# chnl_rx_stream

Fig. 1: chnl_rx_stream, sizing map
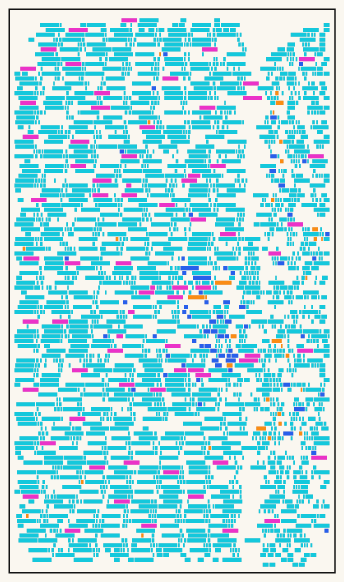
Fig. 2: chnl_rx_stream, cell outlines without signal wires
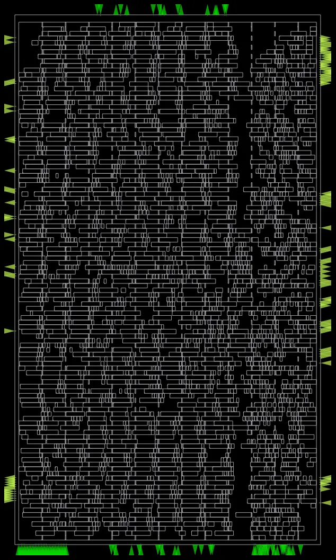
--- src/rtl/chnl_pkg.sv ---
// Shared definitions for the RIFFA RX channel to stream bridge.
package chnl_pkg;

  // Receive FSM encoding
  typedef enum logic [1:0] {
    ST_IDLE  = 2'd0,
    ST_ACK   = 2'd1,
    ST_RECV  = 2'd2,
    ST_DRAIN = 2'd3
  } state_t;

  // 32-bit words per beat at the default 32-bit channel width
  localparam int W = 1;

  // Number of 32-bit words carried by one beat of a dw-bit channel
  function automatic int words_per_beat(input int dw);
    return dw / 32;
  endfunction

endpackage

--- src/rtl/chnl_sync_fifo.sv ---
// First-word-fall-through synchronous FIFO with full/empty flags.
module chnl_sync_fifo #(
  parameter int WIDTH      = 33,
  parameter int DEPTH_LOG2 = 4
) (
  input  logic             clk,
  input  logic             rst_n,
  input  logic             push,
  input  logic [WIDTH-1:0] din,
  input  logic             pop,
  output logic [WIDTH-1:0] dout,
  output logic             full,
  output logic             empty
);

  localparam int DEPTH = 1 << DEPTH_LOG2;

  logic [WIDTH-1:0]      mem [DEPTH];
  logic [DEPTH_LOG2-1:0] wptr, rptr;
  logic [DEPTH_LOG2:0]   count;
  logic                  do_push, do_pop;

  // Push into a full FIFO and pop from an empty one are dropped
  assign do_push = push && !full;
  assign do_pop  = pop && !empty;
  assign full    = (count == (DEPTH_LOG2+1)'(DEPTH));
  assign empty   = (count == '0);
  // Head is forced to zero while empty so the outputs are clean after reset
  assign dout    = empty ? '0 : mem[rptr];

  // Storage write; contents need no reset since empty masks the head
  always_ff @(posedge clk) begin
    if (do_push) mem[wptr] <= din;
  end

  // Pointers wrap naturally; occupancy tracks push/pop balance
  always_ff @(posedge clk or negedge rst_n) begin
    if (!rst_n) begin
      wptr  <= '0;
      rptr  <= '0;
      count <= '0;
    end else begin
      if (do_push) wptr <= wptr + 1'b1;
      if (do_pop)  rptr <= rptr + 1'b1;
      case ({do_push, do_pop})
        2'b10:   count <= count + 1'b1;
        2'b01:   count <= count - 1'b1;
        default: count <= count;
      endcase
    end
  end

endmodule

--- src/rtl/chnl_rx_stream.sv ---
// RIFFA RX channel consumer: accepts one transaction at a time, buffers the
// payload in a FWFT FIFO and presents it as a valid/ready stream with a
// final-beat flag.
module chnl_rx_stream
  import chnl_pkg::*;
#(
  parameter int C_PCI_DATA_WIDTH  = 32,
  parameter int C_FIFO_DEPTH_LOG2 = 4
) (
  input  logic                        CLK,
  input  logic                        RST_N,
  output logic                        CHNL_RX_CLK,
  input  logic                        CHNL_RX,
  output logic                        CHNL_RX_ACK,
  input  logic                        CHNL_RX_LAST,
  input  logic [31:0]                 CHNL_RX_LEN,
  input  logic [30:0]                 CHNL_RX_OFF,
  input  logic [C_PCI_DATA_WIDTH-1:0] CHNL_RX_DATA,
  input  logic                        CHNL_RX_DATA_VALID,
  output logic                        CHNL_RX_DATA_REN,
  output logic [C_PCI_DATA_WIDTH-1:0] STRM_DATA,
  output logic                        STRM_VALID,
  input  logic                        STRM_READY,
  output logic                        STRM_LAST,
  output logic [31:0]                 XFER_LEN,
  output logic                        BUSY
);

  localparam int DW  = C_PCI_DATA_WIDTH;
  localparam int WPB = words_per_beat(DW);
  localparam logic [32:0] WPB33 = 33'(WPB);

  state_t      state;
  logic [31:0] r_len, r_count;
  logic        r_last_txn;
  logic        ack, busy;
  logic        push, pop, beat_last;
  logic [32:0] count_next;
  logic        fifo_full, fifo_empty;
  logic [DW:0] fifo_head;
  logic        unused_ok;

  assign CHNL_RX_CLK = CLK;

  // Offset is meaningless to this consumer and the last-transaction flag is
  // only kept for visibility, not control
  assign unused_ok = ^{CHNL_RX_OFF, r_last_txn};

  // 33-bit sum so a length near 2^32 cannot wrap the last-beat test
  assign count_next = {1'b0, r_count} + WPB33;
  assign beat_last  = (count_next >= {1'b0, r_len});

  // Full is a registered occupancy flag, so a same-cycle pop never frees a slot
  assign CHNL_RX_DATA_REN = (state == ST_RECV) && !fifo_full && (r_count < r_len);
  assign push             = CHNL_RX_DATA_REN && CHNL_RX_DATA_VALID;
  assign pop              = STRM_VALID && STRM_READY;

  assign CHNL_RX_ACK = ack;
  assign BUSY        = busy;
  assign XFER_LEN    = r_len;
  assign STRM_VALID  = !fifo_empty;
  assign STRM_DATA   = fifo_head[DW-1:0];
  assign STRM_LAST   = fifo_head[DW];

  // Transaction FSM with registered ACK/BUSY outputs
  always_ff @(posedge CLK or negedge RST_N) begin
    if (!RST_N) begin
      state      <= ST_IDLE;
      r_len      <= '0;
      r_count    <= '0;
      r_last_txn <= 1'b0;
      ack        <= 1'b0;
      busy       <= 1'b0;
    end else begin
      ack <= 1'b0;
      case (state)
        ST_IDLE: begin
          if (CHNL_RX) begin
            r_len      <= CHNL_RX_LEN;
            r_count    <= '0;
            r_last_txn <= CHNL_RX_LAST;
            ack        <= 1'b1;
            busy       <= 1'b1;
            state      <= ST_ACK;
          end
        end
        ST_ACK: begin
          state <= (r_len == '0) ? ST_DRAIN : ST_RECV;
        end
        ST_RECV: begin
          if (push) begin
            r_count <= count_next[31:0];
            if (beat_last) state <= ST_DRAIN;
          end
        end
        ST_DRAIN: begin
          if (fifo_empty) begin
            busy  <= 1'b0;
            state <= ST_IDLE;
          end
        end
        default: state <= ST_IDLE;
      endcase
    end
  end

  chnl_sync_fifo #(
    .WIDTH      (DW + 1),
    .DEPTH_LOG2 (C_FIFO_DEPTH_LOG2)
  ) u_fifo (
    .clk   (CLK),
    .rst_n (RST_N),
    .push  (push),
    .din   ({beat_last, CHNL_RX_DATA}),
    .pop   (pop),
    .dout  (fifo_head),
    .full  (fifo_full),
    .empty (fifo_empty)
  );

endmodule
--- config.mk ---
export PLATFORM = sky130hd
export DESIGN_NAME = chnl_rx_stream
export DESIGN_NICKNAME = d
export VERILOG_FILES = /design/src/rtl/chnl_pkg.sv /design/src/rtl/chnl_sync_fifo.sv /design/src/rtl/chnl_rx_stream.sv
export SDC_FILE = /design/constraint.sdc
export NUM_CORES = 1
export LEC_CHECK = 0
export ABC_AREA = 1
export CAP_MARGIN = 0
export CORE_ASPECT_RATIO = 1.75
export CORE_MARGIN = 2
export CORE_UTILIZATION = 50
export CTS_BUF_LIST = sky130_fd_sc_hd__clkbuf_16
export DETAILED_ROUTE_END_ITERATION = 8
export PLACE_DENSITY_LB_ADDON = 0.05
export SLEW_MARGIN = 20
export SYNTH_ARGS = -nofsm -noshare
export SYNTH_HDL_FRONTEND = slang
export SYNTH_HIERARCHICAL = 1
export SYNTH_SLANG_ARGS = --single-unit
--- constraint.sdc ---
create_clock -name CLK -period 12.7 [get_ports CLK]
set_input_delay 2.54 -clock CLK [delete_from_list [all_inputs] [get_ports CLK]]
set_output_delay 2.54 -clock CLK [all_outputs]
set_load 0.02 [all_outputs]
==> reports/qor.log <==
[synth] post-synthesis share of cell area spent on xor and xnor gates 1.14%
[detailed_routing] residual DRC count 0
[finish] combined area of the multi-input logic cells 0.00845 sq mm
[synth] netlist area before placement 0.0275 sq mm
[synth] top cells by area in the synthesized netlist sky130_fd_sc_hd__edfxtp_1, sky130_fd_sc_hd__nand2_1, sky130_fd_sc_hd__nand3_1
[status] outcome completed
[finish] Non-clock buffer share 5.19%
[synth] synthesized chip area reported by yosys 0.0275 sq mm
[sta] summed negative setup slack over all endpoints 0 ns
[synth] Max-area cell share 57.6%
[sta] hold slack final 0.514 ns
[pwr] Total Power 0.00681 W
[synth] largest area contributor in the synthesized netlist sky130_fd_sc_hd__edfxtp_1
[die] vertical die dimension 314 um
[detailed_routing] via-per-instance ratio 5.66
[cts] # Post-CTS Setup Buffers 0
[sta] post-route clock skew 0.0158 ns
[cts] clock transition at the registers of the reported paths 0.07 ns
[finish] multi-input combinational cell count 1718
[pwr] VDD IR-drop max 176 uV
[critical_path] slowest library cell on the worst path sky130_fd_sc_hd__clkdlybuf4s50_1
[finish] ANT cells 1
[detailed_routing] count of vias placed by the detailed router 19300
[detailed_routing] DRC marker count from the first detailed-route iteration 1317
[detailed_routing] iteration tally of the first detailed-router pass 6
[critical_path] sort of element at the start of the critical path clock port
[synth] yosys cell count 2583
[placement] number of buffers inserted by port buffering 138
## Picture notes: Fig. 1
[orange] drive 2 | cells: 33 | share: 1.2%
[magenta] drive 6 and up | cells: 71 | share: 2.6%
[cyan] drive 1 or less | cells: 2555 | share: 94%
[blue] drive 3 to 4 | cells: 64 | share: 2.4%

## Picture notes: Fig. 2
area inside the core boundary: 0.0543 sq mm
site row count: 113
post-layout utilization of the core: 57.4%
num sequential: 609
inserted tap cell count: 690

through the flow:
stage | cell area (sq um) | instances
4_1_cts | 31100 | 3413
3_5_place_dp | 29300 | 3308
6_report | 31200 | 3414
3_3_place_gp | 29300 | 3308
2_1_floorplan | 27500 | 2583
5_1_grt | 31200 | 3414
layer usage:
metal  GRT usage [%]  routed length, um
met5               0                  0
met3            3.33               3770
met4            12.7               3550
met2            47.2              38500
met1            29.0              26900
final timing paths:
path                                endpoint  slack, ns         start
setup / recovery                 CHNL_RX_CLK       3.03           CLK
hold / removal                          BUSY       0.51          BUSY
setup reg to reg           u_fifo/mem[7][25]       8.26  XFER_LEN[27]
hold reg to reg                         BUSY       0.51          BUSY
max in group asynchronous     u_fifo/rptr[0]       9.80         RST_N
min in group asynchronous       XFER_LEN[19]       1.76         RST_N
registers in the layout (all words and copies together) (netlist names):
name	cells
u_fifo/wptr	4
u_fifo/rptr	4
u_fifo/count	5
state	2
u_fifo/mem	528
XFER_LEN	32
BUSY	1
CHNL_RX_ACK	1
r_count	32
report_power, final:
group,total (W),internal (W),switching (W),leakage (nW)
combinational,0.00264,0.000874,0.00176,5.54
sequential,0.00247,0.00231,0.000165,5.80
clock,0.00170,0.000960,0.000745,0.943

# tx_frame_ctrl_flat

Fig. 3: tx_frame_ctrl_flat, a small window of the routed layout
Region (50, 109) to (70, 129) um. Cells in gray, sequential cells in the stronger gray; small squares are vias.
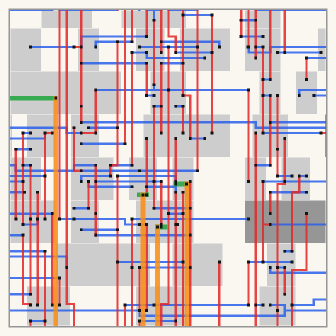
`config.mk`:
```
export PLATFORM = sky130hd
export DESIGN_NAME = tx_frame_ctrl_flat
export DESIGN_NICKNAME = d
export VERILOG_FILES = /design/src/rtl/tx_pkg.sv /design/src/rtl/tx_frame_ctrl_if.sv /design/src/rtl/tx_skid_buf.sv /design/src/rtl/tx_frame_ctrl.sv /design/src/flat_wrapper.sv
export SDC_FILE = /design/constraint.sdc
export NUM_CORES = 1
export LEC_CHECK = 0
export CELL_PAD_IN_SITES_DETAIL_PLACEMENT = 1
export CELL_PAD_IN_SITES_GLOBAL_PLACEMENT = 1
export CORE_ASPECT_RATIO = 2
export CORE_UTILIZATION = 53
export DETAILED_ROUTE_END_ITERATION = 6
export DONT_BUFFER_PORTS = 1
export GPL_ROUTABILITY_DRIVEN = 0
export PLACE_DENSITY_LB_ADDON = 0.05
export SYNTH_ARGS = -nofsm -noshare
export SYNTH_HDL_FRONTEND = slang
export SYNTH_HIERARCHICAL = 1
export SYNTH_SLANG_ARGS = --single-unit
```
`constraint.sdc`:
```
create_clock -name clk -period 8.5 [get_ports clk]
set_clock_uncertainty 0.1 [all_clocks]
set_input_delay 1.7 -clock clk [delete_from_list [all_inputs] [get_ports clk]]
set_output_delay 1.7 -clock clk [all_outputs]
set_load 0.05 [all_outputs]
```
`src/rtl/tx_pkg.sv`:
```
// rtl/tx_pkg.sv - shared state encoding and default framing constants for the TX framer
package tx_pkg;

    typedef enum logic [1:0] {
        IDLE,
        DATA,
        PAD,
        GAP
    } tx_state_t;

    localparam int TX_MIN_LEN_DEF = 64;
    localparam int TX_IFG_DEF     = 12;

endpackage

```
`src/rtl/tx_frame_ctrl_if.sv`:
```
// rtl/tx_frame_ctrl_if.sv - descriptor, byte-buffer and MAC stream signals of the TX framer
interface tx_frame_ctrl_if #(
    parameter int DATA_W = 8,
    parameter int LEN_W  = 16
);
    logic [LEN_W-1:0]  frm_len;
    logic              frm_len_valid;
    logic              frm_len_ready;
    logic              buf_empty;
    logic              buf_rd;
    logic [DATA_W-1:0] buf_data;
    logic [DATA_W-1:0] tx_data;
    logic              tx_valid;
    logic              tx_ready;
    logic              tx_last;

    // master is the framer itself; slave is the buffer/MAC/descriptor side
    modport master (
        input  frm_len, frm_len_valid, buf_empty, buf_data, tx_ready,
        output frm_len_ready, buf_rd, tx_data, tx_valid, tx_last
    );

    modport slave (
        output frm_len, frm_len_valid, buf_empty, buf_data, tx_ready,
        input  frm_len_ready, buf_rd, tx_data, tx_valid, tx_last
    );
endinterface

```
`src/rtl/tx_skid_buf.sv`:
```
// rtl/tx_skid_buf.sv - 2-entry FIFO between buffer read returns and the MAC stream head
module tx_skid_buf #(
    parameter int DATA_W = 8
) (
    input  logic              clk,
    input  logic              rst,
    input  logic              push,
    input  logic [DATA_W-1:0] push_data,
    input  logic              pop,
    output logic [DATA_W-1:0] head,
    output logic [1:0]        occupancy
);

    logic [DATA_W-1:0] mem0;
    logic [DATA_W-1:0] mem1;
    logic [1:0]        occ;
    logic              do_pop;
    logic              do_push;

    assign do_pop    = pop && (occ != 2'd0);
    assign do_push   = push && ((occ != 2'd2) || do_pop);
    assign head      = mem0;
    assign occupancy = occ;

    always_ff @(posedge clk or posedge rst) begin
        if (rst) begin
            mem0 <= '0;
            mem1 <= '0;
            occ  <= 2'd0;
        end else begin
            case ({do_push, do_pop})
                2'b10: begin
                    if (occ == 2'd0) mem0 <= push_data;
                    else             mem1 <= push_data;
                    occ <= occ + 2'd1;
                end
                2'b01: begin
                    mem0 <= mem1;
                    occ  <= occ - 2'd1;
                end
                2'b11: begin
                    // occupancy unchanged; the pushed word lands behind whatever survives the pop
                    if (occ == 2'd1) begin
                        mem0 <= push_data;
                    end else begin
                        mem0 <= mem1;
                        mem1 <= push_data;
                    end
                end
                default: ;
            endcase
        end
    end

endmodule

```
`src/rtl/tx_frame_ctrl.sv`:
```
// rtl/tx_frame_ctrl.sv - descriptor-driven TX framer with padding, inter-frame gap and underrun flag
module tx_frame_ctrl
    import tx_pkg::*;
#(
    parameter int                DATA_W     = 8,
    parameter int                LEN_W      = 16,
    parameter int                MIN_LEN    = TX_MIN_LEN_DEF,
    parameter logic [DATA_W-1:0] PAD_WORD   = '0,
    parameter int                IFG_CYCLES = TX_IFG_DEF
) (
    input  logic            clk,
    input  logic            rst,
    tx_frame_ctrl_if.master bus,
    output logic            len_err,
    output logic            underrun,
    output logic [15:0]     frame_cnt
);

    localparam logic [LEN_W-1:0] MIN_LEN_L  = LEN_W'(MIN_LEN);
    localparam logic [LEN_W-1:0] ONE        = LEN_W'(1);
    localparam logic [7:0]       IFG_LAST   = (IFG_CYCLES == 0) ? 8'd0 : 8'(IFG_CYCLES - 1);
    localparam tx_state_t        POST_FRAME = (IFG_CYCLES == 0) ? IDLE : GAP;

    tx_state_t         state_q, state_d;
    logic [LEN_W-1:0]  len_q, total_q, rd_left_q, out_cnt_q;
    logic [7:0]        gap_cnt_q;
    logic              rd_inflight_q;
    logic              out_en_q;
    logic              len_err_q;
    logic              ur_seen_q;

    logic              sk_pop;
    logic [DATA_W-1:0] sk_head;
    logic [1:0]        sk_occ;
    logic [2:0]        pending;
    logic              desc_hs;
    logic              tx_hs;
    logic              last_word;
    logic              data_last;

    tx_skid_buf #(.DATA_W(DATA_W)) u_skid (
        .clk       (clk),
        .rst       (rst),
        .push      (rd_inflight_q),
        .push_data (bus.buf_data),
        .pop       (sk_pop),
        .head      (sk_head),
        .occupancy (sk_occ)
    );

    assign desc_hs   = bus.frm_len_valid && bus.frm_len_ready;
    assign tx_hs     = bus.tx_valid && bus.tx_ready;
    assign last_word = (out_cnt_q == total_q - ONE);
    assign data_last = (out_cnt_q == len_q - ONE);
    // words held or already requested, after this cycle's pop leaves
    assign pending   = {1'b0, sk_occ} + {2'b00, rd_inflight_q} - {2'b00, sk_pop};
    assign len_err   = len_err_q;

    always_ff @(posedge clk or posedge rst) begin
        if (rst) state_q <= IDLE;
        else     state_q <= state_d;
    end

    always_comb begin
        state_d           = state_q;
        bus.frm_len_ready = 1'b0;
        bus.buf_rd        = 1'b0;
        bus.tx_valid      = 1'b0;
        bus.tx_data       = '0;
        sk_pop            = 1'b0;
        underrun          = 1'b0;
        case (state_q)
            IDLE: begin
                bus.frm_len_ready = out_en_q;
                if (desc_hs && (bus.frm_len != '0)) state_d = DATA;
            end
            DATA: begin
                bus.tx_valid = (sk_occ != 2'd0);
                bus.tx_data  = sk_head;
                sk_pop       = tx_hs;
                bus.buf_rd   = !bus.buf_empty && (rd_left_q != '0) && (pending < 3'd2);
                underrun     = (rd_left_q != '0) && (sk_occ == 2'd0) && !rd_inflight_q &&
                               bus.buf_empty && !ur_seen_q;
                if (tx_hs && data_last) state_d = (len_q < MIN_LEN_L) ? PAD : POST_FRAME;
            end
            PAD: begin
                bus.tx_valid = 1'b1;
                bus.tx_data  = PAD_WORD;
                if (tx_hs && last_word) state_d = POST_FRAME;
            end
            GAP: begin
                if (gap_cnt_q == IFG_LAST) state_d = IDLE;
            end
            default: state_d = IDLE;
        endcase
        bus.tx_last = bus.tx_valid && last_word;
    end

    always_ff @(posedge clk or posedge rst) begin
        if (rst) begin
            len_q         <= '0;
            total_q       <= '0;
            rd_left_q     <= '0;
            out_cnt_q     <= '0;
            gap_cnt_q     <= 8'd0;
            rd_inflight_q <= 1'b0;
            out_en_q      <= 1'b0;
            len_err_q     <= 1'b0;
            ur_seen_q     <= 1'b0;
            frame_cnt     <= 16'd0;
        end else begin
            out_en_q      <= 1'b1;
            len_err_q     <= 1'b0;
            rd_inflight_q <= bus.buf_rd;
            gap_cnt_q     <= (state_q == GAP) ? gap_cnt_q + 8'd1 : 8'd0;
            if (desc_hs) begin
                len_q     <= bus.frm_len;
                total_q   <= (bus.frm_len < MIN_LEN_L) ? MIN_LEN_L : bus.frm_len;
                rd_left_q <= bus.frm_len;
                out_cnt_q <= '0;
                ur_seen_q <= 1'b0;
                len_err_q <= (bus.frm_len == '0);
            end
            if (bus.buf_rd)             rd_left_q <= rd_left_q - ONE;
            if (tx_hs)                  out_cnt_q <= out_cnt_q + ONE;
            if (tx_hs && bus.tx_last)   frame_cnt <= frame_cnt + 16'd1;
            if (underrun)               ur_seen_q <= 1'b1;
        end
    end

endmodule

```
`src/flat_wrapper.sv`:
```
// flat-port wrapper written by rule: the top's interface ports become plain ports
module tx_frame_ctrl_flat import tx_pkg::*;
#(
    parameter int                DATA_W     = 8,
    parameter int                LEN_W      = 16,
    parameter int                MIN_LEN    = TX_MIN_LEN_DEF,
    parameter logic [DATA_W-1:0] PAD_WORD   = '0,
    parameter int                IFG_CYCLES = TX_IFG_DEF
)
  (clk, rst, len_err, underrun, frame_cnt, bus_frm_len, bus_frm_len_valid, bus_buf_empty, bus_buf_data, bus_tx_ready, bus_frm_len_ready, bus_buf_rd, bus_tx_data, bus_tx_valid, bus_tx_last);
  tx_frame_ctrl_if #(.DATA_W(DATA_W), .LEN_W(LEN_W)) bus_i ();
  input  logic clk;
  input  logic rst;
  output logic len_err;
  output logic underrun;
  output logic [15:0] frame_cnt;
  input wire logic [$bits(bus_i.frm_len)-1:0] bus_frm_len;
  input wire logic [$bits(bus_i.frm_len_valid)-1:0] bus_frm_len_valid;
  input wire logic [$bits(bus_i.buf_empty)-1:0] bus_buf_empty;
  input wire logic [$bits(bus_i.buf_data)-1:0] bus_buf_data;
  input wire logic [$bits(bus_i.tx_ready)-1:0] bus_tx_ready;
  output wire logic [$bits(bus_i.frm_len_ready)-1:0] bus_frm_len_ready;
  output wire logic [$bits(bus_i.buf_rd)-1:0] bus_buf_rd;
  output wire logic [$bits(bus_i.tx_data)-1:0] bus_tx_data;
  output wire logic [$bits(bus_i.tx_valid)-1:0] bus_tx_valid;
  output wire logic [$bits(bus_i.tx_last)-1:0] bus_tx_last;
  assign bus_i.frm_len = bus_frm_len;
  assign bus_i.frm_len_valid = bus_frm_len_valid;
  assign bus_i.buf_empty = bus_buf_empty;
  assign bus_i.buf_data = bus_buf_data;
  assign bus_i.tx_ready = bus_tx_ready;
  assign bus_frm_len_ready = bus_i.frm_len_ready;
  assign bus_buf_rd = bus_i.buf_rd;
  assign bus_tx_data = bus_i.tx_data;
  assign bus_tx_valid = bus_i.tx_valid;
  assign bus_tx_last = bus_i.tx_last;
  tx_frame_ctrl #(.DATA_W(DATA_W), .LEN_W(LEN_W), .MIN_LEN(MIN_LEN), .PAD_WORD(PAD_WORD), .IFG_CYCLES(IFG_CYCLES)) u_core (.clk(clk), .rst(rst), .bus(bus_i), .len_err(len_err), .underrun(underrun), .frame_cnt(frame_cnt));
endmodule
```
==> reports/qor.log <==
[hold_path] Hold Crit Start u_core/gap_cnt_q[0]
[synth] leading cell types by count after synthesis sky130_fd_sc_hd__dfrtp_1, sky130_fd_sc_hd__nand2_1, sky130_fd_sc_hd__o21ai_0
[cts] cell resize tally after clock tree synthesis 0
[detailed_routing] number of nets still failing antenna checks after routing 0
[cts] source-to-sink clock delay at the later pin of the worst-skew pair 0.36 ns
[synth] netlist area before placement 0.00650 sq mm
[global_route] via count of the first global-routing pass 6005
[critical_path] Critical Path Fanout Max 15
[finish] Syn-to-layout area delta 5.66%
[detailed_routing] count of vias placed by the detailed router 5473
[detailed_routing] via-per-instance ratio 6.43
[pwr] Total Power 0.00170 W
[sta] Max-Slew Margin vs Limit 34.0%
[die] Die Footprint 0.0127 sq mm
[critical_path] data required time at the worst endpoint 6.70 ns
[pwr] cell-internal power 0.00101 W
[finish] Fill cells 1424
[status] outcome completed
[detailed_routing] iteration tally of the first detailed-router pass 4
[finish] Non-clock buffer share 0.437%
[global_route] met2 track demand over resource 57.1%
[finish] multi-input combinational cell count 553
[finish] layout cells sized above 1 6.37%
[synth] synthesized chip area reported by yosys 0.00650 sq mm
[finish] combined area of the multi-input logic cells 0.00346 sq mm
[finish] combinational fraction of the cell area 50.4%
[sta] number of endpoints with negative hold slack in the final report 0
[critical_path] end of the critical path bus_buf_rd
[synth] ao+oa area frac 14.4%
[cts] clock tree from TritonCTS done
[synth] MUX share of area 2.35%
[pwr] Sequential Power Share 43.9%
[sta] endpoints failing setup 0
[sta] period utilization 74.5%
[cts] H-tree levels 3
[detailed_routing] residual DRC count 0
[finish] most instantiated logic cells after routing sky130_fd_sc_hd__nand2_1, sky130_fd_sc_hd__dfrtp_1, sky130_fd_sc_hd__o21ai_0, sky130_fd_sc_hd__nor2_1, sky130_fd_sc_hd__xor2_1
[synth] adder-cell area share of the yosys netlist 3.20%
[finish] num sequential 112
[sta] post-layout min period 6.33 ns
[die] area inside the core boundary 0.0118 sq mm
[die] Die X-Extent 80.3 um
[die] vertical die dimension 159 um
[pwr] Clk. pwr 0.000442 W
[critical_path] endpoint class of the critical path primary output
About Fig. 3:
[orange] met4
[green] met3
[blue] met1
[red] met2
netlist names of flops here include: `u_core/out_cnt_q` (1)
most frequent: o21ai_0 (3), nor2_1 (3)
sequential cells in the window: 1
cells with their middle in the window: 28

## metrics by stage
| stage | instances | setup slack [ns] | utilization, % |
|---|---|---|---|
| 3_5_place_dp | 835 | 2.55 | 55.4 |
| 3_3_place_gp | 835 | 2.77 | 55.4 |
| 6_report | 851 | 2.17 | 58.0 |
| 2_1_floorplan | 719 | 3.06 | - |
| 5_1_grt | 851 | 1.80 | 58.0 |
| 4_1_cts | 851 | 2.13 | 58.0 |
## worst max-delay path, cell delays in order (launching register included)
cell and delay (ns):
sky130_fd_sc_hd__dfrtp_1 0.44, sky130_fd_sc_hd__inv_1 0.14, sky130_fd_sc_hd__ha_1 0.47, sky130_fd_sc_hd__o21a_1 0.20, sky130_fd_sc_hd__o21a_1 0.52, sky130_fd_sc_hd__and3_1 0.35, sky130_fd_sc_hd__ha_1 0.26, sky130_fd_sc_hd__nand2b_1 0.15
sky130_fd_sc_hd__fa_1 0.39, sky130_fd_sc_hd__xnor2_1 0.20, sky130_fd_sc_hd__and4b_1 0.24, sky130_fd_sc_hd__nand2b_1 0.31, sky130_fd_sc_hd__inv_2 0.48

# multicycle_ctrl

Fig. 4: multicycle_ctrl, sizing map
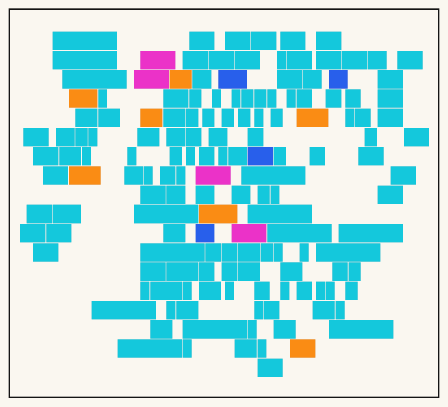
Fig. 5: multicycle_ctrl, I/O pins on the die edge
Bar = 20 um. Pins as bars across the die edge, other pins in gray.
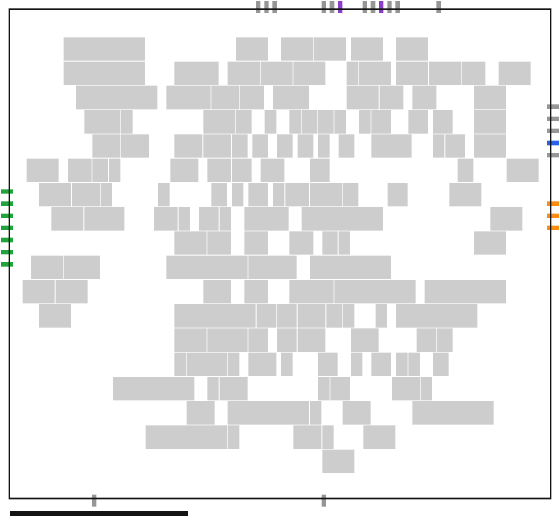
File: src/rtl/multicycle_ctrl.sv
// multicycle_ctrl: multicycle RISC-V style control FSM with memory-wait timeout trap.
// Outputs are decoded from the state register and forced low while reset is held.
module multicycle_ctrl #(
    parameter int MEM_TIMEOUT = 16
) (
    input  logic       clk,
    input  logic       reset,
    input  logic [6:0] Opcode,
    input  logic       Zero,
    input  logic       mem_ready,
    output logic       PCWrite,
    output logic       IRWrite,
    output logic       IorD,
    output logic       MemRead,
    output logic       MemWrite,
    output logic       MemtoReg,
    output logic       RegWrite,
    output logic       ALUSrcA,
    output logic       PCSrc,
    output logic [1:0] ALUSrcB,
    output logic [1:0] ALUOp,
    output logic [2:0] state,
    output logic       instr_done,
    output logic       trap
);
    typedef enum logic [2:0] {
        FETCH = 3'd0, DECODE = 3'd1, EXEC = 3'd2, MEM = 3'd3,
        WB = 3'd4, BRANCH = 3'd5, TRAP = 3'd6, ILLEGAL = 3'd7
    } state_t;
    typedef enum logic [2:0] {C_NONE, C_R, C_I, C_LW, C_SW, C_BEQ} cls_t;
    typedef struct packed {
        logic       pc_write;
        logic       ir_write;
        logic       iord;
        logic       mem_read;
        logic       mem_write;
        logic       mem_to_reg;
        logic       reg_write;
        logic       alu_src_a;
        logic       pc_src;
        logic [1:0] alu_src_b;
        logic [1:0] alu_op;
        logic       done;
        logic       trap;
    } ctl_t;

    state_t     cur, nxt;
    cls_t       cls, dec_cls;
    ctl_t       c;
    logic [7:0] cnt;
    logic       timeout;

    assign timeout = !mem_ready && (cnt == 8'(MEM_TIMEOUT - 1));
    assign dec_cls = (Opcode == 7'b0110011) ? C_R   :
                     (Opcode == 7'b0010011) ? C_I   :
                     (Opcode == 7'b0000011) ? C_LW  :
                     (Opcode == 7'b0100011) ? C_SW  :
                     (Opcode == 7'b1100011) ? C_BEQ : C_NONE;

    always_comb begin
        c   = '0;
        nxt = cur;
        case (cur)
            FETCH: begin
                c.mem_read  = 1'b1;
                c.alu_src_b = 2'b01;
                c.ir_write  = mem_ready;
                c.pc_write  = mem_ready;
                nxt = mem_ready ? DECODE : timeout ? TRAP : FETCH;
            end
            DECODE: begin
                c.alu_src_b = 2'b10;
                nxt = (dec_cls == C_BEQ) ? BRANCH : (dec_cls == C_NONE) ? TRAP : EXEC;
            end
            EXEC: begin
                c.alu_src_a = 1'b1;
                c.alu_src_b = (cls == C_R) ? 2'b00 : 2'b10;
                c.alu_op    = (cls == C_R) ? 2'b10 : (cls == C_I) ? 2'b11 : 2'b00;
                nxt = (cls == C_R || cls == C_I)   ? WB  :
                      (cls == C_LW || cls == C_SW) ? MEM : TRAP;
            end
            MEM: begin
                c.iord      = 1'b1;
                c.mem_read  = (cls == C_LW);
                c.mem_write = (cls == C_SW);
                c.done      = mem_ready && (cls == C_SW);
                nxt = mem_ready ? ((cls == C_LW) ? WB : FETCH) : timeout ? TRAP : MEM;
            end
            WB: begin
                c.reg_write  = 1'b1;
                c.mem_to_reg = (cls == C_LW);
                c.done       = 1'b1;
                nxt = FETCH;
            end
            BRANCH: begin
                c.alu_src_a = 1'b1;
                c.alu_op    = 2'b01;
                c.pc_src    = 1'b1;
                c.pc_write  = Zero;
                c.done      = 1'b1;
                nxt = FETCH;
            end
            TRAP: begin
                c.trap = 1'b1;
                nxt = TRAP;
            end
            default: nxt = TRAP;
        endcase
    end

    // The wait counter only runs while lingering in FETCH/MEM; any transition restarts it.
    always_ff @(posedge clk or posedge reset) begin
        if (reset) begin
            cur <= FETCH;
            cls <= C_NONE;
            cnt <= '0;
        end else begin
            cur <= nxt;
            if (cur == DECODE) cls <= dec_cls;
            cnt <= (nxt != cur || !(cur == FETCH || cur == MEM)) ? 8'd0 :
                   (!mem_ready && cnt != 8'(MEM_TIMEOUT)) ? cnt + 8'd1 : cnt;
        end
    end

    assign {PCWrite, IRWrite, IorD, MemRead, MemWrite, MemtoReg, RegWrite,
            ALUSrcA, PCSrc, ALUSrcB, ALUOp, instr_done, trap} = reset ? '0 : c;
    assign state = cur;
endmodule

File: config.mk
export PLATFORM = sky130hd
export DESIGN_NAME = multicycle_ctrl
export DESIGN_NICKNAME = d
export VERILOG_FILES = /design/src/rtl/multicycle_ctrl.sv
export SDC_FILE = /design/constraint.sdc
export NUM_CORES = 1
export LEC_CHECK = 0
export CORE_ASPECT_RATIO = 0.9
export CORE_UTILIZATION = 35
export CTS_BUF_LIST = sky130_fd_sc_hd__clkbuf_8
export DETAILED_ROUTE_END_ITERATION = 6
export PLACE_DENSITY = 0.62
export SYNTH_ARGS = -nofsm -noshare
export SYNTH_HDL_FRONTEND = slang
export SYNTH_SLANG_ARGS = --single-unit
export TNS_END_PERCENT = 50
File: constraint.sdc
create_clock -name clk -period 3.86 [get_ports clk]
set_input_delay 0.965 -clock clk [delete_from_list [all_inputs] [get_ports clk]]
set_output_delay 0.965 -clock clk [all_outputs]
set_load 0.005 [all_outputs]
==> reports/qor.log <==
[synth] synthesized chip area reported by yosys 0.00108 sq mm
[critical_path] Arrival @ worst endpoint 2.65 ns
[cts] cell resize tally after clock tree synthesis 0
[sta] final setup margin 0.249 ns
[pwr] Total Power 0.000638 W
[global_route] via count of the first global-routing pass 843
[finish] final cell area excluding filler cells 0.00143 sq mm
[sta] actual slew at the worst max-slew pin 0.528 ns
[synth] dominant non-sequential cell family after synthesis simple AND/OR/NAND/NOR gates
[placement] number of buffers inserted by port buffering 28
[synth] number of enable-type register cells in the synthesized netlist 0
[pwr] cell-internal power 0.000412 W
[sta] setup repair after global routing missed its margin false
[finish] non-filler instance count after layout 192
[global_route] largest net degree at the start of global routing 19
[status] outcome completed
[pwr] total power density per cell area 446 mW/mm^2
[synth] dominant register cell in the synthesized netlist sky130_fd_sc_hd__dfrtp_1
[cts] post-cts hold-fix buffer tally 0
[critical_path] endpoint class of the critical path primary output
[finish] Syn-to-layout area delta 32.4%
[critical_path] kind of cell with the highest combined delay on the critical path buffers and inverters
[synth] FF+latch count, synth 14
[detailed_routing] detailed-route wire length 2.41 mm
[finish] top register by number of flip-flops cnt
[sta] post-layout min period 3.61 ns
[finish] Top cell excl fill/tap sky130_fd_sc_hd__clkdlybuf4s50_1
About Fig. 4:
[magenta] drive 6 and up | cells: 4 | share: 2.6%
[orange] drive 2 | cells: 7 | share: 4.6%
[blue] drive 3 to 4 | cells: 4 | share: 2.6%
[cyan] drive 1 or less | cells: 137 | share: 90%

About Fig. 5:
[orange] `state` | pins: 3 | direction: output | edge: right
[purple] `ALUSrcB` | pins: 2 | direction: output | edge: top
[green] `Opcode` | pins: 7 | direction: input | edge: left
[blue] `MemtoReg` | pins: 1 | direction: output | edge: right
Die X-Extent: 60.6 um
vertical die dimension: 54.7 um

## cell type report
cell class / instances / area, sq um / share of cell area [%]
timing repair buffer: 30 / 295 / 20.6
multi-input combinational: 99 / 661 / 46.2
sequential: 14 / 350 / 24.5
tap: 40 / 50.0 / 3.50
inverter: 5 / 18.8 / 1.31
clock buffer: 4 / 55.1 / 3.85
## worst reg2reg max path, delay by kind of cell, from the launching register on
family,cells,cell delay (ns)
DFF,1,0.61
and+or+nand+nor,3,0.58
AOI/OAI and AO/OA,1,0.31
## metal layers
layer | vias up | share of wire, % | global-route usage, %
li1 | 502 | - | -
met1 | 456 | 50 | 22.2
met2 | 25 | 44 | 24.0
met3 | 4 | 4.4 | 2.84
met4 | 0 | 1.7 | 7.95
met5 | - | 0 | 0
## power groups by stage
stage                     logic (W)  clock network (W)  registers, W
after detailed placement   0.000253                  0      0.000240
final                      0.000253           0.000147      0.000237
after floorplan            0.000201                  0      0.000187
after CTS                  0.000255           0.000151      0.000237
after global placement     0.000254                  0      0.000240
after global routing       0.000285           0.000155      0.000247

# pipe_reg_packer

## src/rtl/pipe_reg_packer.sv

```systemverilog
// pipe_reg_packer
// Decode/register-read -> execute pipeline register. It packs
// {inst, a_data, b_data, control_data, alucontrol_data, pc} into one bundle
// and holds it behind a valid/ready handshake.
// Whenever out_valid is low, out_bundle reads as zero (a NOP bubble).
// Optional feature: define PIPE_REG_SKID_EN to add one skid entry.
//   Enabled:  in_ready is a flop output, and capacity is 2.
//   Disabled: in_ready is combinational from out_ready, and capacity is 1.

module pipe_reg_packer #(
    parameter int INST_W    = 32,
    parameter int DATA_W    = 32,
    parameter int CTRL_W    = 54,
    parameter int ALUCTRL_W = 38,
    parameter int PC_W      = 32
) (
    input  logic                 clk,
    input  logic                 resetn,
    input  logic                 in_valid,
    output logic                 in_ready,
    input  logic [INST_W-1:0]    inst,
    input  logic [DATA_W-1:0]    a_data,
    input  logic [DATA_W-1:0]    b_data,
    input  logic [CTRL_W-1:0]    control_data,
    input  logic [ALUCTRL_W-1:0] alucontrol_data,
    input  logic [PC_W-1:0]      pc,
    input  logic                 flush,
    output logic                 out_valid,
    input  logic                 out_ready,
    output logic [INST_W+2*DATA_W+CTRL_W+ALUCTRL_W+PC_W-1:0] out_bundle
);

    localparam int BUNDLE_W = INST_W + 2*DATA_W + CTRL_W + ALUCTRL_W + PC_W;

    logic [BUNDLE_W-1:0] w_in_bundle;
    logic                w_accept;
    logic                w_consume;

    logic                r_valid;
    logic [BUNDLE_W-1:0] r_bundle;

    // Pure concatenation: inst lands in the MSBs and pc in the LSBs.
    assign w_in_bundle = {inst, a_data, b_data, control_data, alucontrol_data, pc};

    // A flush cycle never accepts, so the bundle offered in that cycle is dropped.
    assign w_accept  = in_valid && in_ready && !flush;
    assign w_consume = r_valid && out_ready;

    assign out_valid  = r_valid;
    assign out_bundle = r_bundle;

`ifdef PIPE_REG_SKID_EN

    logic                r_skid_valid;
    logic [BUNDLE_W-1:0] r_skid_bundle;

    // in_ready depends only on a flop, so it does not see out_ready in the same cycle.
    assign in_ready = !r_skid_valid;

    // Main register: refills from the skid entry first, so ordering stays FIFO.
    // The skid entry can only be occupied while main is full.
    always_ff @(posedge clk or negedge resetn) begin
        if (!resetn) begin
            r_valid  <= 1'b0;
            r_bundle <= '0;
        end else if (flush) begin
            r_valid  <= 1'b0;
            r_bundle <= '0;
        end else if (!r_valid || w_consume) begin
            if (r_skid_valid) begin
                r_valid  <= 1'b1;
                r_bundle <= r_skid_bundle;
            end else if (w_accept) begin
                r_valid  <= 1'b1;
                r_bundle <= w_in_bundle;
            end else begin
                r_valid  <= 1'b0;
                r_bundle <= '0;
            end
        end
    end

    // Skid entry: captures an accept while main is stalled.
    // It empties when its contents move into main.
    always_ff @(posedge clk or negedge resetn) begin
        if (!resetn) begin
            r_skid_valid  <= 1'b0;
            r_skid_bundle <= '0;
        end else if (flush) begin
            r_skid_valid  <= 1'b0;
            r_skid_bundle <= '0;
        end else if (r_valid && !w_consume && w_accept) begin
            r_skid_valid  <= 1'b1;
            r_skid_bundle <= w_in_bundle;
        end else if (w_consume) begin
            r_skid_valid  <= 1'b0;
            r_skid_bundle <= '0;
        end
    end

`else

    // Single entry: accept is possible when the register is empty or drains this cycle.
    assign in_ready = !r_valid || out_ready;

    // Main register: load on accept, zero to a bubble on a bare consume, clear on flush.
    always_ff @(posedge clk or negedge resetn) begin
        if (!resetn) begin
            r_valid  <= 1'b0;
            r_bundle <= '0;
        end else if (flush) begin
            r_valid  <= 1'b0;
            r_bundle <= '0;
        end else if (w_accept) begin
            r_valid  <= 1'b1;
            r_bundle <= w_in_bundle;
        end else if (w_consume) begin
            r_valid  <= 1'b0;
            r_bundle <= '0;
        end
    end

`endif

endmodule

```

## config.mk

```make
export PLATFORM = sky130hd
export DESIGN_NAME = pipe_reg_packer
export DESIGN_NICKNAME = d
export VERILOG_FILES = /design/src/rtl/pipe_reg_packer.sv
export SDC_FILE = /design/constraint.sdc
export NUM_CORES = 1
export LEC_CHECK = 0
export CORE_MARGIN = 1
export CORE_UTILIZATION = 42
export CTS_BUF_LIST = sky130_fd_sc_hd__clkbuf_2
export CTS_CLUSTER_DIAMETER = 120
export DETAILED_ROUTE_END_ITERATION = 8
export GPL_TIMING_DRIVEN = 0
export PLACE_DENSITY = 0.79
export SETUP_SLACK_MARGIN = 0.3
export SYNTH_ARGS = -nofsm -noshare
export SYNTH_HDL_FRONTEND = slang
export SYNTH_SLANG_ARGS = --single-unit
```

## constraint.sdc

```tcl
create_clock -name clk -period 1.4 [get_ports clk]
set_clock_uncertainty 0.15 [all_clocks]
set_input_delay 0.42 -clock clk [delete_from_list [all_inputs] [get_ports clk]]
set_output_delay 0.42 -clock clk [all_outputs]
set_load 0.05 [all_outputs]
```

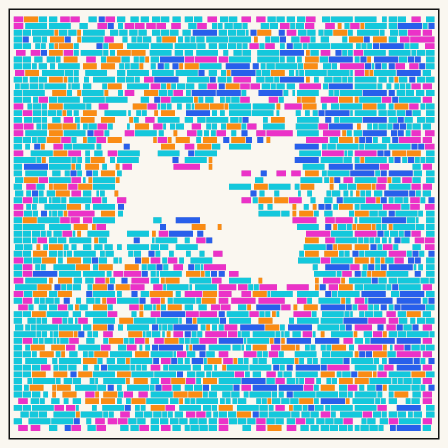
Fig. 6. Sizing map (pipe_reg_packer).
[orange] drive 2 | cells: 278 | share: 14%
[blue] drive 3 to 4 | cells: 223 | share: 11%
[magenta] drive 6 and up | cells: 293 | share: 15%
[cyan] drive 1 or less | cells: 1152 | share: 59%
final setup margin: -1.14 ns
buffers outside the clock class: 950
Syn-to-layout area delta: 87.5%

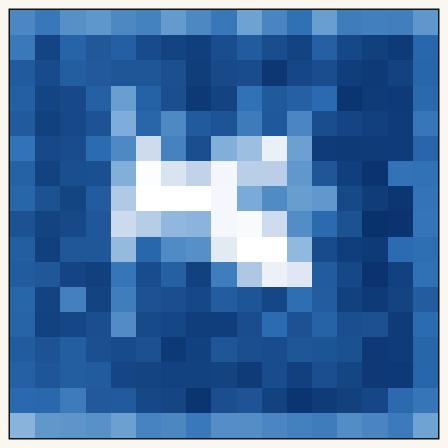
Fig. 7. Placement density heat map (pipe_reg_packer).
The die is cut into 17 by 17 equal tiles; white is low, dark blue is high, 0 to 100% covered.
mean over tiles: 75%
tiles over 75% full: 66%
emptiest ninth of the die: middle
fullest tile: 99%
nearly empty tiles: 2.1%

==> reports/qor.log <==
[sta] post-layout min period 2.54 ns
[finish] Flop area 0.00553 sq mm
[placement] dpl cells 1838
[finish] multi-input combinational cell count 663
[status] failing checks hold timing, setup timing
[synth] yosys cell count 1008
[sta] number of endpoints with negative hold slack in the final report 113
[detailed_routing] wire length on met2 27.2 mm
[synth] FF+latch count, synth 221
[finish] most instantiated logic cells after routing sky130_fd_sc_hd__nand2b_1, sky130_fd_sc_hd__buf_6, sky130_fd_sc_hd__clkdlybuf4s50_1, sky130_fd_sc_hd__dfrtp_1, sky130_fd_sc_hd__dlygate4sd3_1
[synth] post-synthesis share of cell area spent on xor and xnor gates 0%
[finish] layout cells sized above 1 40.8%
[critical_path] maximum single-stage delay on the critical path 0.43 ns
[critical_path] sort of element at the start of the critical path register
[placement] number of buffers inserted by port buffering 445
[sta] endpoints failing setup 443
[status] outcome finished, violations left
[sta] final setup margin -1.14 ns
[critical_path] worst path cell trace nor2b_4 > buf_6 > buf_12 > buf_12 > clkinv_8 > buf_12
[sta] hold slack final -0.529 ns
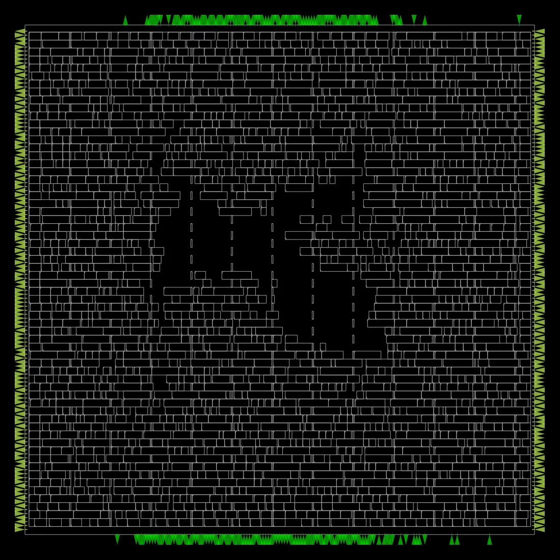
Fig. 8. Cell outlines without signal wires (pipe_reg_packer).
sequential share of cell area: 23.8%
post-layout utilization of the core: 80.6%
site row count: 62
area inside the core boundary: 0.0289 sq mm

## cells in the mapped netlist
cell and instances:
sky130_fd_sc_hd__buf_2 32, sky130_fd_sc_hd__dfrtp_1 221, sky130_fd_sc_hd__inv_2 2, sky130_fd_sc_hd__nor2b_4 1, sky130_fd_sc_hd__mux2_4 1, sky130_fd_sc_hd__buf_4 10, sky130_fd_sc_hd__buf_6 25, sky130_fd_sc_hd__nand2b_1 440
sky130_fd_sc_hd__o32ai_2 189, sky130_fd_sc_hd__o32ai_1 31, sky130_fd_sc_hd__clkbuf_1 55, sky130_fd_sc_hd__a21oi_2 1
## final timing paths
check	slack, ns	from	endpoint
hold / removal	-0.53	resetn	out_bundle[65]
max in group asynchronous	0.54	resetn	out_bundle[12]
setup / recovery	-1.14	out_valid	in_ready
hold reg to reg	0.45	out_bundle[199]	out_bundle[199]
setup reg to reg	-0.60	out_valid	out_bundle[30]
min in group clk	0.10	pc[14]	out_bundle[14]
## state kept, by name, summed over array words and instances (netlist names)
register / count
out_valid: 1
out_bundle: 220
## power breakdown
group	total [W]	switching, W	internal (W)	leakage (nW)
Sequential	0.00709	0.000334	0.00675	2.96
Clock	0.00548	0.00302	0.00246	0.465
Combinational	0.00679	0.00356	0.00323	6.13

# uart_tx_serializer

Fig. 9: uart_tx_serializer, placement density heat map
The die is cut into 11 by 9 equal tiles; white is low, dark blue is high, 0 to 100% covered.
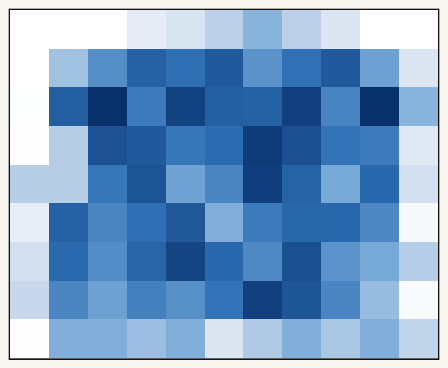
Fig. 10: uart_tx_serializer, cell outlines without signal wires
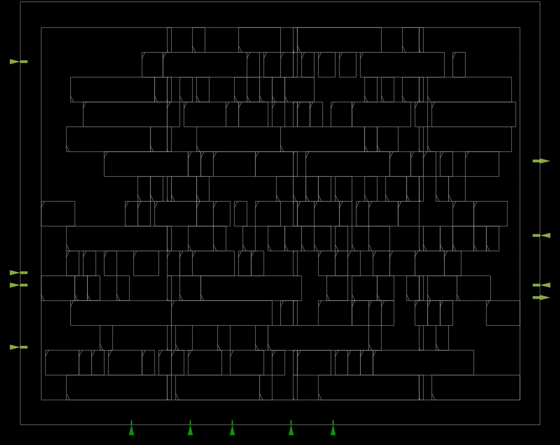
Fig. 11: uart_tx_serializer, a small window of the routed layout
Region (33, 25) to (53, 45) um. Cells in gray, sequential cells in the stronger gray; small squares are vias.
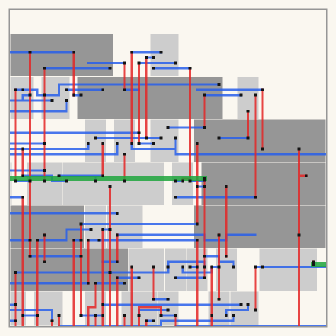
`config.mk`:
```
export PLATFORM = sky130hd
export DESIGN_NAME = uart_tx_serializer
export DESIGN_NICKNAME = d
export VERILOG_FILES = /design/src/rtl/uart_pkg.sv /design/src/rtl/uart_baud_gen.sv /design/src/rtl/uart_tx_serializer.sv
export SDC_FILE = /design/constraint.sdc
export NUM_CORES = 1
export LEC_CHECK = 0
export ABC_AREA = 1
export CORE_ASPECT_RATIO = 0.8
export CORE_MARGIN = 2
export CORE_UTILIZATION = 57
export DETAILED_ROUTE_END_ITERATION = 12
export MAX_ROUTING_LAYER = met4
export PLACE_DENSITY = 0.81
export SETUP_SLACK_MARGIN = 0.3
export SLEW_MARGIN = 25
export SYNTH_ARGS = -nofsm -noshare
export SYNTH_HDL_FRONTEND = slang
export SYNTH_SLANG_ARGS = --single-unit
```
`constraint.sdc`:
```
create_clock -name clk -period 3.3 [get_ports clk]
set_clock_uncertainty 0.1 [all_clocks]
set_input_delay 0.99 -clock clk [delete_from_list [all_inputs] [get_ports clk]]
set_output_delay 0.99 -clock clk [all_outputs]
set_load 0.01 [all_outputs]
```
`src/rtl/uart_pkg.sv`:
```
// Shared UART definitions: state encodings, data width and baud divisor helper.
// Used by the transmit serializer and intended for the receiver as well.
package uart_pkg;

   typedef enum logic [2:0] {
      IDLE   = 3'd0,
      START  = 3'd1,
      DATA   = 3'd2,
      PARITY = 3'd3,
      STOP   = 3'd4
   } uart_state_e;

   localparam int UART_DATA_BITS = 8;

   function automatic int calc_div(input int clk_hz, input int baud);
      return clk_hz / baud;
   endfunction

endpackage

```
`src/rtl/uart_baud_gen.sv`:
```
// Bit-period timer: down-counter reloaded with DIV-1, bit_end high while the count is 0.
// restart aligns a fresh bit period to the cycle after it is asserted.
module uart_baud_gen #(
   parameter int DIV = 104
) (
   input  logic clk,
   input  logic reset_n,
   input  logic restart,
   output logic bit_end
);

   localparam int CW = $clog2(DIV);
   localparam logic [CW-1:0] LOAD = CW'(DIV - 1);

   logic [CW-1:0] cnt;

   always_ff @(posedge clk or negedge reset_n) begin
      if (!reset_n) begin
         cnt <= '0;
      end else if (restart || (cnt == '0)) begin
         cnt <= LOAD;
      end else begin
         cnt <= cnt - 1'b1;
      end
   end

   assign bit_end = (cnt == '0);

endmodule

```
`src/rtl/uart_tx_serializer.sv`:
```
// 8-bit UART transmitter: start bit, 8 data bits LSB first, optional even parity, STOP_BITS stop bits.
// Define UART_TX_PARITY_EN to insert the even-parity bit after the data bits.
module uart_tx_serializer
   import uart_pkg::*;
#(
   parameter int CLK_HZ    = 12_000_000,
   parameter int BAUD      = 115_200,
   parameter int STOP_BITS = 1
) (
   input  logic       clk,
   input  logic       reset_n,
   input  logic [7:0] utb_txdata,
   input  logic       utb_txdata_rdy,
   output logic       txBusy,
   output logic       tx
);

   localparam int DIV = calc_div(CLK_HZ, BAUD);
   localparam logic [2:0] LAST_DATA = 3'(UART_DATA_BITS - 1);
   localparam logic [2:0] LAST_STOP = 3'(STOP_BITS - 1);

   uart_state_e               state, state_d;
   logic [UART_DATA_BITS-1:0] shreg, shreg_d;
   logic [2:0]                bit_cnt, bit_cnt_d;
   logic                      tx_d, busy_d;
   logic                      restart, bit_end;
`ifdef UART_TX_PARITY_EN
   logic                      parity, parity_d;
`endif

   uart_baud_gen #(.DIV(DIV)) u_baud (
      .clk     (clk),
      .reset_n (reset_n),
      .restart (restart),
      .bit_end (bit_end)
   );

   always_comb begin
      state_d   = state;
      shreg_d   = shreg;
      bit_cnt_d = bit_cnt;
      tx_d      = tx;
      busy_d    = txBusy;
      restart   = 1'b0;
`ifdef UART_TX_PARITY_EN
      parity_d  = parity;
`endif
      case (state)
         IDLE: begin
            if (utb_txdata_rdy) begin
               shreg_d   = utb_txdata;
`ifdef UART_TX_PARITY_EN
               parity_d  = ^utb_txdata;
`endif
               restart   = 1'b1;
               tx_d      = 1'b0;
               busy_d    = 1'b1;
               bit_cnt_d = '0;
               state_d   = START;
            end
         end
         START: begin
            if (bit_end) begin
               tx_d    = shreg[0];
               state_d = DATA;
            end
         end
         DATA: begin
            if (bit_end) begin
               if (bit_cnt == LAST_DATA) begin
                  bit_cnt_d = '0;
`ifdef UART_TX_PARITY_EN
                  tx_d      = parity;
                  state_d   = PARITY;
`else
                  tx_d      = 1'b1;
                  state_d   = STOP;
`endif
               end else begin
                  // shreg[0] is the bit currently on the line, so the next one is shreg[1]
                  bit_cnt_d = bit_cnt + 3'd1;
                  shreg_d   = shreg >> 1;
                  tx_d      = shreg[1];
               end
            end
         end
`ifdef UART_TX_PARITY_EN
         PARITY: begin
            if (bit_end) begin
               tx_d    = 1'b1;
               state_d = STOP;
            end
         end
`endif
         STOP: begin
            if (bit_end) begin
               if (bit_cnt == LAST_STOP) begin
                  bit_cnt_d = '0;
                  busy_d    = 1'b0;
                  state_d   = IDLE;
               end else begin
                  bit_cnt_d = bit_cnt + 3'd1;
               end
            end
         end
         default: begin
            tx_d    = 1'b1;
            busy_d  = 1'b0;
            state_d = IDLE;
         end
      endcase
   end

   always_ff @(posedge clk or negedge reset_n) begin
      if (!reset_n) begin
         state   <= IDLE;
         tx      <= 1'b1;
         txBusy  <= 1'b0;
         bit_cnt <= '0;
      end else begin
         state   <= state_d;
         tx      <= tx_d;
         txBusy  <= busy_d;
         bit_cnt <= bit_cnt_d;
      end
   end

   // Payload registers carry no reset; they are always loaded before use.
   always_ff @(posedge clk) begin
      shreg  <= shreg_d;
`ifdef UART_TX_PARITY_EN
      parity <= parity_d;
`endif
   end

endmodule

```
==> reports/qor.log <==
[pwr] Total Power 0.00126 W
[synth] Post-Syn Instances 154
[hold_path] class of the tightest hold or removal check reg -> reg
[synth] Yosys top cell by instances sky130_fd_sc_hd__nand2_1
[sta] achievable frequency 404 MHz
[die] Die X-Extent 56.9 um
[sta] number of endpoints with negative hold slack in the final report 0
[critical_path] Critical Path Fanout Max 2
[cts] CTS buffer count 3
[critical_path] slowest library cell on the worst path sky130_fd_sc_hd__dfstp_2
[global_route] most used routing layer in global routing met2
[synth] FF+latch count, synth 23
[global_route] met2 track demand over resource 35.2%
[global_route] met3 Use GR 6.18%
[detailed_routing] count of vias placed by the detailed router 1019
[synth] largest area contributor in the synthesized netlist sky130_fd_sc_hd__dfrtp_1
[synth] netlist area before placement 0.00128 sq mm
[cts] clock transition at the registers of the reported paths 0.12 ns
[flow_run] OpenROAD warnings 28
[finish] combinational fraction of the cell area 39.6%
[detailed_routing] DRC marker count from the first detailed-route iteration 29
[global_route] via count of the first global-routing pass 952
[global_route] first-pass GRT wire length 3.93 mm
[synth] Cell Type Count 27
[sta] post-layout min period 2.48 ns
[global_route] total track usage 20.5%
[synth] dominant non-sequential cell family after synthesis simple AND/OR/NAND/NOR gates
[synth] syn_area_per_cell 8.30 sq um
[cts] # Post-CTS Setup Buffers 0
[status] outcome completed
[detailed_routing] wire length per cell 12.1 um
[critical_path] timing startpoint of the critical path tx
About Fig. 9:
fullest tile: 100%
emptiest ninth of the die: top left
tiles over 75% full: 30%
mean over tiles: 54%
nearly empty tiles: 9.1%
densest ninth of the die: middle
Floorplan Utilization: 59.7%
post-layout utilization of the core: 67.5%
area inside the core boundary: 0.00214 sq mm

About Fig. 10:
Fill cells: 186
site row count: 15
non-filler instance count after layout: 194

About Fig. 11:
[red] met2
[green] met3
[blue] met1
most frequent: nand2_1 (7), dfrtp_1 (7)
sequential cells in the window: 7
netlist names of flops here include: `state` (3), `u_baud.cnt` (3)
cells with their middle in the window: 31

==> kinds of logic after synthesis <==
group,after synthesis
simple gates,88
flops,23
buf+inv,21
compound gates,15
fa+ha+maj,5
xor+xnor,2
==> registers in the layout, indices dropped and copies added, names as in the netlist <==
register and count:
txBusy 1, u_baud.cnt 7, tx 1, shreg 8, bit_cnt 3, state 3
==> stage by stage <==
stage / setup slack [ns] / hold WS (ns) / cells
finish: 0.823 / 0.338 / 194
global route: 0.774 / 0.372 / 194
CTS: 0.810 / 0.345 / 194
detailed placement: 0.761 / 0.327 / 190
global placement: 0.818 / 0.326 / 190
floorplan: 1.43 / 0.309 / 154
==> worst paths after layout <==
check	endpoint	depth (start not counted)
setup / recovery	tx	1
hold / removal	u_baud.cnt[0]	1
setup reg to reg	shreg[7]	7
hold reg to reg	u_baud.cnt[0]	1
max in group asynchronous	u_baud.cnt[2]	1
min in group asynchronous	state[0]	1
==> report_power, final <==
group	switching (W)	internal, W
Combinational	0.000379	0.000210
Sequential	0.0000860	0.000452
Clock	0.0000829	0.0000472

# rv_fetch_queue

[config.mk]
export PLATFORM = sky130hd
export DESIGN_NAME = rv_fetch_queue
export DESIGN_NICKNAME = d
export VERILOG_FILES = /design/src/rtl/rv_fetch_queue.sv
export SDC_FILE = /design/constraint.sdc
export NUM_CORES = 1
export LEC_CHECK = 0
export ABC_AREA = 1
export ABC_CLOCK_PERIOD_IN_PS = 3600
export CAP_MARGIN = 15
export CORE_MARGIN = 2
export CORE_UTILIZATION = 40
export DETAILED_ROUTE_END_ITERATION = 12
export SYNTH_ARGS = -nofsm -noshare
export SYNTH_HDL_FRONTEND = slang
export SYNTH_SLANG_ARGS = --single-unit
[constraint.sdc]
create_clock -name clk -period 3.6 [get_ports clk]
set_input_delay 0.36 -clock clk [delete_from_list [all_inputs] [get_ports clk]]
set_output_delay 0.36 -clock clk [all_outputs]
set_load 0.02 [all_outputs]
[src/rtl/rv_fetch_queue.sv]
// rv_fetch_queue: decoupled instruction-fetch front end.
//
// Issues in-order word fetches to an instruction memory with variable latency.
// Each granted request is tagged with its PC in a small in-order tag FIFO. The
// returned instruction is paired with that PC and buffered in a DEPTH-entry
// FIFO that ID drains through a valid/ready handshake. A redirect flushes the
// FIFO in one cycle. Responses to requests that were still in flight at the
// redirect are counted off and dropped as they come back.
//
// Ports:
//   clk            rising-edge clock for all state
//   reset          asynchronous, active-low reset
//   imem_req       fetch request valid
//   imem_addr      fetch address (current fetch_pc)
//   imem_gnt       memory accepts the request this cycle
//   imem_rvalid    response valid (in request order, >= 1 cycle after grant)
//   imem_rdata     returned instruction word
//   redirect_valid taken branch/jump: flush and refetch from redirect_pc
//   redirect_pc    new fetch address
//   inst_valid     FIFO head valid
//   inst           head instruction
//   inst_pc        PC of the head instruction
//   inst_ready     ID consumes the head this cycle
//   count          FIFO occupancy
//   full, empty    count == DEPTH, count == 0
module rv_fetch_queue #(
    parameter int              XLEN     = 32,
    parameter int              DEPTH    = 4,
    parameter logic [XLEN-1:0] RESET_PC = '0
) (
    input  logic                   clk,
    input  logic                   reset,
    output logic                   imem_req,
    output logic [XLEN-1:0]        imem_addr,
    input  logic                   imem_gnt,
    input  logic                   imem_rvalid,
    input  logic [31:0]            imem_rdata,
    input  logic                   redirect_valid,
    input  logic [XLEN-1:0]        redirect_pc,
    output logic                   inst_valid,
    output logic [31:0]            inst,
    output logic [XLEN-1:0]        inst_pc,
    input  logic                   inst_ready,
    output logic [$clog2(DEPTH):0] count,
    output logic                   full,
    output logic                   empty
);

    localparam int PW = $clog2(DEPTH);
    localparam int CW = PW + 1;

    // Holds imem_req low until the first clock edge after reset release.
    logic            started_reg;
    logic [XLEN-1:0] fetch_pc_reg;

    // Instruction FIFO
    logic [31:0]     data_mem [DEPTH];
    logic [XLEN-1:0] pc_mem   [DEPTH];
    logic [PW-1:0]   rd_ptr_reg;
    logic [PW-1:0]   wr_ptr_reg;
    logic [CW-1:0]   count_reg;

    // PC tags of granted, still-live requests
    logic [XLEN-1:0] tag_mem  [DEPTH];
    logic [PW-1:0]   tag_rd_ptr_reg;
    logic [PW-1:0]   tag_wr_ptr_reg;

    // outstanding counts every granted request not yet answered, live or
    // stale; discard counts the stale ones still to come back.
    logic [CW-1:0]   outstanding_reg;
    logic [CW-1:0]   discard_reg;

    logic [CW:0]      in_use;
    logic             transfer;
    logic             live_rsp;
    logic             drop_rsp;
    logic             push;
    logic             pop;
    logic [CW-1:0]    outstanding_next;
    logic [CW-1:0]    discard_next;
    logic [CW-1:0]    count_next;
    logic [DEPTH-1:0] data_wr_en;
    logic [DEPTH-1:0] tag_wr_en;

    always_comb begin
        // Reserving a FIFO slot for every outstanding request guarantees a
        // live response always finds room.
        in_use     = {1'b0, count_reg} + {1'b0, outstanding_reg};
        imem_req   = started_reg & ~redirect_valid & (in_use < (CW+1)'(DEPTH));
        transfer   = imem_req & imem_gnt;
        inst_valid = (count_reg != '0);
        live_rsp   = imem_rvalid & (discard_reg == '0);
        drop_rsp   = imem_rvalid & (discard_reg != '0);
        push       = live_rsp & ~redirect_valid;
        pop        = inst_valid & inst_ready & ~redirect_valid;

        outstanding_next = outstanding_reg + CW'(transfer) - CW'(imem_rvalid);
        // On redirect every request still unanswered becomes stale, except a
        // response arriving right now, which is dropped in this same cycle.
        if (redirect_valid) begin
            discard_next = outstanding_reg - CW'(imem_rvalid);
        end else begin
            discard_next = discard_reg - CW'(drop_rsp);
        end
        count_next = count_reg + CW'(push) - CW'(pop);
    end

    genvar gi;
    generate
        for (gi = 0; gi < DEPTH; gi++) begin : g_entry_en
            assign data_wr_en[gi] = push & (wr_ptr_reg == PW'(gi));
            assign tag_wr_en[gi]  = transfer & (tag_wr_ptr_reg == PW'(gi));
        end
    endgenerate

    // Storage. Entries are cleared on reset so inst/inst_pc read zero.
    always_ff @(posedge clk or negedge reset) begin
        if (!reset) begin
            for (int i = 0; i < DEPTH; i++) begin
                data_mem[i] <= '0;
                pc_mem[i]   <= '0;
                tag_mem[i]  <= '0;
            end
        end else begin
            for (int i = 0; i < DEPTH; i++) begin
                if (data_wr_en[i]) begin
                    data_mem[i] <= imem_rdata;
                    pc_mem[i]   <= tag_mem[tag_rd_ptr_reg];
                end
                if (tag_wr_en[i]) begin
                    tag_mem[i] <= fetch_pc_reg;
                end
            end
        end
    end

    // Control state
    always_ff @(posedge clk or negedge reset) begin
        if (!reset) begin
            started_reg     <= 1'b0;
            fetch_pc_reg    <= RESET_PC;
            rd_ptr_reg      <= '0;
            wr_ptr_reg      <= '0;
            count_reg       <= '0;
            tag_rd_ptr_reg  <= '0;
            tag_wr_ptr_reg  <= '0;
            outstanding_reg <= '0;
            discard_reg     <= '0;
        end else begin
            started_reg     <= 1'b1;
            outstanding_reg <= outstanding_next;
            discard_reg     <= discard_next;
            if (redirect_valid) begin
                fetch_pc_reg   <= redirect_pc;
                rd_ptr_reg     <= '0;
                wr_ptr_reg     <= '0;
                count_reg      <= '0;
                tag_rd_ptr_reg <= '0;
                tag_wr_ptr_reg <= '0;
            end else begin
                if (transfer) begin
                    fetch_pc_reg   <= fetch_pc_reg + XLEN'(4);
                    tag_wr_ptr_reg <= tag_wr_ptr_reg + PW'(1);
                end
                if (live_rsp) begin
                    wr_ptr_reg     <= wr_ptr_reg + PW'(1);
                    tag_rd_ptr_reg <= tag_rd_ptr_reg + PW'(1);
                end
                if (pop) begin
                    rd_ptr_reg <= rd_ptr_reg + PW'(1);
                end
                count_reg <= count_next;
            end
        end
    end

    assign imem_addr = fetch_pc_reg;
    assign inst      = data_mem[rd_ptr_reg];
    assign inst_pc   = pc_mem[rd_ptr_reg];
    assign count     = count_reg;
    assign full      = (count_reg == CW'(DEPTH));
    assign empty     = (count_reg == '0);

endmodule

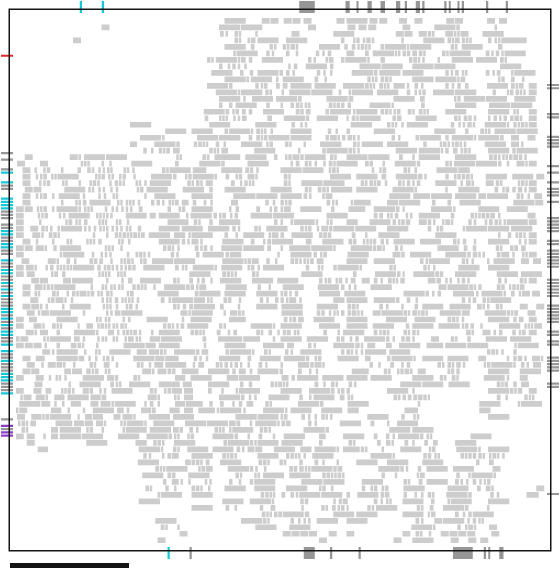
Fig. 12. I/O pins on the die edge (rv_fetch_queue).
Bar = 50 um. Pins as bars across the die edge, other pins in gray.
[red] `clk` | pins: 1 | direction: input | edge: left
[cyan] `redirect_pc` | pins: 32 | direction: input | edge: 29 left, 2 top, 1 bottom
[purple] `count` | pins: 3 | direction: output | edge: left
all pins by edge: 71 left, 52 right, 28 top, 22 bottom

==> reports/qor.log <==
[status] outcome completed
[synth] top cells by area in the synthesized netlist sky130_fd_sc_hd__dfrtp_1, sky130_fd_sc_hd__o21ai_0, sky130_fd_sc_hd__nand2_1
[critical_path] Critical Path Fanout Max 128
[finish] clock network share of area 6.84%
[placement] number of buffers inserted by port buffering 172
[cts] CTS buffer count 48
[placement] placement-stage worst setup slack 0.849 ns
[finish] most instantiated logic cells after routing sky130_fd_sc_hd__nand2_1, sky130_fd_sc_hd__o21ai_0, sky130_fd_sc_hd__dfrtp_1, sky130_fd_sc_hd__nor2_1, sky130_fd_sc_hd__clkdlybuf4s50_1
[pwr] cell-internal power 0.0112 W
[die] Die X-Extent 226 um
[pwr] reported net switching power 0.00630 W
[flow_run] max-capacitance violation count 0
[global_route] via count of the first global-routing pass 15600
[finish] layout cells sized above 1 4.79%
[synth] warning count from the yosys run 0
[detailed_routing] iteration tally of the first detailed-router pass 5
[die] site row count 81
[kinds of logic after synthesis]
kind of cell	count (synthesis)	synth area share, %
multiplexers	2	0.101
buffers and inverters	270	6.47
AND-OR/OR-AND	705	19.0
XOR/XNOR	9	0.399
flip-flops	434	55.0
adder cells (fa/ha/maj)	21	1.41
AND/OR/NAND/NOR	890	17.7
other	1	0.0190
[metal layers]
layer	up-vias	wire length (um)	GRT usage, %
met3	50	3210	2.98
met1	7838	25300	30.9
met5	-	0	0
met4	0	779	4.97
li1	7898	-	-
met2	501	23300	32.0
[worst paths after layout]
kind,end,slack [ns],start
worst min-delay path,count[2],0.22,redirect_valid
min in group asynchronous,data_mem[27],0.45,reset
worst max register to register,tag_mem[46],1.10,count[1]
worst max-delay path,inst_pc[31],0.46,rd_ptr_reg[0]
worst min register to register,pc_mem[48],0.48,pc_mem[48]
max in group asynchronous,imem_addr[28],2.17,reset
[power groups by stage]
stage               logic, W  clock network (W)  registers (W)
finish               0.00615            0.00491        0.00648
global route         0.00680            0.00524        0.00661
CTS                  0.00620            0.00503        0.00647
detailed placement   0.00618                  0        0.00655
global placement     0.00610                  0        0.00652
floorplan            0.00360                  0        0.00648

# persiana_motor_driver_flat

Fig. 13: persiana_motor_driver_flat, sizing map
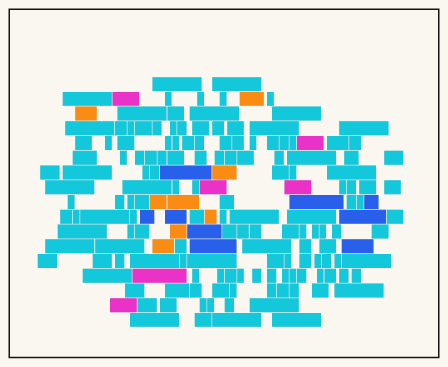
`src/rtl/persiana_motor_driver_if.sv`:
```
// persiana_motor_driver_if
//   Groups the command, end-switch and motor-drive signals between the blind
//   FSM side (master) and the motor driver (slave).
//   Signals:
//     subir, bajar   raise / lower command levels from the blind FSM
//     Ssup, Sinf     top / bottom end switches (1 = end reached)
//     fault_clr      clears a latched run-timeout fault
//     motor_en       motor energised
//     motor_dir      1 = up, 0 = down (meaningful while motor_en = 1)
//     fault          sticky run-timeout fault
//     busy           driver is not idle
interface persiana_motor_driver_if;
    logic subir;
    logic bajar;
    logic Ssup;
    logic Sinf;
    logic fault_clr;
    logic motor_en;
    logic motor_dir;
    logic fault;
    logic busy;

    modport master (
        output subir, bajar, Ssup, Sinf, fault_clr,
        input  motor_en, motor_dir, fault, busy
    );

    modport slave (
        input  subir, bajar, Ssup, Sinf, fault_clr,
        output motor_en, motor_dir, fault, busy
    );
endinterface

```
`src/rtl/persiana_motor_driver.sv`:
```
// persiana_motor_driver
//   Converts subir/bajar commands into safe motor drive. Every start is
//   preceded by DEAD_T motor-off cycles with the direction already settled,
//   and every stop is followed by DEAD_T motor-off cycles, so the direction
//   never changes while the motor is energised. End switches stop the motor
//   immediately; a run longer than MAX_RUN cycles latches a fault that only
//   fault_clr releases.
//   Ports:
//     Reloj   in  clock, rising edge
//     reset   in  asynchronous active-low reset
//     bus     slave side of persiana_motor_driver_if (commands, switches,
//             fault_clr in; motor_en, motor_dir, fault, busy out)
//   All outputs are registered and decoded from the next state.
module persiana_motor_driver #(
    parameter int DEAD_T  = 8,
    parameter int MAX_RUN = 1024,
    parameter int TW      = 11
) (
    input  logic                     Reloj,
    input  logic                     reset,
    persiana_motor_driver_if.slave   bus
);

    typedef enum logic [2:0] {
        IDLE  = 3'd0,
        DEAD  = 3'd1,
        RUN   = 3'd2,
        BRAKE = 3'd3,
        FAULT = 3'd4
    } state_t;

    localparam logic [TW-1:0] DEAD_LAST = TW'(DEAD_T - 1);
    localparam logic [TW-1:0] RUN_LAST  = TW'(MAX_RUN - 1);
    localparam logic [TW-1:0] CNT_MAX   = '1;

    state_t        state, state_nx;
    logic          tgt, tgt_nx;
    logic [TW-1:0] dcnt, dcnt_nx;
    logic [TW-1:0] rcnt, rcnt_nx;

    logic motor_en_q, motor_dir_q, fault_q, busy_q;
    logic motor_en_nx, motor_dir_nx, fault_nx, busy_nx;

    logic up_req, dn_req, tgt_req;

    // Counters hold at all-ones instead of wrapping.
    function automatic logic [TW-1:0] sat_inc(input logic [TW-1:0] v);
        return (v == CNT_MAX) ? v : v + TW'(1);
    endfunction

    // subir and bajar together cancel each other out; an end switch in the
    // requested direction removes the request.
    assign up_req  = bus.subir & ~bus.bajar & ~bus.Ssup;
    assign dn_req  = bus.bajar & ~bus.subir & ~bus.Sinf;
    assign tgt_req = tgt ? up_req : dn_req;

    // NOTE: every always_comb target gets a default first so no path leaves it
    // unassigned, which would otherwise infer a latch.
    always_comb begin
        state_nx = state;
        tgt_nx   = tgt;
        dcnt_nx  = dcnt;
        rcnt_nx  = rcnt;

        unique case (state)
            IDLE: begin
                if (up_req) begin
                    state_nx = DEAD;
                    tgt_nx   = 1'b1;
                    dcnt_nx  = '0;
                end else if (dn_req) begin
                    state_nx = DEAD;
                    tgt_nx   = 1'b0;
                    dcnt_nx  = '0;
                end
            end
            DEAD: begin
                if (!tgt_req) begin
                    state_nx = IDLE;
                end else if (dcnt == DEAD_LAST) begin
                    state_nx = RUN;
                    rcnt_nx  = '0;
                end else begin
                    dcnt_nx = sat_inc(dcnt);
                end
            end
            RUN: begin
                // A lost request (command change or end switch) outranks the
                // timeout on the same edge.
                if (!tgt_req) begin
                    state_nx = BRAKE;
                    dcnt_nx  = '0;
                end else if (rcnt == RUN_LAST) begin
                    state_nx = FAULT;
                end else begin
                    rcnt_nx = sat_inc(rcnt);
                end
            end
            BRAKE: begin
                if (dcnt == DEAD_LAST) begin
                    state_nx = IDLE;
                end else begin
                    dcnt_nx = sat_inc(dcnt);
                end
            end
            FAULT: begin
                if (bus.fault_clr) begin
                    state_nx = IDLE;
                end
            end
            default: state_nx = IDLE;
        endcase
    end

    // Direction follows the target while starting or running, and otherwise
    // holds its last value so it never moves during the brake phase.
    always_comb begin
        motor_en_nx  = (state_nx == RUN);
        fault_nx     = (state_nx == FAULT);
        busy_nx      = (state_nx != IDLE);
        motor_dir_nx = motor_dir_q;
        if (state_nx == DEAD || state_nx == RUN) begin
            motor_dir_nx = tgt_nx;
        end
    end

    // NOTE: sequential state uses non-blocking assignments so every register
    // samples the pre-edge values, independent of statement order.
    // NOTE: every register, including the counters, is cleared by the async
    // reset, so motor_en drops the moment reset asserts, without a clock.
    always_ff @(posedge Reloj or negedge reset) begin
        if (!reset) begin
            state       <= IDLE;
            tgt         <= 1'b0;
            dcnt        <= '0;
            rcnt        <= '0;
            motor_en_q  <= 1'b0;
            motor_dir_q <= 1'b0;
            fault_q     <= 1'b0;
            busy_q      <= 1'b0;
        end else begin
            state       <= state_nx;
            tgt         <= tgt_nx;
            dcnt        <= dcnt_nx;
            rcnt        <= rcnt_nx;
            motor_en_q  <= motor_en_nx;
            motor_dir_q <= motor_dir_nx;
            fault_q     <= fault_nx;
            busy_q      <= busy_nx;
        end
    end

    assign bus.motor_en  = motor_en_q;
    assign bus.motor_dir = motor_dir_q;
    assign bus.fault     = fault_q;
    assign bus.busy      = busy_q;

endmodule

```
`src/flat_wrapper.sv`:
```
// flat-port wrapper written by rule: the top's interface ports become plain ports
module persiana_motor_driver_flat 
#(
    parameter int DEAD_T  = 8,
    parameter int MAX_RUN = 1024,
    parameter int TW      = 11
)
  (Reloj, reset, bus_subir, bus_bajar, bus_Ssup, bus_Sinf, bus_fault_clr, bus_motor_en, bus_motor_dir, bus_fault, bus_busy);
  persiana_motor_driver_if bus_i ();
  input  logic Reloj;
  input  logic reset;
  input wire logic [$bits(bus_i.subir)-1:0] bus_subir;
  input wire logic [$bits(bus_i.bajar)-1:0] bus_bajar;
  input wire logic [$bits(bus_i.Ssup)-1:0] bus_Ssup;
  input wire logic [$bits(bus_i.Sinf)-1:0] bus_Sinf;
  input wire logic [$bits(bus_i.fault_clr)-1:0] bus_fault_clr;
  output wire logic [$bits(bus_i.motor_en)-1:0] bus_motor_en;
  output wire logic [$bits(bus_i.motor_dir)-1:0] bus_motor_dir;
  output wire logic [$bits(bus_i.fault)-1:0] bus_fault;
  output wire logic [$bits(bus_i.busy)-1:0] bus_busy;
  assign bus_i.subir = bus_subir;
  assign bus_i.bajar = bus_bajar;
  assign bus_i.Ssup = bus_Ssup;
  assign bus_i.Sinf = bus_Sinf;
  assign bus_i.fault_clr = bus_fault_clr;
  assign bus_motor_en = bus_i.motor_en;
  assign bus_motor_dir = bus_i.motor_dir;
  assign bus_fault = bus_i.fault;
  assign bus_busy = bus_i.busy;
  persiana_motor_driver #(.DEAD_T(DEAD_T), .MAX_RUN(MAX_RUN), .TW(TW)) u_core (.Reloj(Reloj), .reset(reset), .bus(bus_i));
endmodule
```
`config.mk`:
```
export PLATFORM = sky130hd
export DESIGN_NAME = persiana_motor_driver_flat
export DESIGN_NICKNAME = d
export VERILOG_FILES = /design/src/rtl/persiana_motor_driver_if.sv /design/src/rtl/persiana_motor_driver.sv /design/src/flat_wrapper.sv
export SDC_FILE = /design/constraint.sdc
export NUM_CORES = 1
export LEC_CHECK = 0
export CAP_MARGIN = 20
export CORE_AREA = 5 5 74 59
export CTS_CLUSTER_SIZE = 12
export DETAILED_ROUTE_END_ITERATION = 6
export DIE_AREA = 0 0 79 64
export GPL_TIMING_DRIVEN = 0
export PLACE_DENSITY = 0.74
export SETUP_SLACK_MARGIN = 0.15
export SLEW_MARGIN = 0
export SYNTH_ARGS = -nofsm -noshare
export SYNTH_HDL_FRONTEND = slang
export SYNTH_SLANG_ARGS = --single-unit
```
`constraint.sdc`:
```
create_clock -name Reloj -period 2.6 [get_ports Reloj]
set_input_delay 0.52 -clock Reloj [delete_from_list [all_inputs] [get_ports Reloj]]
set_output_delay 0.52 -clock Reloj [all_outputs]
set_load 0.02 [all_outputs]
```
==> reports/qor.log <==
[critical_path] Arrival @ worst endpoint 2.53 ns
[status] outcome completed
[flow_run] max-capacitance violation count 0
[synth] largest area contributor in the synthesized netlist sky130_fd_sc_hd__dfrtp_1
[sta] number of max-slew violations in the final report 0
[synth] sequential share of the synthesized area 48.4%
[placement] total placed instance area 0.00173 sq mm
[detailed_routing] iteration tally of the first detailed-router pass 4
[die] site row count 19
[synth] synthesized chip area reported by yosys 0.00155 sq mm
[sta] number of endpoints with negative hold slack in the final report 0
[global_route] met1 usage 17.9%
[synth] FF+latch count, synth 30
[finish] Final nets 180
[global_route] met2 track demand over resource 20.3%
[critical_path] endpoint class of the critical path register
[synth] syn_nets 161
[pwr] VDD IR-drop max 431 uV
[cts] H-tree levels 2
Notes on Fig. 13 above:
[orange] drive 2 | cells: 8 | share: 4.7%
[blue] drive 3 to 4 | cells: 9 | share: 5.3%
[cyan] drive 1 or less | cells: 148 | share: 87%
[magenta] drive 6 and up | cells: 6 | share: 3.5%
final setup margin: 0.233 ns
final cell area excluding filler cells: 0.00186 sq mm
buffers outside the clock class: 13
Syn-to-layout area delta: 19.6%

-- registers in the layout, indices dropped and copies added, names as in the netlist --
name                  flops
u_core.tgt                1
u_core.state              3
u_core.bus.fault          1
u_core.rcnt              11
u_core.bus.busy           1
u_core.bus.motor_dir      1
u_core.bus.motor_en       1
u_core.dcnt              11
-- worst paths after layout --
| path | end | slack (ns) | cells after the start |
|---|---|---|---|
| max | u_core.bus.motor_dir | 0.23 | 8 |
| min | u_core.bus.motor_dir | 0.50 | 1 |
| max reg2reg | u_core.bus.motor_dir | 0.27 | 6 |
| min reg2reg | u_core.bus.motor_dir | 0.50 | 1 |
| max in group asynchronous | u_core.rcnt[3] | 1.41 | 2 |
| min in group asynchronous | u_core.bus.fault | 0.67 | 1 |
-- cell families after synthesis --
family,count (synthesis),synth area share (%)
compound gates,21,10.6
xor+xnor,14,7.90
fa+ha+maj,2,1.61
buf+inv,3,0.968
flops,30,48.4
mux,3,2.18
simple gates,79,28.4
-- area by class of cell --
cell class                      count  area [sq um]
Clock buffer                        7          76.3
Multi-Input combinational cell    119           831
Sequential cell                    30           751
Fill cell                         322          1690
Buffer                              1          7.51
Inverter                            2          7.51
Timing Repair Buffer               12           130
Tap cell                           42          52.6

# sram_access_ctrl

### src/rtl/sram_ctrl_pkg.sv
// Shared types and sizing helpers for the SRAM access controller.
//   state_t     : controller sequencing states
//   addr_width  : row-address width for a given word count (minimum 1 bit)
//   cnt_width   : width of a counter that spans 0..n-1 (minimum 1 bit)
package sram_ctrl_pkg;

    typedef enum logic [2:0] {
        IDLE    = 3'd0,
        SHIFT   = 3'd1,
        LOAD    = 3'd2,
        WRITE   = 3'd3,
        READ    = 3'd4,
        WAIT_RD = 3'd5,
        RESP    = 3'd6
    } state_t;

    function automatic int unsigned addr_width(input int unsigned rows);
        return (rows > 1) ? $clog2(rows) : 1;
    endfunction

    function automatic int unsigned cnt_width(input int unsigned n);
        return (n > 1) ? $clog2(n) : 1;
    endfunction

endpackage

### src/rtl/sram_ctrl_ser.sv
// Parallel-in / serial-out helper for the SRAM write path.
// A COLS-bit word is loaded in one cycle and then presented MSB first,
// advancing one bit per cycle while i_shift is high.
//   clk, arst_n : clock, asynchronous active-low reset
//   i_load      : capture i_word and restart the bit counter
//   i_word      : word to serialise
//   i_shift     : advance to the next bit
//   o_bit       : bit currently presented (MSB of the remaining word)
//   o_done      : high while the final bit of the word is on o_bit
module sram_ctrl_ser
    import sram_ctrl_pkg::*;
#(
    parameter  int unsigned COLS = 4,
    localparam int unsigned CW   = cnt_width(COLS)
) (
    input  logic            clk,
    input  logic            arst_n,
    input  logic            i_load,
    input  logic [COLS-1:0] i_word,
    input  logic            i_shift,
    output logic            o_bit,
    output logic            o_done
);

    localparam logic [CW-1:0] LAST = CW'(COLS - 1);

    logic [COLS-1:0] r_sr;
    logic [CW-1:0]   r_cnt;

    always_ff @(posedge clk or negedge arst_n) begin
        if (!arst_n) begin
            r_sr  <= '0;
            r_cnt <= '0;
        end else if (i_load) begin
            r_sr  <= i_word;
            r_cnt <= '0;
        end else if (i_shift) begin
            r_sr  <= r_sr << 1;
            r_cnt <= (r_cnt == LAST) ? '0 : r_cnt + CW'(1);
        end
    end

    assign o_bit  = r_sr[COLS-1];
    assign o_done = (r_cnt == LAST);

endmodule

### src/rtl/sram_access_ctrl.sv
// Sequencer between a parallel request port and the serial-load SRAM macro.
// One accepted command is turned into the macro's shift/load/w_en or r_en
// sequence with the row address held steady, and exactly one response is
// returned per command.
//   clk, arst_n              : clock, asynchronous active-low reset
//   cmd_valid/cmd_ready      : command handshake (ready only when idle)
//   cmd_we/cmd_addr/cmd_wdata: 1=write / 0=read, target row, write word
//   rsp_valid/rsp_ready      : response handshake, held until consumed
//   rsp_rdata/rsp_err        : read word (0 otherwise), range/timeout error
//   serial_in/shift/load     : macro shift-register data, enable, load strobe
//   w_en/r_en/addr           : macro write enable, read enable, row address
//   data_valid/data_out      : macro read return
module sram_access_ctrl
    import sram_ctrl_pkg::*;
#(
    parameter  int unsigned ROWS       = 4,
    parameter  int unsigned COLS       = 4,
    parameter  int unsigned RD_TIMEOUT = 16,
    localparam int unsigned AW         = addr_width(ROWS)
) (
    input  logic            clk,
    input  logic            arst_n,
    input  logic            cmd_valid,
    output logic            cmd_ready,
    input  logic            cmd_we,
    input  logic [AW-1:0]   cmd_addr,
    input  logic [COLS-1:0] cmd_wdata,
    output logic            rsp_valid,
    input  logic            rsp_ready,
    output logic [COLS-1:0] rsp_rdata,
    output logic            rsp_err,
    output logic            serial_in,
    output logic            shift,
    output logic            load,
    output logic            w_en,
    output logic            r_en,
    output logic [AW-1:0]   addr,
    input  logic            data_valid,
    input  logic [COLS-1:0] data_out
);

    localparam int unsigned   TW       = cnt_width(RD_TIMEOUT);
    localparam logic [TW-1:0] TMR_LAST = TW'(RD_TIMEOUT - 1);

    state_t          r_state;
    state_t          w_state_nxt;
    logic            r_live;     // low until the first clock after reset
    logic [AW-1:0]   r_addr;
    logic [TW-1:0]   r_tmr;      // cycles already spent in WAIT_RD
    logic [COLS-1:0] r_rdata;
    logic            r_err;

    logic            w_accept;
    logic            w_addr_oor;
    logic            w_ser_load;
    logic            w_ser_shift;
    logic            w_ser_bit;
    logic            w_ser_done;
    logic            w_timeout;
    logic            w_busy;

    assign w_addr_oor  = (32'(cmd_addr) >= ROWS);
    assign w_ser_load  = w_accept & cmd_we & ~w_addr_oor;
    // Taken straight from the state so the serialiser's done flag never
    // feeds back into the combinational block that produces the strobes.
    assign w_ser_shift = (r_state == SHIFT);

    sram_ctrl_ser #(
        .COLS (COLS)
    ) u_ser (
        .clk     (clk),
        .arst_n  (arst_n),
        .i_load  (w_ser_load),
        .i_word  (cmd_wdata),
        .i_shift (w_ser_shift),
        .o_bit   (w_ser_bit),
        .o_done  (w_ser_done)
    );

    // Next state and Moore outputs
    always_comb begin
        w_state_nxt = r_state;
        w_accept    = 1'b0;
        w_timeout   = 1'b0;
        w_busy      = 1'b0;
        cmd_ready   = 1'b0;
        rsp_valid   = 1'b0;
        shift       = 1'b0;
        serial_in   = 1'b0;
        load        = 1'b0;
        w_en        = 1'b0;
        r_en        = 1'b0;

        unique case (r_state)
            IDLE: begin
                cmd_ready = r_live;
                if (cmd_valid && r_live) begin
                    w_accept = 1'b1;
                    if (w_addr_oor) begin
                        w_state_nxt = RESP;
                    end else if (cmd_we) begin
                        w_state_nxt = SHIFT;
                    end else begin
                        w_state_nxt = READ;
                    end
                end
            end
            SHIFT: begin
                w_busy    = 1'b1;
                shift     = 1'b1;
                serial_in = w_ser_bit;
                if (w_ser_done) begin
                    w_state_nxt = LOAD;
                end
            end
            LOAD: begin
                w_busy      = 1'b1;
                load        = 1'b1;
                w_state_nxt = WRITE;
            end
            WRITE: begin
                w_busy      = 1'b1;
                w_en        = 1'b1;
                w_state_nxt = RESP;
            end
            READ: begin
                w_busy      = 1'b1;
                r_en        = 1'b1;
                w_state_nxt = WAIT_RD;
            end
            WAIT_RD: begin
                w_busy = 1'b1;
                // Data arriving on the final allowed cycle still counts.
                if (data_valid) begin
                    w_state_nxt = RESP;
                end else if (r_tmr == TMR_LAST) begin
                    w_timeout   = 1'b1;
                    w_state_nxt = RESP;
                end
            end
            RESP: begin
                rsp_valid = 1'b1;
                if (rsp_ready) begin
                    w_state_nxt = IDLE;
                end
            end
            default: begin
                w_state_nxt = IDLE;
            end
        endcase
    end

    always_ff @(posedge clk or negedge arst_n) begin
        if (!arst_n) begin
            r_state <= IDLE;
            r_live  <= 1'b0;
            r_addr  <= '0;
            r_tmr   <= '0;
            r_rdata <= '0;
            r_err   <= 1'b0;
        end else begin
            r_state <= w_state_nxt;
            r_live  <= 1'b1;

            if (w_accept) begin
                r_addr  <= cmd_addr;
                r_tmr   <= '0;
                r_rdata <= '0;
                r_err   <= w_addr_oor;
            end

            if (r_state == WAIT_RD) begin
                if (data_valid) begin
                    r_rdata <= data_out;
                    r_err   <= 1'b0;
                end else if (w_timeout) begin
                    r_err   <= 1'b1;
                end else begin
                    r_tmr   <= r_tmr + TW'(1);
                end
            end

            if (rsp_valid && rsp_ready) begin
                r_addr  <= '0;
                r_rdata <= '0;
                r_err   <= 1'b0;
            end
        end
    end

    assign addr      = w_busy ? r_addr : '0;
    assign rsp_rdata = r_rdata;
    assign rsp_err   = r_err;

    a_strobe_excl: assert property (@(posedge clk) disable iff (!arst_n)
        $onehot0({shift, load, w_en, r_en}));

    a_addr_hold: assert property (@(posedge clk) disable iff (!arst_n)
        (w_busy && $past(w_busy)) |-> (addr == $past(addr)));

endmodule

### config.mk
export PLATFORM = sky130hd
export DESIGN_NAME = sram_access_ctrl
export DESIGN_NICKNAME = d
export VERILOG_FILES = /design/src/rtl/sram_ctrl_pkg.sv /design/src/rtl/sram_ctrl_ser.sv /design/src/rtl/sram_access_ctrl.sv
export SDC_FILE = /design/constraint.sdc
export NUM_CORES = 1
export LEC_CHECK = 0
export CAP_MARGIN = 0
export CORE_MARGIN = 5
export CORE_UTILIZATION = 50
export CTS_CLUSTER_DIAMETER = 60
export CTS_CLUSTER_SIZE = 25
export DETAILED_ROUTE_END_ITERATION = 12
export PLACE_DENSITY_LB_ADDON = 0.15
export SLEW_MARGIN = 20
export SYNTH_ARGS = -nofsm -noshare
export SYNTH_HDL_FRONTEND = slang
export SYNTH_SLANG_ARGS = --single-unit
export TNS_END_PERCENT = 1
### constraint.sdc
create_clock -name clk -period 2.91 [get_ports clk]
set_clock_uncertainty 0.15 [all_clocks]
set_input_delay 0.291 -clock clk [delete_from_list [all_inputs] [get_ports clk]]
set_output_delay 0.291 -clock clk [all_outputs]
set_load 0.005 [all_outputs]
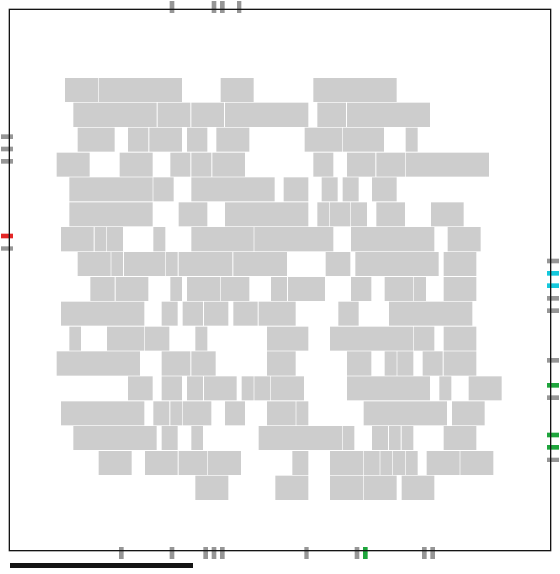
Fig. 14. I/O pins on the die edge (sram_access_ctrl).
Bar = 20 um. Pins as bars across the die edge, other pins in gray.
[red] `cmd_valid` | pins: 1 | direction: input | edge: left
[cyan] `cmd_addr` | pins: 2 | direction: input | edge: right
[green] `rsp_rdata` | pins: 4 | direction: output | edge: 3 right, 1 bottom
all pins by edge: 11 right, 10 bottom, 5 left, 4 top

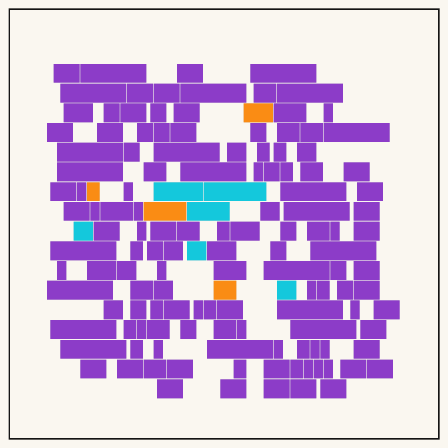
Fig. 15. Sizing map (sram_access_ctrl).
[purple] drive 1 or less | cells: 130 | share: 93%
[orange] drive 2 | cells: 4 | share: 2.9%
[cyan] drive 3 to 4 | cells: 6 | share: 4.3%

==> reports/qor.log <==
[critical_path] type of the setup path with the least slack reg -> out
[synth] post-synthesis share of cell area spent on xor and xnor gates 0.728%
[critical_path] maximum single-stage delay on the critical path 0.75 ns
[pwr] reported combinational group power 0.000602 W
[critical_path] Critical path buffers and inverters 1
[flow_run] max-capacitance violation count 0
[synth] MUX share of area 4.47%
[global_route] number of antenna violations at the first check in global routing 0
[synth] netlist area before placement 0.00120 sq mm
[sta] actual slew at the worst max-slew pin 0.918 ns
[finish] Final nets 159
[finish] Syn-to-layout area delta 24.6%
[detailed_routing] wire length per cell 15.1 um
[global_route] overall overflow remaining after global route 0
[critical_path] worst path cell trace nor3b_4 > and2_1 > clkdlybuf4s50_1
[cts] CTS Root Cell sky130_fd_sc_hd__clkbuf_4
[sta] period utilization 91.4%
[sta] number of max-slew violations in the final report 0
[finish] layout cells sized above 1 7.14%
[synth] Yosys top cell by instances sky130_fd_sc_hd__dfrtp_1
[pwr] part of the power in the clock network 10.6%
[pwr] reported net switching power 0.000497 W
[cts] clock transition at the registers of the reported paths 0.12 ns
[cts] cell resize tally after clock tree synthesis 0
[synth] Cell Type Count 47
[critical_path] register-to-register setup slack 0.90 ns
[pwr] leakage power 0.625 nW
[critical_path] R2R cell count 3
[critical_path] kind of cell with the highest combined delay on the critical path flip-flops
[global_route] via count of the first global-routing pass 939
[critical_path] slowest library cell on the worst path sky130_fd_sc_hd__dfrtp_1
[synth] dominant register cell in the synthesized netlist sky130_fd_sc_hd__dfrtp_1
[cts] post-cts hold-fix buffer tally 0
[pwr] combinational cell fraction of total power 45.7%
[detailed_routing] iteration tally of the first detailed-router pass 4
[detailed_routing] count of vias placed by the detailed router 972
[sta] final setup margin 0.249 ns
[detailed_routing] number of nets still failing antenna checks after routing 0
[status] outcome completed
[pwr] VDD IR-drop max 724 uV
==> logic make-up after synthesis <==
logic type	after synthesis
adder cells (fa/ha/maj)	2
buffers and inverters	12
XOR/XNOR	1
other	1
multiplexers	5
AND-OR/OR-AND	25
AND/OR/NAND/NOR	47
flip-flops	21
==> per-stage QoR <==
step                      cell area, sq um  util, %  std cells
after detailed placement              1470     65.3        164
after global routing                  1500     66.5        168
after global placement                1470     65.3        164
final                                 1500     66.5        168
after floorplan                       1200        -        114
after CTS                             1500     66.5        168
==> layout make-up <==
class                           instances  area [sq um]
Fill cell                             200           754
Sequential cell                        21           526
Tap cell                               28          35.0
Clock buffer                            3          22.5
Timing Repair Buffer                   29           290
Multi-Input combinational cell         81           603
Clock inverter                          1          5.00
Inverter                                5          18.8
==> per-layer routing <==
| layer | track usage [%] | share of wire, % | vias up |
|---|---|---|---|
| met5 | 0 | 0 | - |
| met4 | 5.83 | 1.1 | 0 |
| met3 | 5.01 | 6.6 | 4 |
| met2 | 26.3 | 48 | 31 |
| met1 | 19.6 | 44 | 472 |
| li1 | - | - | 465 |

# force_wb_ring_node

Fig. 16: force_wb_ring_node, a small window of the routed layout
Region (189, 189) to (209, 209) um. Cells in gray, sequential cells in the stronger gray; small squares are vias.
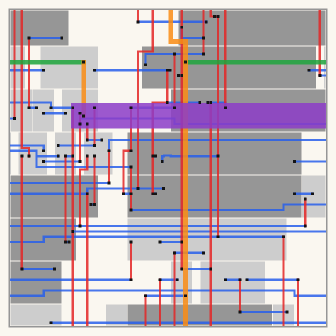
Fig. 17: force_wb_ring_node, I/O pins on the die edge
Bar = 100 um. Pins as bars across the die edge, other pins in gray.
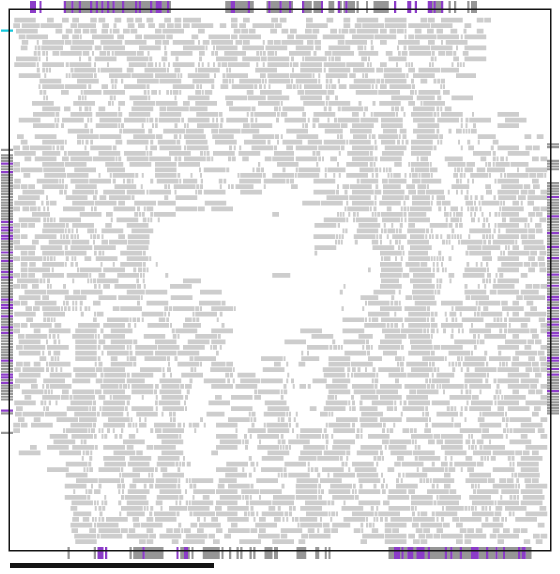
Fig. 18: force_wb_ring_node, sizing map
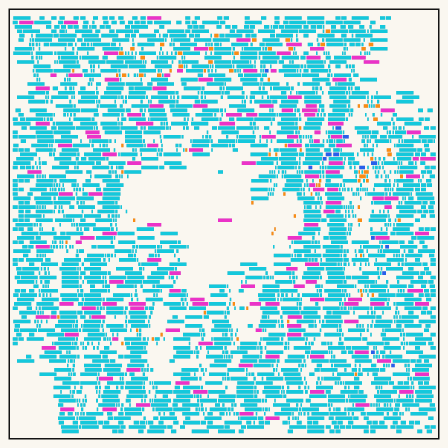
$ cat src/rtl/force_wb_ring_node.sv
// Force write-back ring node: merges local PE write-backs with ring transit traffic,
// ejects packets for HOME_CELL and forwards the rest downstream.
module force_wb_ring_node #(
  parameter int DATA_WIDTH        = 32,
  parameter int CELL_ID_WIDTH     = 3,
  parameter int PARTICLE_ID_WIDTH = 7,
  parameter int ID_WIDTH          = 3*CELL_ID_WIDTH + PARTICLE_ID_WIDTH,
  parameter int WB_WIDTH          = ID_WIDTH + 3*DATA_WIDTH,
  parameter logic [3*CELL_ID_WIDTH-1:0] HOME_CELL = 9'b010_010_010,
  parameter int LOCAL_FIFO_DEPTH  = 4,
  parameter int STARVE_LIMIT      = 7
) (
  input  logic                clk,
  input  logic                rst,
  input  logic [WB_WIDTH-1:0] local_data,
  input  logic                local_valid,
  output logic                local_ready,
  input  logic [WB_WIDTH-1:0] ring_in_data,
  input  logic                ring_in_valid,
  output logic                ring_in_ready,
  output logic [WB_WIDTH-1:0] ring_out_data,
  output logic                ring_out_valid,
  input  logic                ring_out_ready,
  output logic [WB_WIDTH-1:0] eject_data,
  output logic                eject_valid,
  input  logic                eject_ready,
  output logic                node_idle
);
  localparam int PW       = $clog2(LOCAL_FIFO_DEPTH);
  localparam int CW       = PW + 1;
  localparam int SW       = $clog2(STARVE_LIMIT + 1);
  localparam int DEST_LSB = WB_WIDTH - ID_WIDTH + PARTICLE_ID_WIDTH;
  localparam logic [SW-1:0] STARVE_MAX = SW'(STARVE_LIMIT);
  localparam logic [CW-1:0] FIFO_FULL  = CW'(LOCAL_FIFO_DEPTH);

  logic [WB_WIDTH-1:0] fifo_mem_q [LOCAL_FIFO_DEPTH];
  logic [PW-1:0]       wr_ptr_q, rd_ptr_q;
  logic [CW-1:0]       cnt_q;
  logic                hold_valid_q;
  logic [WB_WIDTH-1:0] hold_data_q;
  logic                ro_valid_q, ej_valid_q;
  logic [WB_WIDTH-1:0] ro_data_q, ej_data_q;
  logic [SW-1:0]       ro_starve_q, ro_starve_d, ej_starve_q, ej_starve_d;

  logic [WB_WIDTH-1:0] fifo_head;
  logic fifo_empty, fifo_full, hold_home, fifo_home;
  logic ro_free, ej_free, h_ro, f_ro, h_ej, f_ej;
  logic ro_fifo_win, ro_hold_win, ej_fifo_win, ej_hold_win;
  logic push, pop, hold_departs, hold_load;

  assign fifo_head  = fifo_mem_q[rd_ptr_q];
  assign fifo_empty = (cnt_q == '0);
  assign fifo_full  = (cnt_q == FIFO_FULL);
  assign hold_home  = (hold_data_q[WB_WIDTH-1:DEST_LSB] == HOME_CELL);
  assign fifo_home  = (fifo_head[WB_WIDTH-1:DEST_LSB] == HOME_CELL);

  // Contenders per output are gated by that output register being free this cycle.
  assign ro_free = ~ro_valid_q | ring_out_ready;
  assign ej_free = ~ej_valid_q | eject_ready;
  assign h_ro    = hold_valid_q & ~hold_home & ro_free;
  assign f_ro    = ~fifo_empty  & ~fifo_home & ro_free;
  assign h_ej    = hold_valid_q &  hold_home & ej_free;
  assign f_ej    = ~fifo_empty  &  fifo_home & ej_free;

  assign ro_fifo_win = f_ro & (~h_ro | (ro_starve_q == STARVE_MAX));
  assign ro_hold_win = h_ro & ~ro_fifo_win;
  assign ej_fifo_win = f_ej & (~h_ej | (ej_starve_q == STARVE_MAX));
  assign ej_hold_win = h_ej & ~ej_fifo_win;

  assign hold_departs  = ro_hold_win | ej_hold_win;
  assign pop           = ro_fifo_win | ej_fifo_win;
  assign local_ready   = rst & ~fifo_full;
  assign push          = local_valid & local_ready;
  assign ring_in_ready = ~hold_valid_q | hold_departs;
  assign hold_load     = ring_in_valid & ring_in_ready;

  always_comb begin
    ro_starve_d = ro_starve_q;
    ej_starve_d = ej_starve_q;
    if (ro_fifo_win)                                          ro_starve_d = '0;
    else if (f_ro && ro_hold_win && ro_starve_q != STARVE_MAX) ro_starve_d = ro_starve_q + 1'b1;
    if (ej_fifo_win)                                          ej_starve_d = '0;
    else if (f_ej && ej_hold_win && ej_starve_q != STARVE_MAX) ej_starve_d = ej_starve_q + 1'b1;
  end

  always_ff @(posedge clk or negedge rst) begin
    if (!rst) begin
      wr_ptr_q     <= '0;
      rd_ptr_q     <= '0;
      cnt_q        <= '0;
      hold_valid_q <= 1'b0;
      ro_valid_q   <= 1'b0;
      ej_valid_q   <= 1'b0;
      ro_starve_q  <= '0;
      ej_starve_q  <= '0;
    end else begin
      if (push) wr_ptr_q <= wr_ptr_q + 1'b1;
      if (pop)  rd_ptr_q <= rd_ptr_q + 1'b1;
      case ({push, pop})
        2'b10:   cnt_q <= cnt_q + 1'b1;
        2'b01:   cnt_q <= cnt_q - 1'b1;
        default: cnt_q <= cnt_q;
      endcase
      if (hold_load)         hold_valid_q <= 1'b1;
      else if (hold_departs) hold_valid_q <= 1'b0;
      if (ro_fifo_win || ro_hold_win) ro_valid_q <= 1'b1;
      else if (ring_out_ready)        ro_valid_q <= 1'b0;
      if (ej_fifo_win || ej_hold_win) ej_valid_q <= 1'b1;
      else if (eject_ready)           ej_valid_q <= 1'b0;
      ro_starve_q <= ro_starve_d;
      ej_starve_q <= ej_starve_d;
    end
  end

  // Payload registers carry no reset; their valid bits qualify them.
  always_ff @(posedge clk) begin
    if (push)      fifo_mem_q[wr_ptr_q] <= local_data;
    if (hold_load) hold_data_q <= ring_in_data;
    if (ro_fifo_win || ro_hold_win) ro_data_q <= ro_fifo_win ? fifo_head : hold_data_q;
    if (ej_fifo_win || ej_hold_win) ej_data_q <= ej_fifo_win ? fifo_head : hold_data_q;
  end

  assign ring_out_data  = ro_data_q;
  assign ring_out_valid = ro_valid_q;
  assign eject_data     = ej_data_q;
  assign eject_valid    = ej_valid_q;
  assign node_idle      = fifo_empty & ~hold_valid_q & ~ro_valid_q & ~ej_valid_q;
endmodule

$ cat config.mk
export PLATFORM = sky130hd
export DESIGN_NAME = force_wb_ring_node
export DESIGN_NICKNAME = d
export VERILOG_FILES = /design/src/rtl/force_wb_ring_node.sv
export SDC_FILE = /design/constraint.sdc
export NUM_CORES = 1
export LEC_CHECK = 0
export ABC_AREA = 1
export CAP_MARGIN = 10
export CELL_PAD_IN_SITES_DETAIL_PLACEMENT = 0
export CELL_PAD_IN_SITES_GLOBAL_PLACEMENT = 1
export CORE_UTILIZATION = 44
export CTS_CLUSTER_SIZE = 10
export DETAILED_ROUTE_END_ITERATION = 7
export GPL_TIMING_DRIVEN = 0
export PLACE_DENSITY_LB_ADDON = 0.3
export SLEW_MARGIN = 20
export SYNTH_ARGS = -nofsm -noshare
export SYNTH_HDL_FRONTEND = slang
export SYNTH_SLANG_ARGS = --single-unit
$ cat constraint.sdc
create_clock -name clk -period 7.13 [get_ports clk]
set_input_delay 1.426 -clock clk [delete_from_list [all_inputs] [get_ports clk]]
set_output_delay 1.426 -clock clk [all_outputs]
set_load 0.02 [all_outputs]
==> reports/qor.log <==
[status] outcome completed
[synth] syn_area_per_cell 13.9 sq um
[sta] number of max-slew violations in the final report 0
[critical_path] R2R cell count 14
[cts] CTS buffer count 91
[pwr] leakage power 13.9 nW
[finish] post-layout utilization of the core 58.0%
[finish] Flop area 0.0239 sq mm
[placement] final weighted congestion in routability-driven placement 0.829
[finish] Top cell excl fill/tap sky130_fd_sc_hd__edfxtp_1
[synth] netlist area before placement 0.0304 sq mm
[global_route] via count of the first global-routing pass 19700
[cts] buffer levels on the longest clock path 3
[flow_run] OpenROAD warnings 30
[finish] combined area of the multi-input logic cells 0.00532 sq mm
[die] total I/O pin count 459
[sta] number of endpoints with negative hold slack in the final report 0
[sta] Max-Slew Margin vs Limit 45.5%
[synth] leading cell types by count after synthesis sky130_fd_sc_hd__edfxtp_1, sky130_fd_sc_hd__nor2_1, sky130_fd_sc_hd__o21ai_0
[global_route] total track usage 23.5%
[synth] largest area contributor in the synthesized netlist sky130_fd_sc_hd__edfxtp_1
[critical_path] endpoint class of the critical path primary output
[pwr] total power density per cell area 388 mW/mm^2
[synth] dominant register cell in the synthesized netlist sky130_fd_sc_hd__edfxtp_1
[synth] MUX share of area 0%
[cts] CTS Root Cell sky130_fd_sc_hd__clkbuf_16
## Picture notes: Fig. 16
[blue] met1
[purple] met5
[orange] met4
[red] met2
[green] met3
most frequent: edfxtp_1 (6), o21ai_0 (3), nor2_1 (3)
sequential cells in the window: 7
cells with their middle in the window: 20
netlist names of flops here include: `fifo_mem_q` (6), `wr_ptr_q` (1)

## Picture notes: Fig. 17
[purple] `ring_in_data` | pins: 112 | direction: input | edge: 38 top, 33 bottom, 22 left, 19 right
[cyan] `clk` | pins: 1 | direction: input | edge: left
all pins by edge: 139 top, 136 bottom, 94 left, 90 right
vertical die dimension: 265 um
number of buffers inserted by port buffering: 458

## Picture notes: Fig. 18
[magenta] drive 6 and up | cells: 137 | share: 4.9%
[cyan] drive 1 or less | cells: 2551 | share: 92%
[blue] drive 3 to 4 | cells: 14 | share: 0.50%
[orange] drive 2 | cells: 77 | share: 2.8%
Syn-to-layout area delta: 29.3%
final cell area excluding filler cells: 0.0393 sq mm
final setup margin: 1.61 ns
buffers outside the clock class: 604

worst max-delay path: cells and delay by family:
kind          cells  cell delay (ns)
buf+inv           3             1.61
simple gates      6             1.05
metal layers:
| layer | vias up | share of wire [%] |
|---|---|---|
| li1 | 9001 | - |
| met5 | - | 0.16 |
| met4 | 18 | 3.1 |
| met3 | 160 | 6.9 |
| met1 | 9643 | 41 |
| met2 | 703 | 48 |
report_power, final:
group	switching, W	leakage [nW]	total [W]	internal [W]
sequential	0.000237	7.47	0.00637	0.00613
clock	0.00175	1.23	0.00412	0.00237
combinational	0.00316	5.20	0.00474	0.00158
worst paths after layout:
path | start | endpoint | slack [ns]
worst max-delay path | eject_ready | ring_in_ready | 1.61
worst min-delay path | ro_starve_q[1] | ro_starve_q[1] | 0.49
worst max register to register | rd_ptr_q[0] | hold_data_q[19] | 3.39
worst min register to register | ro_starve_q[1] | ro_starve_q[1] | 0.49
max in group asynchronous | rst | rd_ptr_q[0] | 5.36
min in group asynchronous | rst | ring_out_valid | 1.26
state kept, by name, summed over array words and instances (netlist names), 3 cells and up:
name,cells
hold_data_q,112
ring_out_data,112
eject_data,112
cnt_q,3
ro_starve_q,3
fifo_mem_q,448
ej_starve_q,3

# limn2600_mem_arbiter

Fig. 19: limn2600_mem_arbiter, sizing map
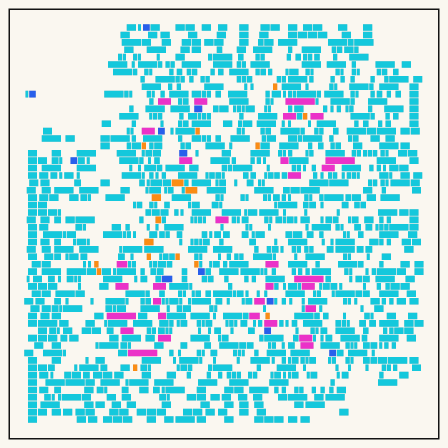
Fig. 20: limn2600_mem_arbiter, I/O pins on the die edge
Bar = 50 um. Pins as bars across the die edge, other pins in gray.
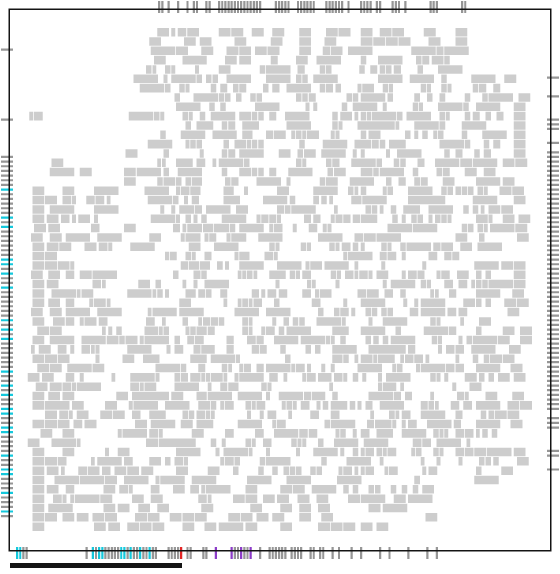
**src/rtl/limn2600_mem_arbiter.sv**
```systemverilog
// Two-port bus arbiter in front of a word-only SRAM: fetch port 0, load/store port 1.
// Sub-word stores become read-modify-write; an SRAM that never answers ends the access with err.
module limn2600_mem_arbiter #(
  parameter int TIMEOUT = 16,
  parameter bit RR_EN   = 1'b1
) (
  input  logic        clk,
  input  logic        rst,
  input  logic        p0_req,
  input  logic [31:0] p0_addr,
  output logic        p0_ack,
  output logic [31:0] p0_rdata,
  input  logic        p1_req,
  input  logic        p1_we,
  input  logic [3:0]  p1_be,
  input  logic [31:0] p1_addr,
  input  logic [31:0] p1_wdata,
  output logic        p1_ack,
  output logic [31:0] p1_rdata,
  output logic        err,
  output logic        mem_cs,
  output logic        mem_we,
  output logic [31:0] mem_addr,
  output logic [31:0] mem_wdata,
  input  logic        mem_rdy,
  input  logic [31:0] mem_rdata
);

  localparam int CW = $clog2(TIMEOUT + 1);

  typedef enum logic [1:0] {
    S_IDLE  = 2'd0,
    S_ISSUE = 2'd1,
    S_WAIT  = 2'd2,
    S_DONE  = 2'd3
  } state_t;

  state_t          r_state, w_state;
  logic            r_port, w_port;
  logic            r_we, w_we;
  logic            r_rmw, w_rmw;
  logic            r_last, w_last;
  logic [3:0]      r_be, w_be;
  logic [31:0]     r_wdata, w_wdata;
  logic [CW-1:0]   r_cnt, w_cnt;
  logic            r_mem_cs, w_mem_cs;
  logic            r_mem_we, w_mem_we;
  logic [31:0]     r_mem_addr, w_mem_addr;
  logic [31:0]     r_mem_wdata, w_mem_wdata;
  logic            r_p0_ack, w_p0_ack;
  logic            r_p1_ack, w_p1_ack;
  logic            r_err, w_err;
  logic [31:0]     r_p0_rdata, w_p0_rdata;
  logic [31:0]     r_p1_rdata, w_p1_rdata;
  logic            w_grant1;
  logic            w_grant_any;
  logic            w_unused_addr;

  function automatic logic [31:0] merge_bytes(input logic [31:0] old_word,
                                              input logic [31:0] new_word,
                                              input logic [3:0]  be);
    logic [31:0] result;
    for (int i = 0; i < 4; i++) begin
      result[8*i +: 8] = be[i] ? new_word[8*i +: 8] : old_word[8*i +: 8];
    end
    return result;
  endfunction

  // r_last = 1 means port 1 was served last, so a tie goes to port 0.
  assign w_grant1      = p1_req & (~p0_req | ~RR_EN | ~r_last);
  assign w_grant_any   = p0_req | p1_req;
  assign w_unused_addr = ^{p0_addr[1:0], p1_addr[1:0]};

  // Next-state and next-output logic; all outputs are registered from these.
  always_comb begin
    w_state     = r_state;
    w_port      = r_port;
    w_we        = r_we;
    w_rmw       = r_rmw;
    w_last      = r_last;
    w_be        = r_be;
    w_wdata     = r_wdata;
    w_cnt       = r_cnt;
    w_mem_cs    = 1'b0;
    w_mem_we    = r_mem_we;
    w_mem_addr  = r_mem_addr;
    w_mem_wdata = r_mem_wdata;
    w_p0_ack    = 1'b0;
    w_p1_ack    = 1'b0;
    w_err       = 1'b0;
    w_p0_rdata  = r_p0_rdata;
    w_p1_rdata  = r_p1_rdata;
    case (r_state)
      S_IDLE: begin
        if (w_grant_any) begin
          w_port     = w_grant1;
          w_last     = w_grant1;
          w_we       = w_grant1 & p1_we;
          w_be       = p1_be;
          w_wdata    = p1_wdata;
          w_mem_addr = {(w_grant1 ? p1_addr[31:2] : p0_addr[31:2]), 2'b00};
          if (w_grant1 && p1_we && (p1_be == 4'h0)) begin
            w_state  = S_DONE;
            w_p1_ack = 1'b1;
          end else begin
            w_state     = S_ISSUE;
            w_mem_cs    = 1'b1;
            w_mem_we    = w_grant1 & p1_we & (p1_be == 4'hF);
            w_mem_wdata = p1_wdata;
            w_rmw       = w_grant1 & p1_we & (p1_be != 4'hF);
          end
        end else begin
          w_state = S_IDLE;
        end
      end
      S_ISSUE: begin
        w_state = S_WAIT;
        w_cnt   = {CW{1'b0}};
      end
      S_WAIT: begin
        if (mem_rdy) begin
          if (r_rmw) begin
            // Read phase of a sub-word store: merge and go back out as a write.
            w_state     = S_ISSUE;
            w_mem_cs    = 1'b1;
            w_mem_we    = 1'b1;
            w_mem_wdata = merge_bytes(mem_rdata, r_wdata, r_be);
            w_rmw       = 1'b0;
          end else if (r_port) begin
            w_state    = S_DONE;
            w_p1_ack   = 1'b1;
            w_p1_rdata = r_we ? r_p1_rdata : mem_rdata;
          end else begin
            w_state    = S_DONE;
            w_p0_ack   = 1'b1;
            w_p0_rdata = mem_rdata;
          end
        end else if (r_cnt == CW'(TIMEOUT - 1)) begin
          w_state = S_DONE;
          w_err   = 1'b1;
          w_rmw   = 1'b0;
          if (r_port) begin
            w_p1_ack   = 1'b1;
            w_p1_rdata = 32'h0000_0000;
          end else begin
            w_p0_ack   = 1'b1;
            w_p0_rdata = 32'h0000_0000;
          end
        end else begin
          w_cnt = r_cnt + CW'(1);
        end
      end
      S_DONE: begin
        w_state = S_IDLE;
      end
      default: begin
        w_state = S_IDLE;
      end
    endcase
  end

  // State and output registers; reset abandons any access in flight.
  always_ff @(posedge clk) begin
    if (rst) begin
      r_state     <= S_IDLE;
      r_port      <= 1'b0;
      r_we        <= 1'b0;
      r_rmw       <= 1'b0;
      r_last      <= 1'b1;
      r_be        <= 4'h0;
      r_wdata     <= 32'h0000_0000;
      r_cnt       <= {CW{1'b0}};
      r_mem_cs    <= 1'b0;
      r_mem_we    <= 1'b0;
      r_mem_addr  <= 32'h0000_0000;
      r_mem_wdata <= 32'h0000_0000;
      r_p0_ack    <= 1'b0;
      r_p1_ack    <= 1'b0;
      r_err       <= 1'b0;
      r_p0_rdata  <= 32'h0000_0000;
      r_p1_rdata  <= 32'h0000_0000;
    end else begin
      r_state     <= w_state;
      r_port      <= w_port;
      r_we        <= w_we;
      r_rmw       <= w_rmw;
      r_last      <= w_last;
      r_be        <= w_be;
      r_wdata     <= w_wdata;
      r_cnt       <= w_cnt;
      r_mem_cs    <= w_mem_cs;
      r_mem_we    <= w_mem_we;
      r_mem_addr  <= w_mem_addr;
      r_mem_wdata <= w_mem_wdata;
      r_p0_ack    <= w_p0_ack;
      r_p1_ack    <= w_p1_ack;
      r_err       <= w_err;
      r_p0_rdata  <= w_p0_rdata;
      r_p1_rdata  <= w_p1_rdata;
    end
  end

  assign p0_ack    = r_p0_ack;
  assign p0_rdata  = r_p0_rdata;
  assign p1_ack    = r_p1_ack;
  assign p1_rdata  = r_p1_rdata;
  assign err       = r_err;
  assign mem_cs    = r_mem_cs;
  assign mem_we    = r_mem_we;
  assign mem_addr  = r_mem_addr;
  assign mem_wdata = r_mem_wdata;

endmodule
```
**config.mk**
```make
export PLATFORM = sky130hd
export DESIGN_NAME = limn2600_mem_arbiter
export DESIGN_NICKNAME = d
export VERILOG_FILES = /design/src/rtl/limn2600_mem_arbiter.sv
export SDC_FILE = /design/constraint.sdc
export NUM_CORES = 1
export LEC_CHECK = 0
export CAP_MARGIN = 30
export CORE_MARGIN = 5
export CORE_UTILIZATION = 35
export CTS_BUF_LIST = sky130_fd_sc_hd__clkbuf_8
export CTS_CLUSTER_DIAMETER = 120
export DETAILED_ROUTE_END_ITERATION = 12
export GPL_TIMING_DRIVEN = 0
export MAX_ROUTING_LAYER = met4
export PLACE_DENSITY_LB_ADDON = 0.1
export SLEW_MARGIN = 0
export SYNTH_ARGS = -nofsm -noshare
export SYNTH_HDL_FRONTEND = slang
export SYNTH_SLANG_ARGS = --single-unit
```
**constraint.sdc**
```tcl
create_clock -name clk -period 6.5 [get_ports clk]
set_clock_uncertainty 0.2 [all_clocks]
set_input_delay 1.625 -clock clk [delete_from_list [all_inputs] [get_ports clk]]
set_output_delay 1.625 -clock clk [all_outputs]
set_load 0.005 [all_outputs]
```
==> reports/qor.log <==
[pwr] Sequential Power Share 45.5%
[placement] total placed instance area 0.0106 sq mm
[detailed_routing] iteration tally of the first detailed-router pass 5
[synth] largest area contributor in the synthesized netlist sky130_fd_sc_hd__dfxtp_1
[pwr] VDD IR-drop max 111 uV
[finish] most instantiated logic cells after routing sky130_fd_sc_hd__clkdlybuf4s50_1, sky130_fd_sc_hd__dfxtp_1, sky130_fd_sc_hd__a21oi_1, sky130_fd_sc_hd__nand2_1, sky130_fd_sc_hd__nor2_1
[pwr] power attributed to sequential cells 0.00122 W
[status] outcome completed
[synth] Yosys top cell by instances sky130_fd_sc_hd__dfxtp_1
[synth] adder-cell area share of the yosys netlist 0.494%
[cts] # Post-CTS Setup Buffers 0
[global_route] first-pass GRT wire length 41.1 mm
[finish] Final nets 1347
[finish] ANT cells 0
[synth] Cell Type Count 38
## Picture notes: Fig. 19
[blue] drive 3 to 4 | cells: 11 | share: 0.90%
[cyan] drive 1 or less | cells: 1160 | share: 95%
[orange] drive 2 | cells: 17 | share: 1.4%
[magenta] drive 6 and up | cells: 31 | share: 2.5%
final cell area excluding filler cells: 0.0111 sq mm
Syn-to-layout area delta: 45.3%

## Picture notes: Fig. 20
[cyan] `p0_addr` | pins: 32 | direction: input | edge: 22 left, 10 bottom
[red] `mem_we` | pins: 1 | direction: output | edge: bottom
[purple] `p1_be` | pins: 4 | direction: input | edge: bottom
number of buffers inserted by port buffering: 262
Die X-Extent: 157 um
vertical die dimension: 157 um

final timing paths:
check / startpoint / slack [ns] / end / cells past startpoint
hold / removal: p0_rdata[19] / 0.26 / p0_rdata[19] / 2
hold reg to reg: p0_rdata[19] / 0.26 / p0_rdata[19] / 2
setup reg to reg: r_cnt[0] / 3.87 / p1_rdata[19] / 8
setup / recovery: p0_req / 2.81 / mem_wdata[18] / 7
metal layers:
metal | global-route usage [%] | up-vias
li1 | - | 3801
met1 | 27.5 | 3539
met2 | 35.7 | 260
met3 | 5.20 | 37
met4 | 6.68 | 0
met5 | - | -
worst max-delay path: stages:
cell,delay (ns)
sky130_fd_sc_hd__clkdlybuf4s50_1,0.46
sky130_fd_sc_hd__nor3_1,0.39
sky130_fd_sc_hd__a211o_1,0.28
sky130_fd_sc_hd__clkbuf_1,0.45
sky130_fd_sc_hd__clkbuf_1,0.37
sky130_fd_sc_hd__o21ai_0,0.14
sky130_fd_sc_hd__a21oi_1,0.15
cell families after synthesis:
kind of cell	Yosys count
muxes	30
xor gates and xnor gates	2
DFF	178
buffers and inverters	92
other	1
AOI/OAI and AO/OA	249
and+or+nand+nor	369
adders and majority gates	3


## Gallery

Sizing map.
picture 1
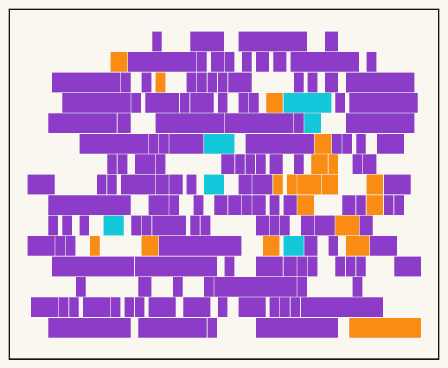
picture 2
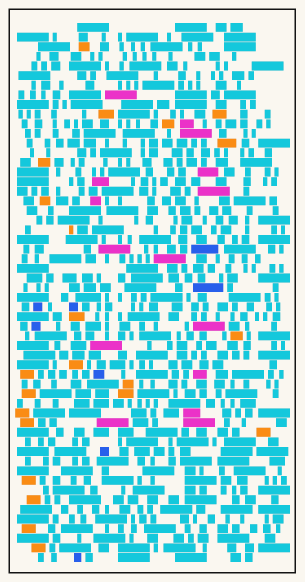
picture 3
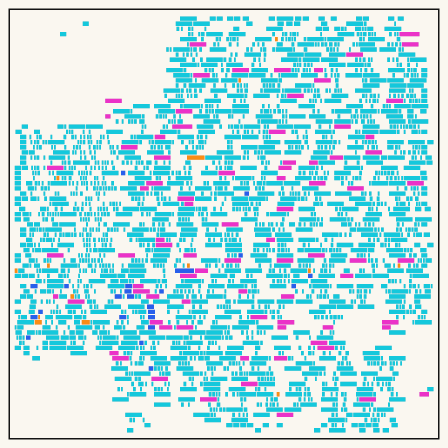
| from | picture |
|---|---|
| tx_frame_ctrl_flat | picture 2 |
| rv_fetch_queue | picture 3 |
| uart_tx_serializer | picture 1 |
The one with the fewest cells is picture 1.
The one with the most cells is picture 3.

Key to picture 2:
[cyan] drive 1 or less | cells: 661 | share: 94%
[orange] drive 2 | cells: 22 | share: 3.1%
[magenta] drive 6 and up | cells: 15 | share: 2.1%
[blue] drive 3 to 4 | cells: 8 | share: 1.1%


==> notes/layouts.md <==
Pictures saved along the way, in no particular order.

A small window of the routed layout.
image #1
Region (120, 120) to (140, 140) um. Cells in gray, sequential cells in the stronger gray; small squares are vias.
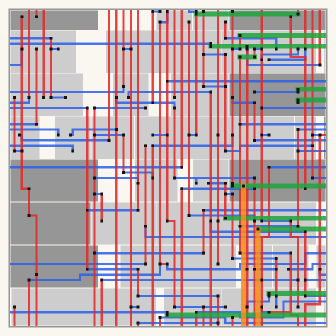
image #2
Region (108, 108) to (128, 128) um. Cells in gray, sequential cells in the stronger gray; small squares are vias.
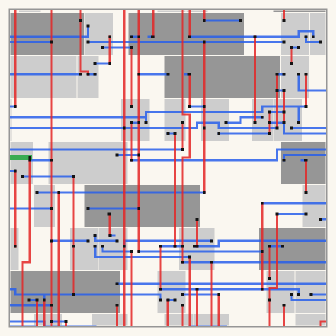
image #3
Region (34, 34) to (54, 54) um. Cells in gray, sequential cells in the stronger gray; small squares are vias.
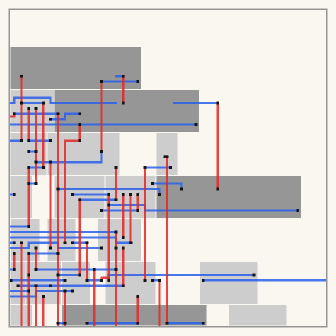
image #4
Region (126, 226) to (146, 246) um. Cells in gray, sequential cells in the stronger gray; small squares are vias.
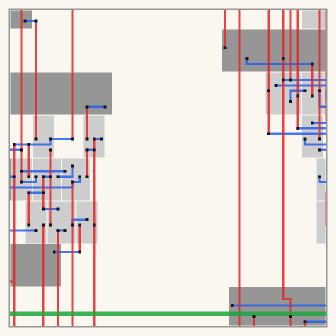
image #5
Region (160, 160) to (180, 180) um. Cells in gray, sequential cells in the stronger gray; small squares are vias.
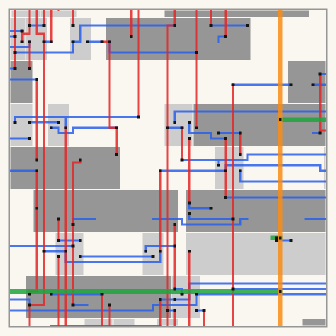
image #6
Region (35, 31) to (55, 51) um. Cells in gray, sequential cells in the stronger gray; small squares are vias.
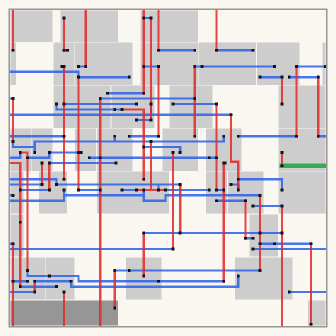
Image #5 comes from rv_fetch_queue.
Image #3 comes from sram_access_ctrl.
Image #2 comes from limn2600_mem_arbiter.
Image #1 comes from pipe_reg_packer.
Image #6 comes from multicycle_ctrl.
Image #4 comes from chnl_rx_stream.

Power figures rest on the tool's default switching activity, not on a simulated workload.
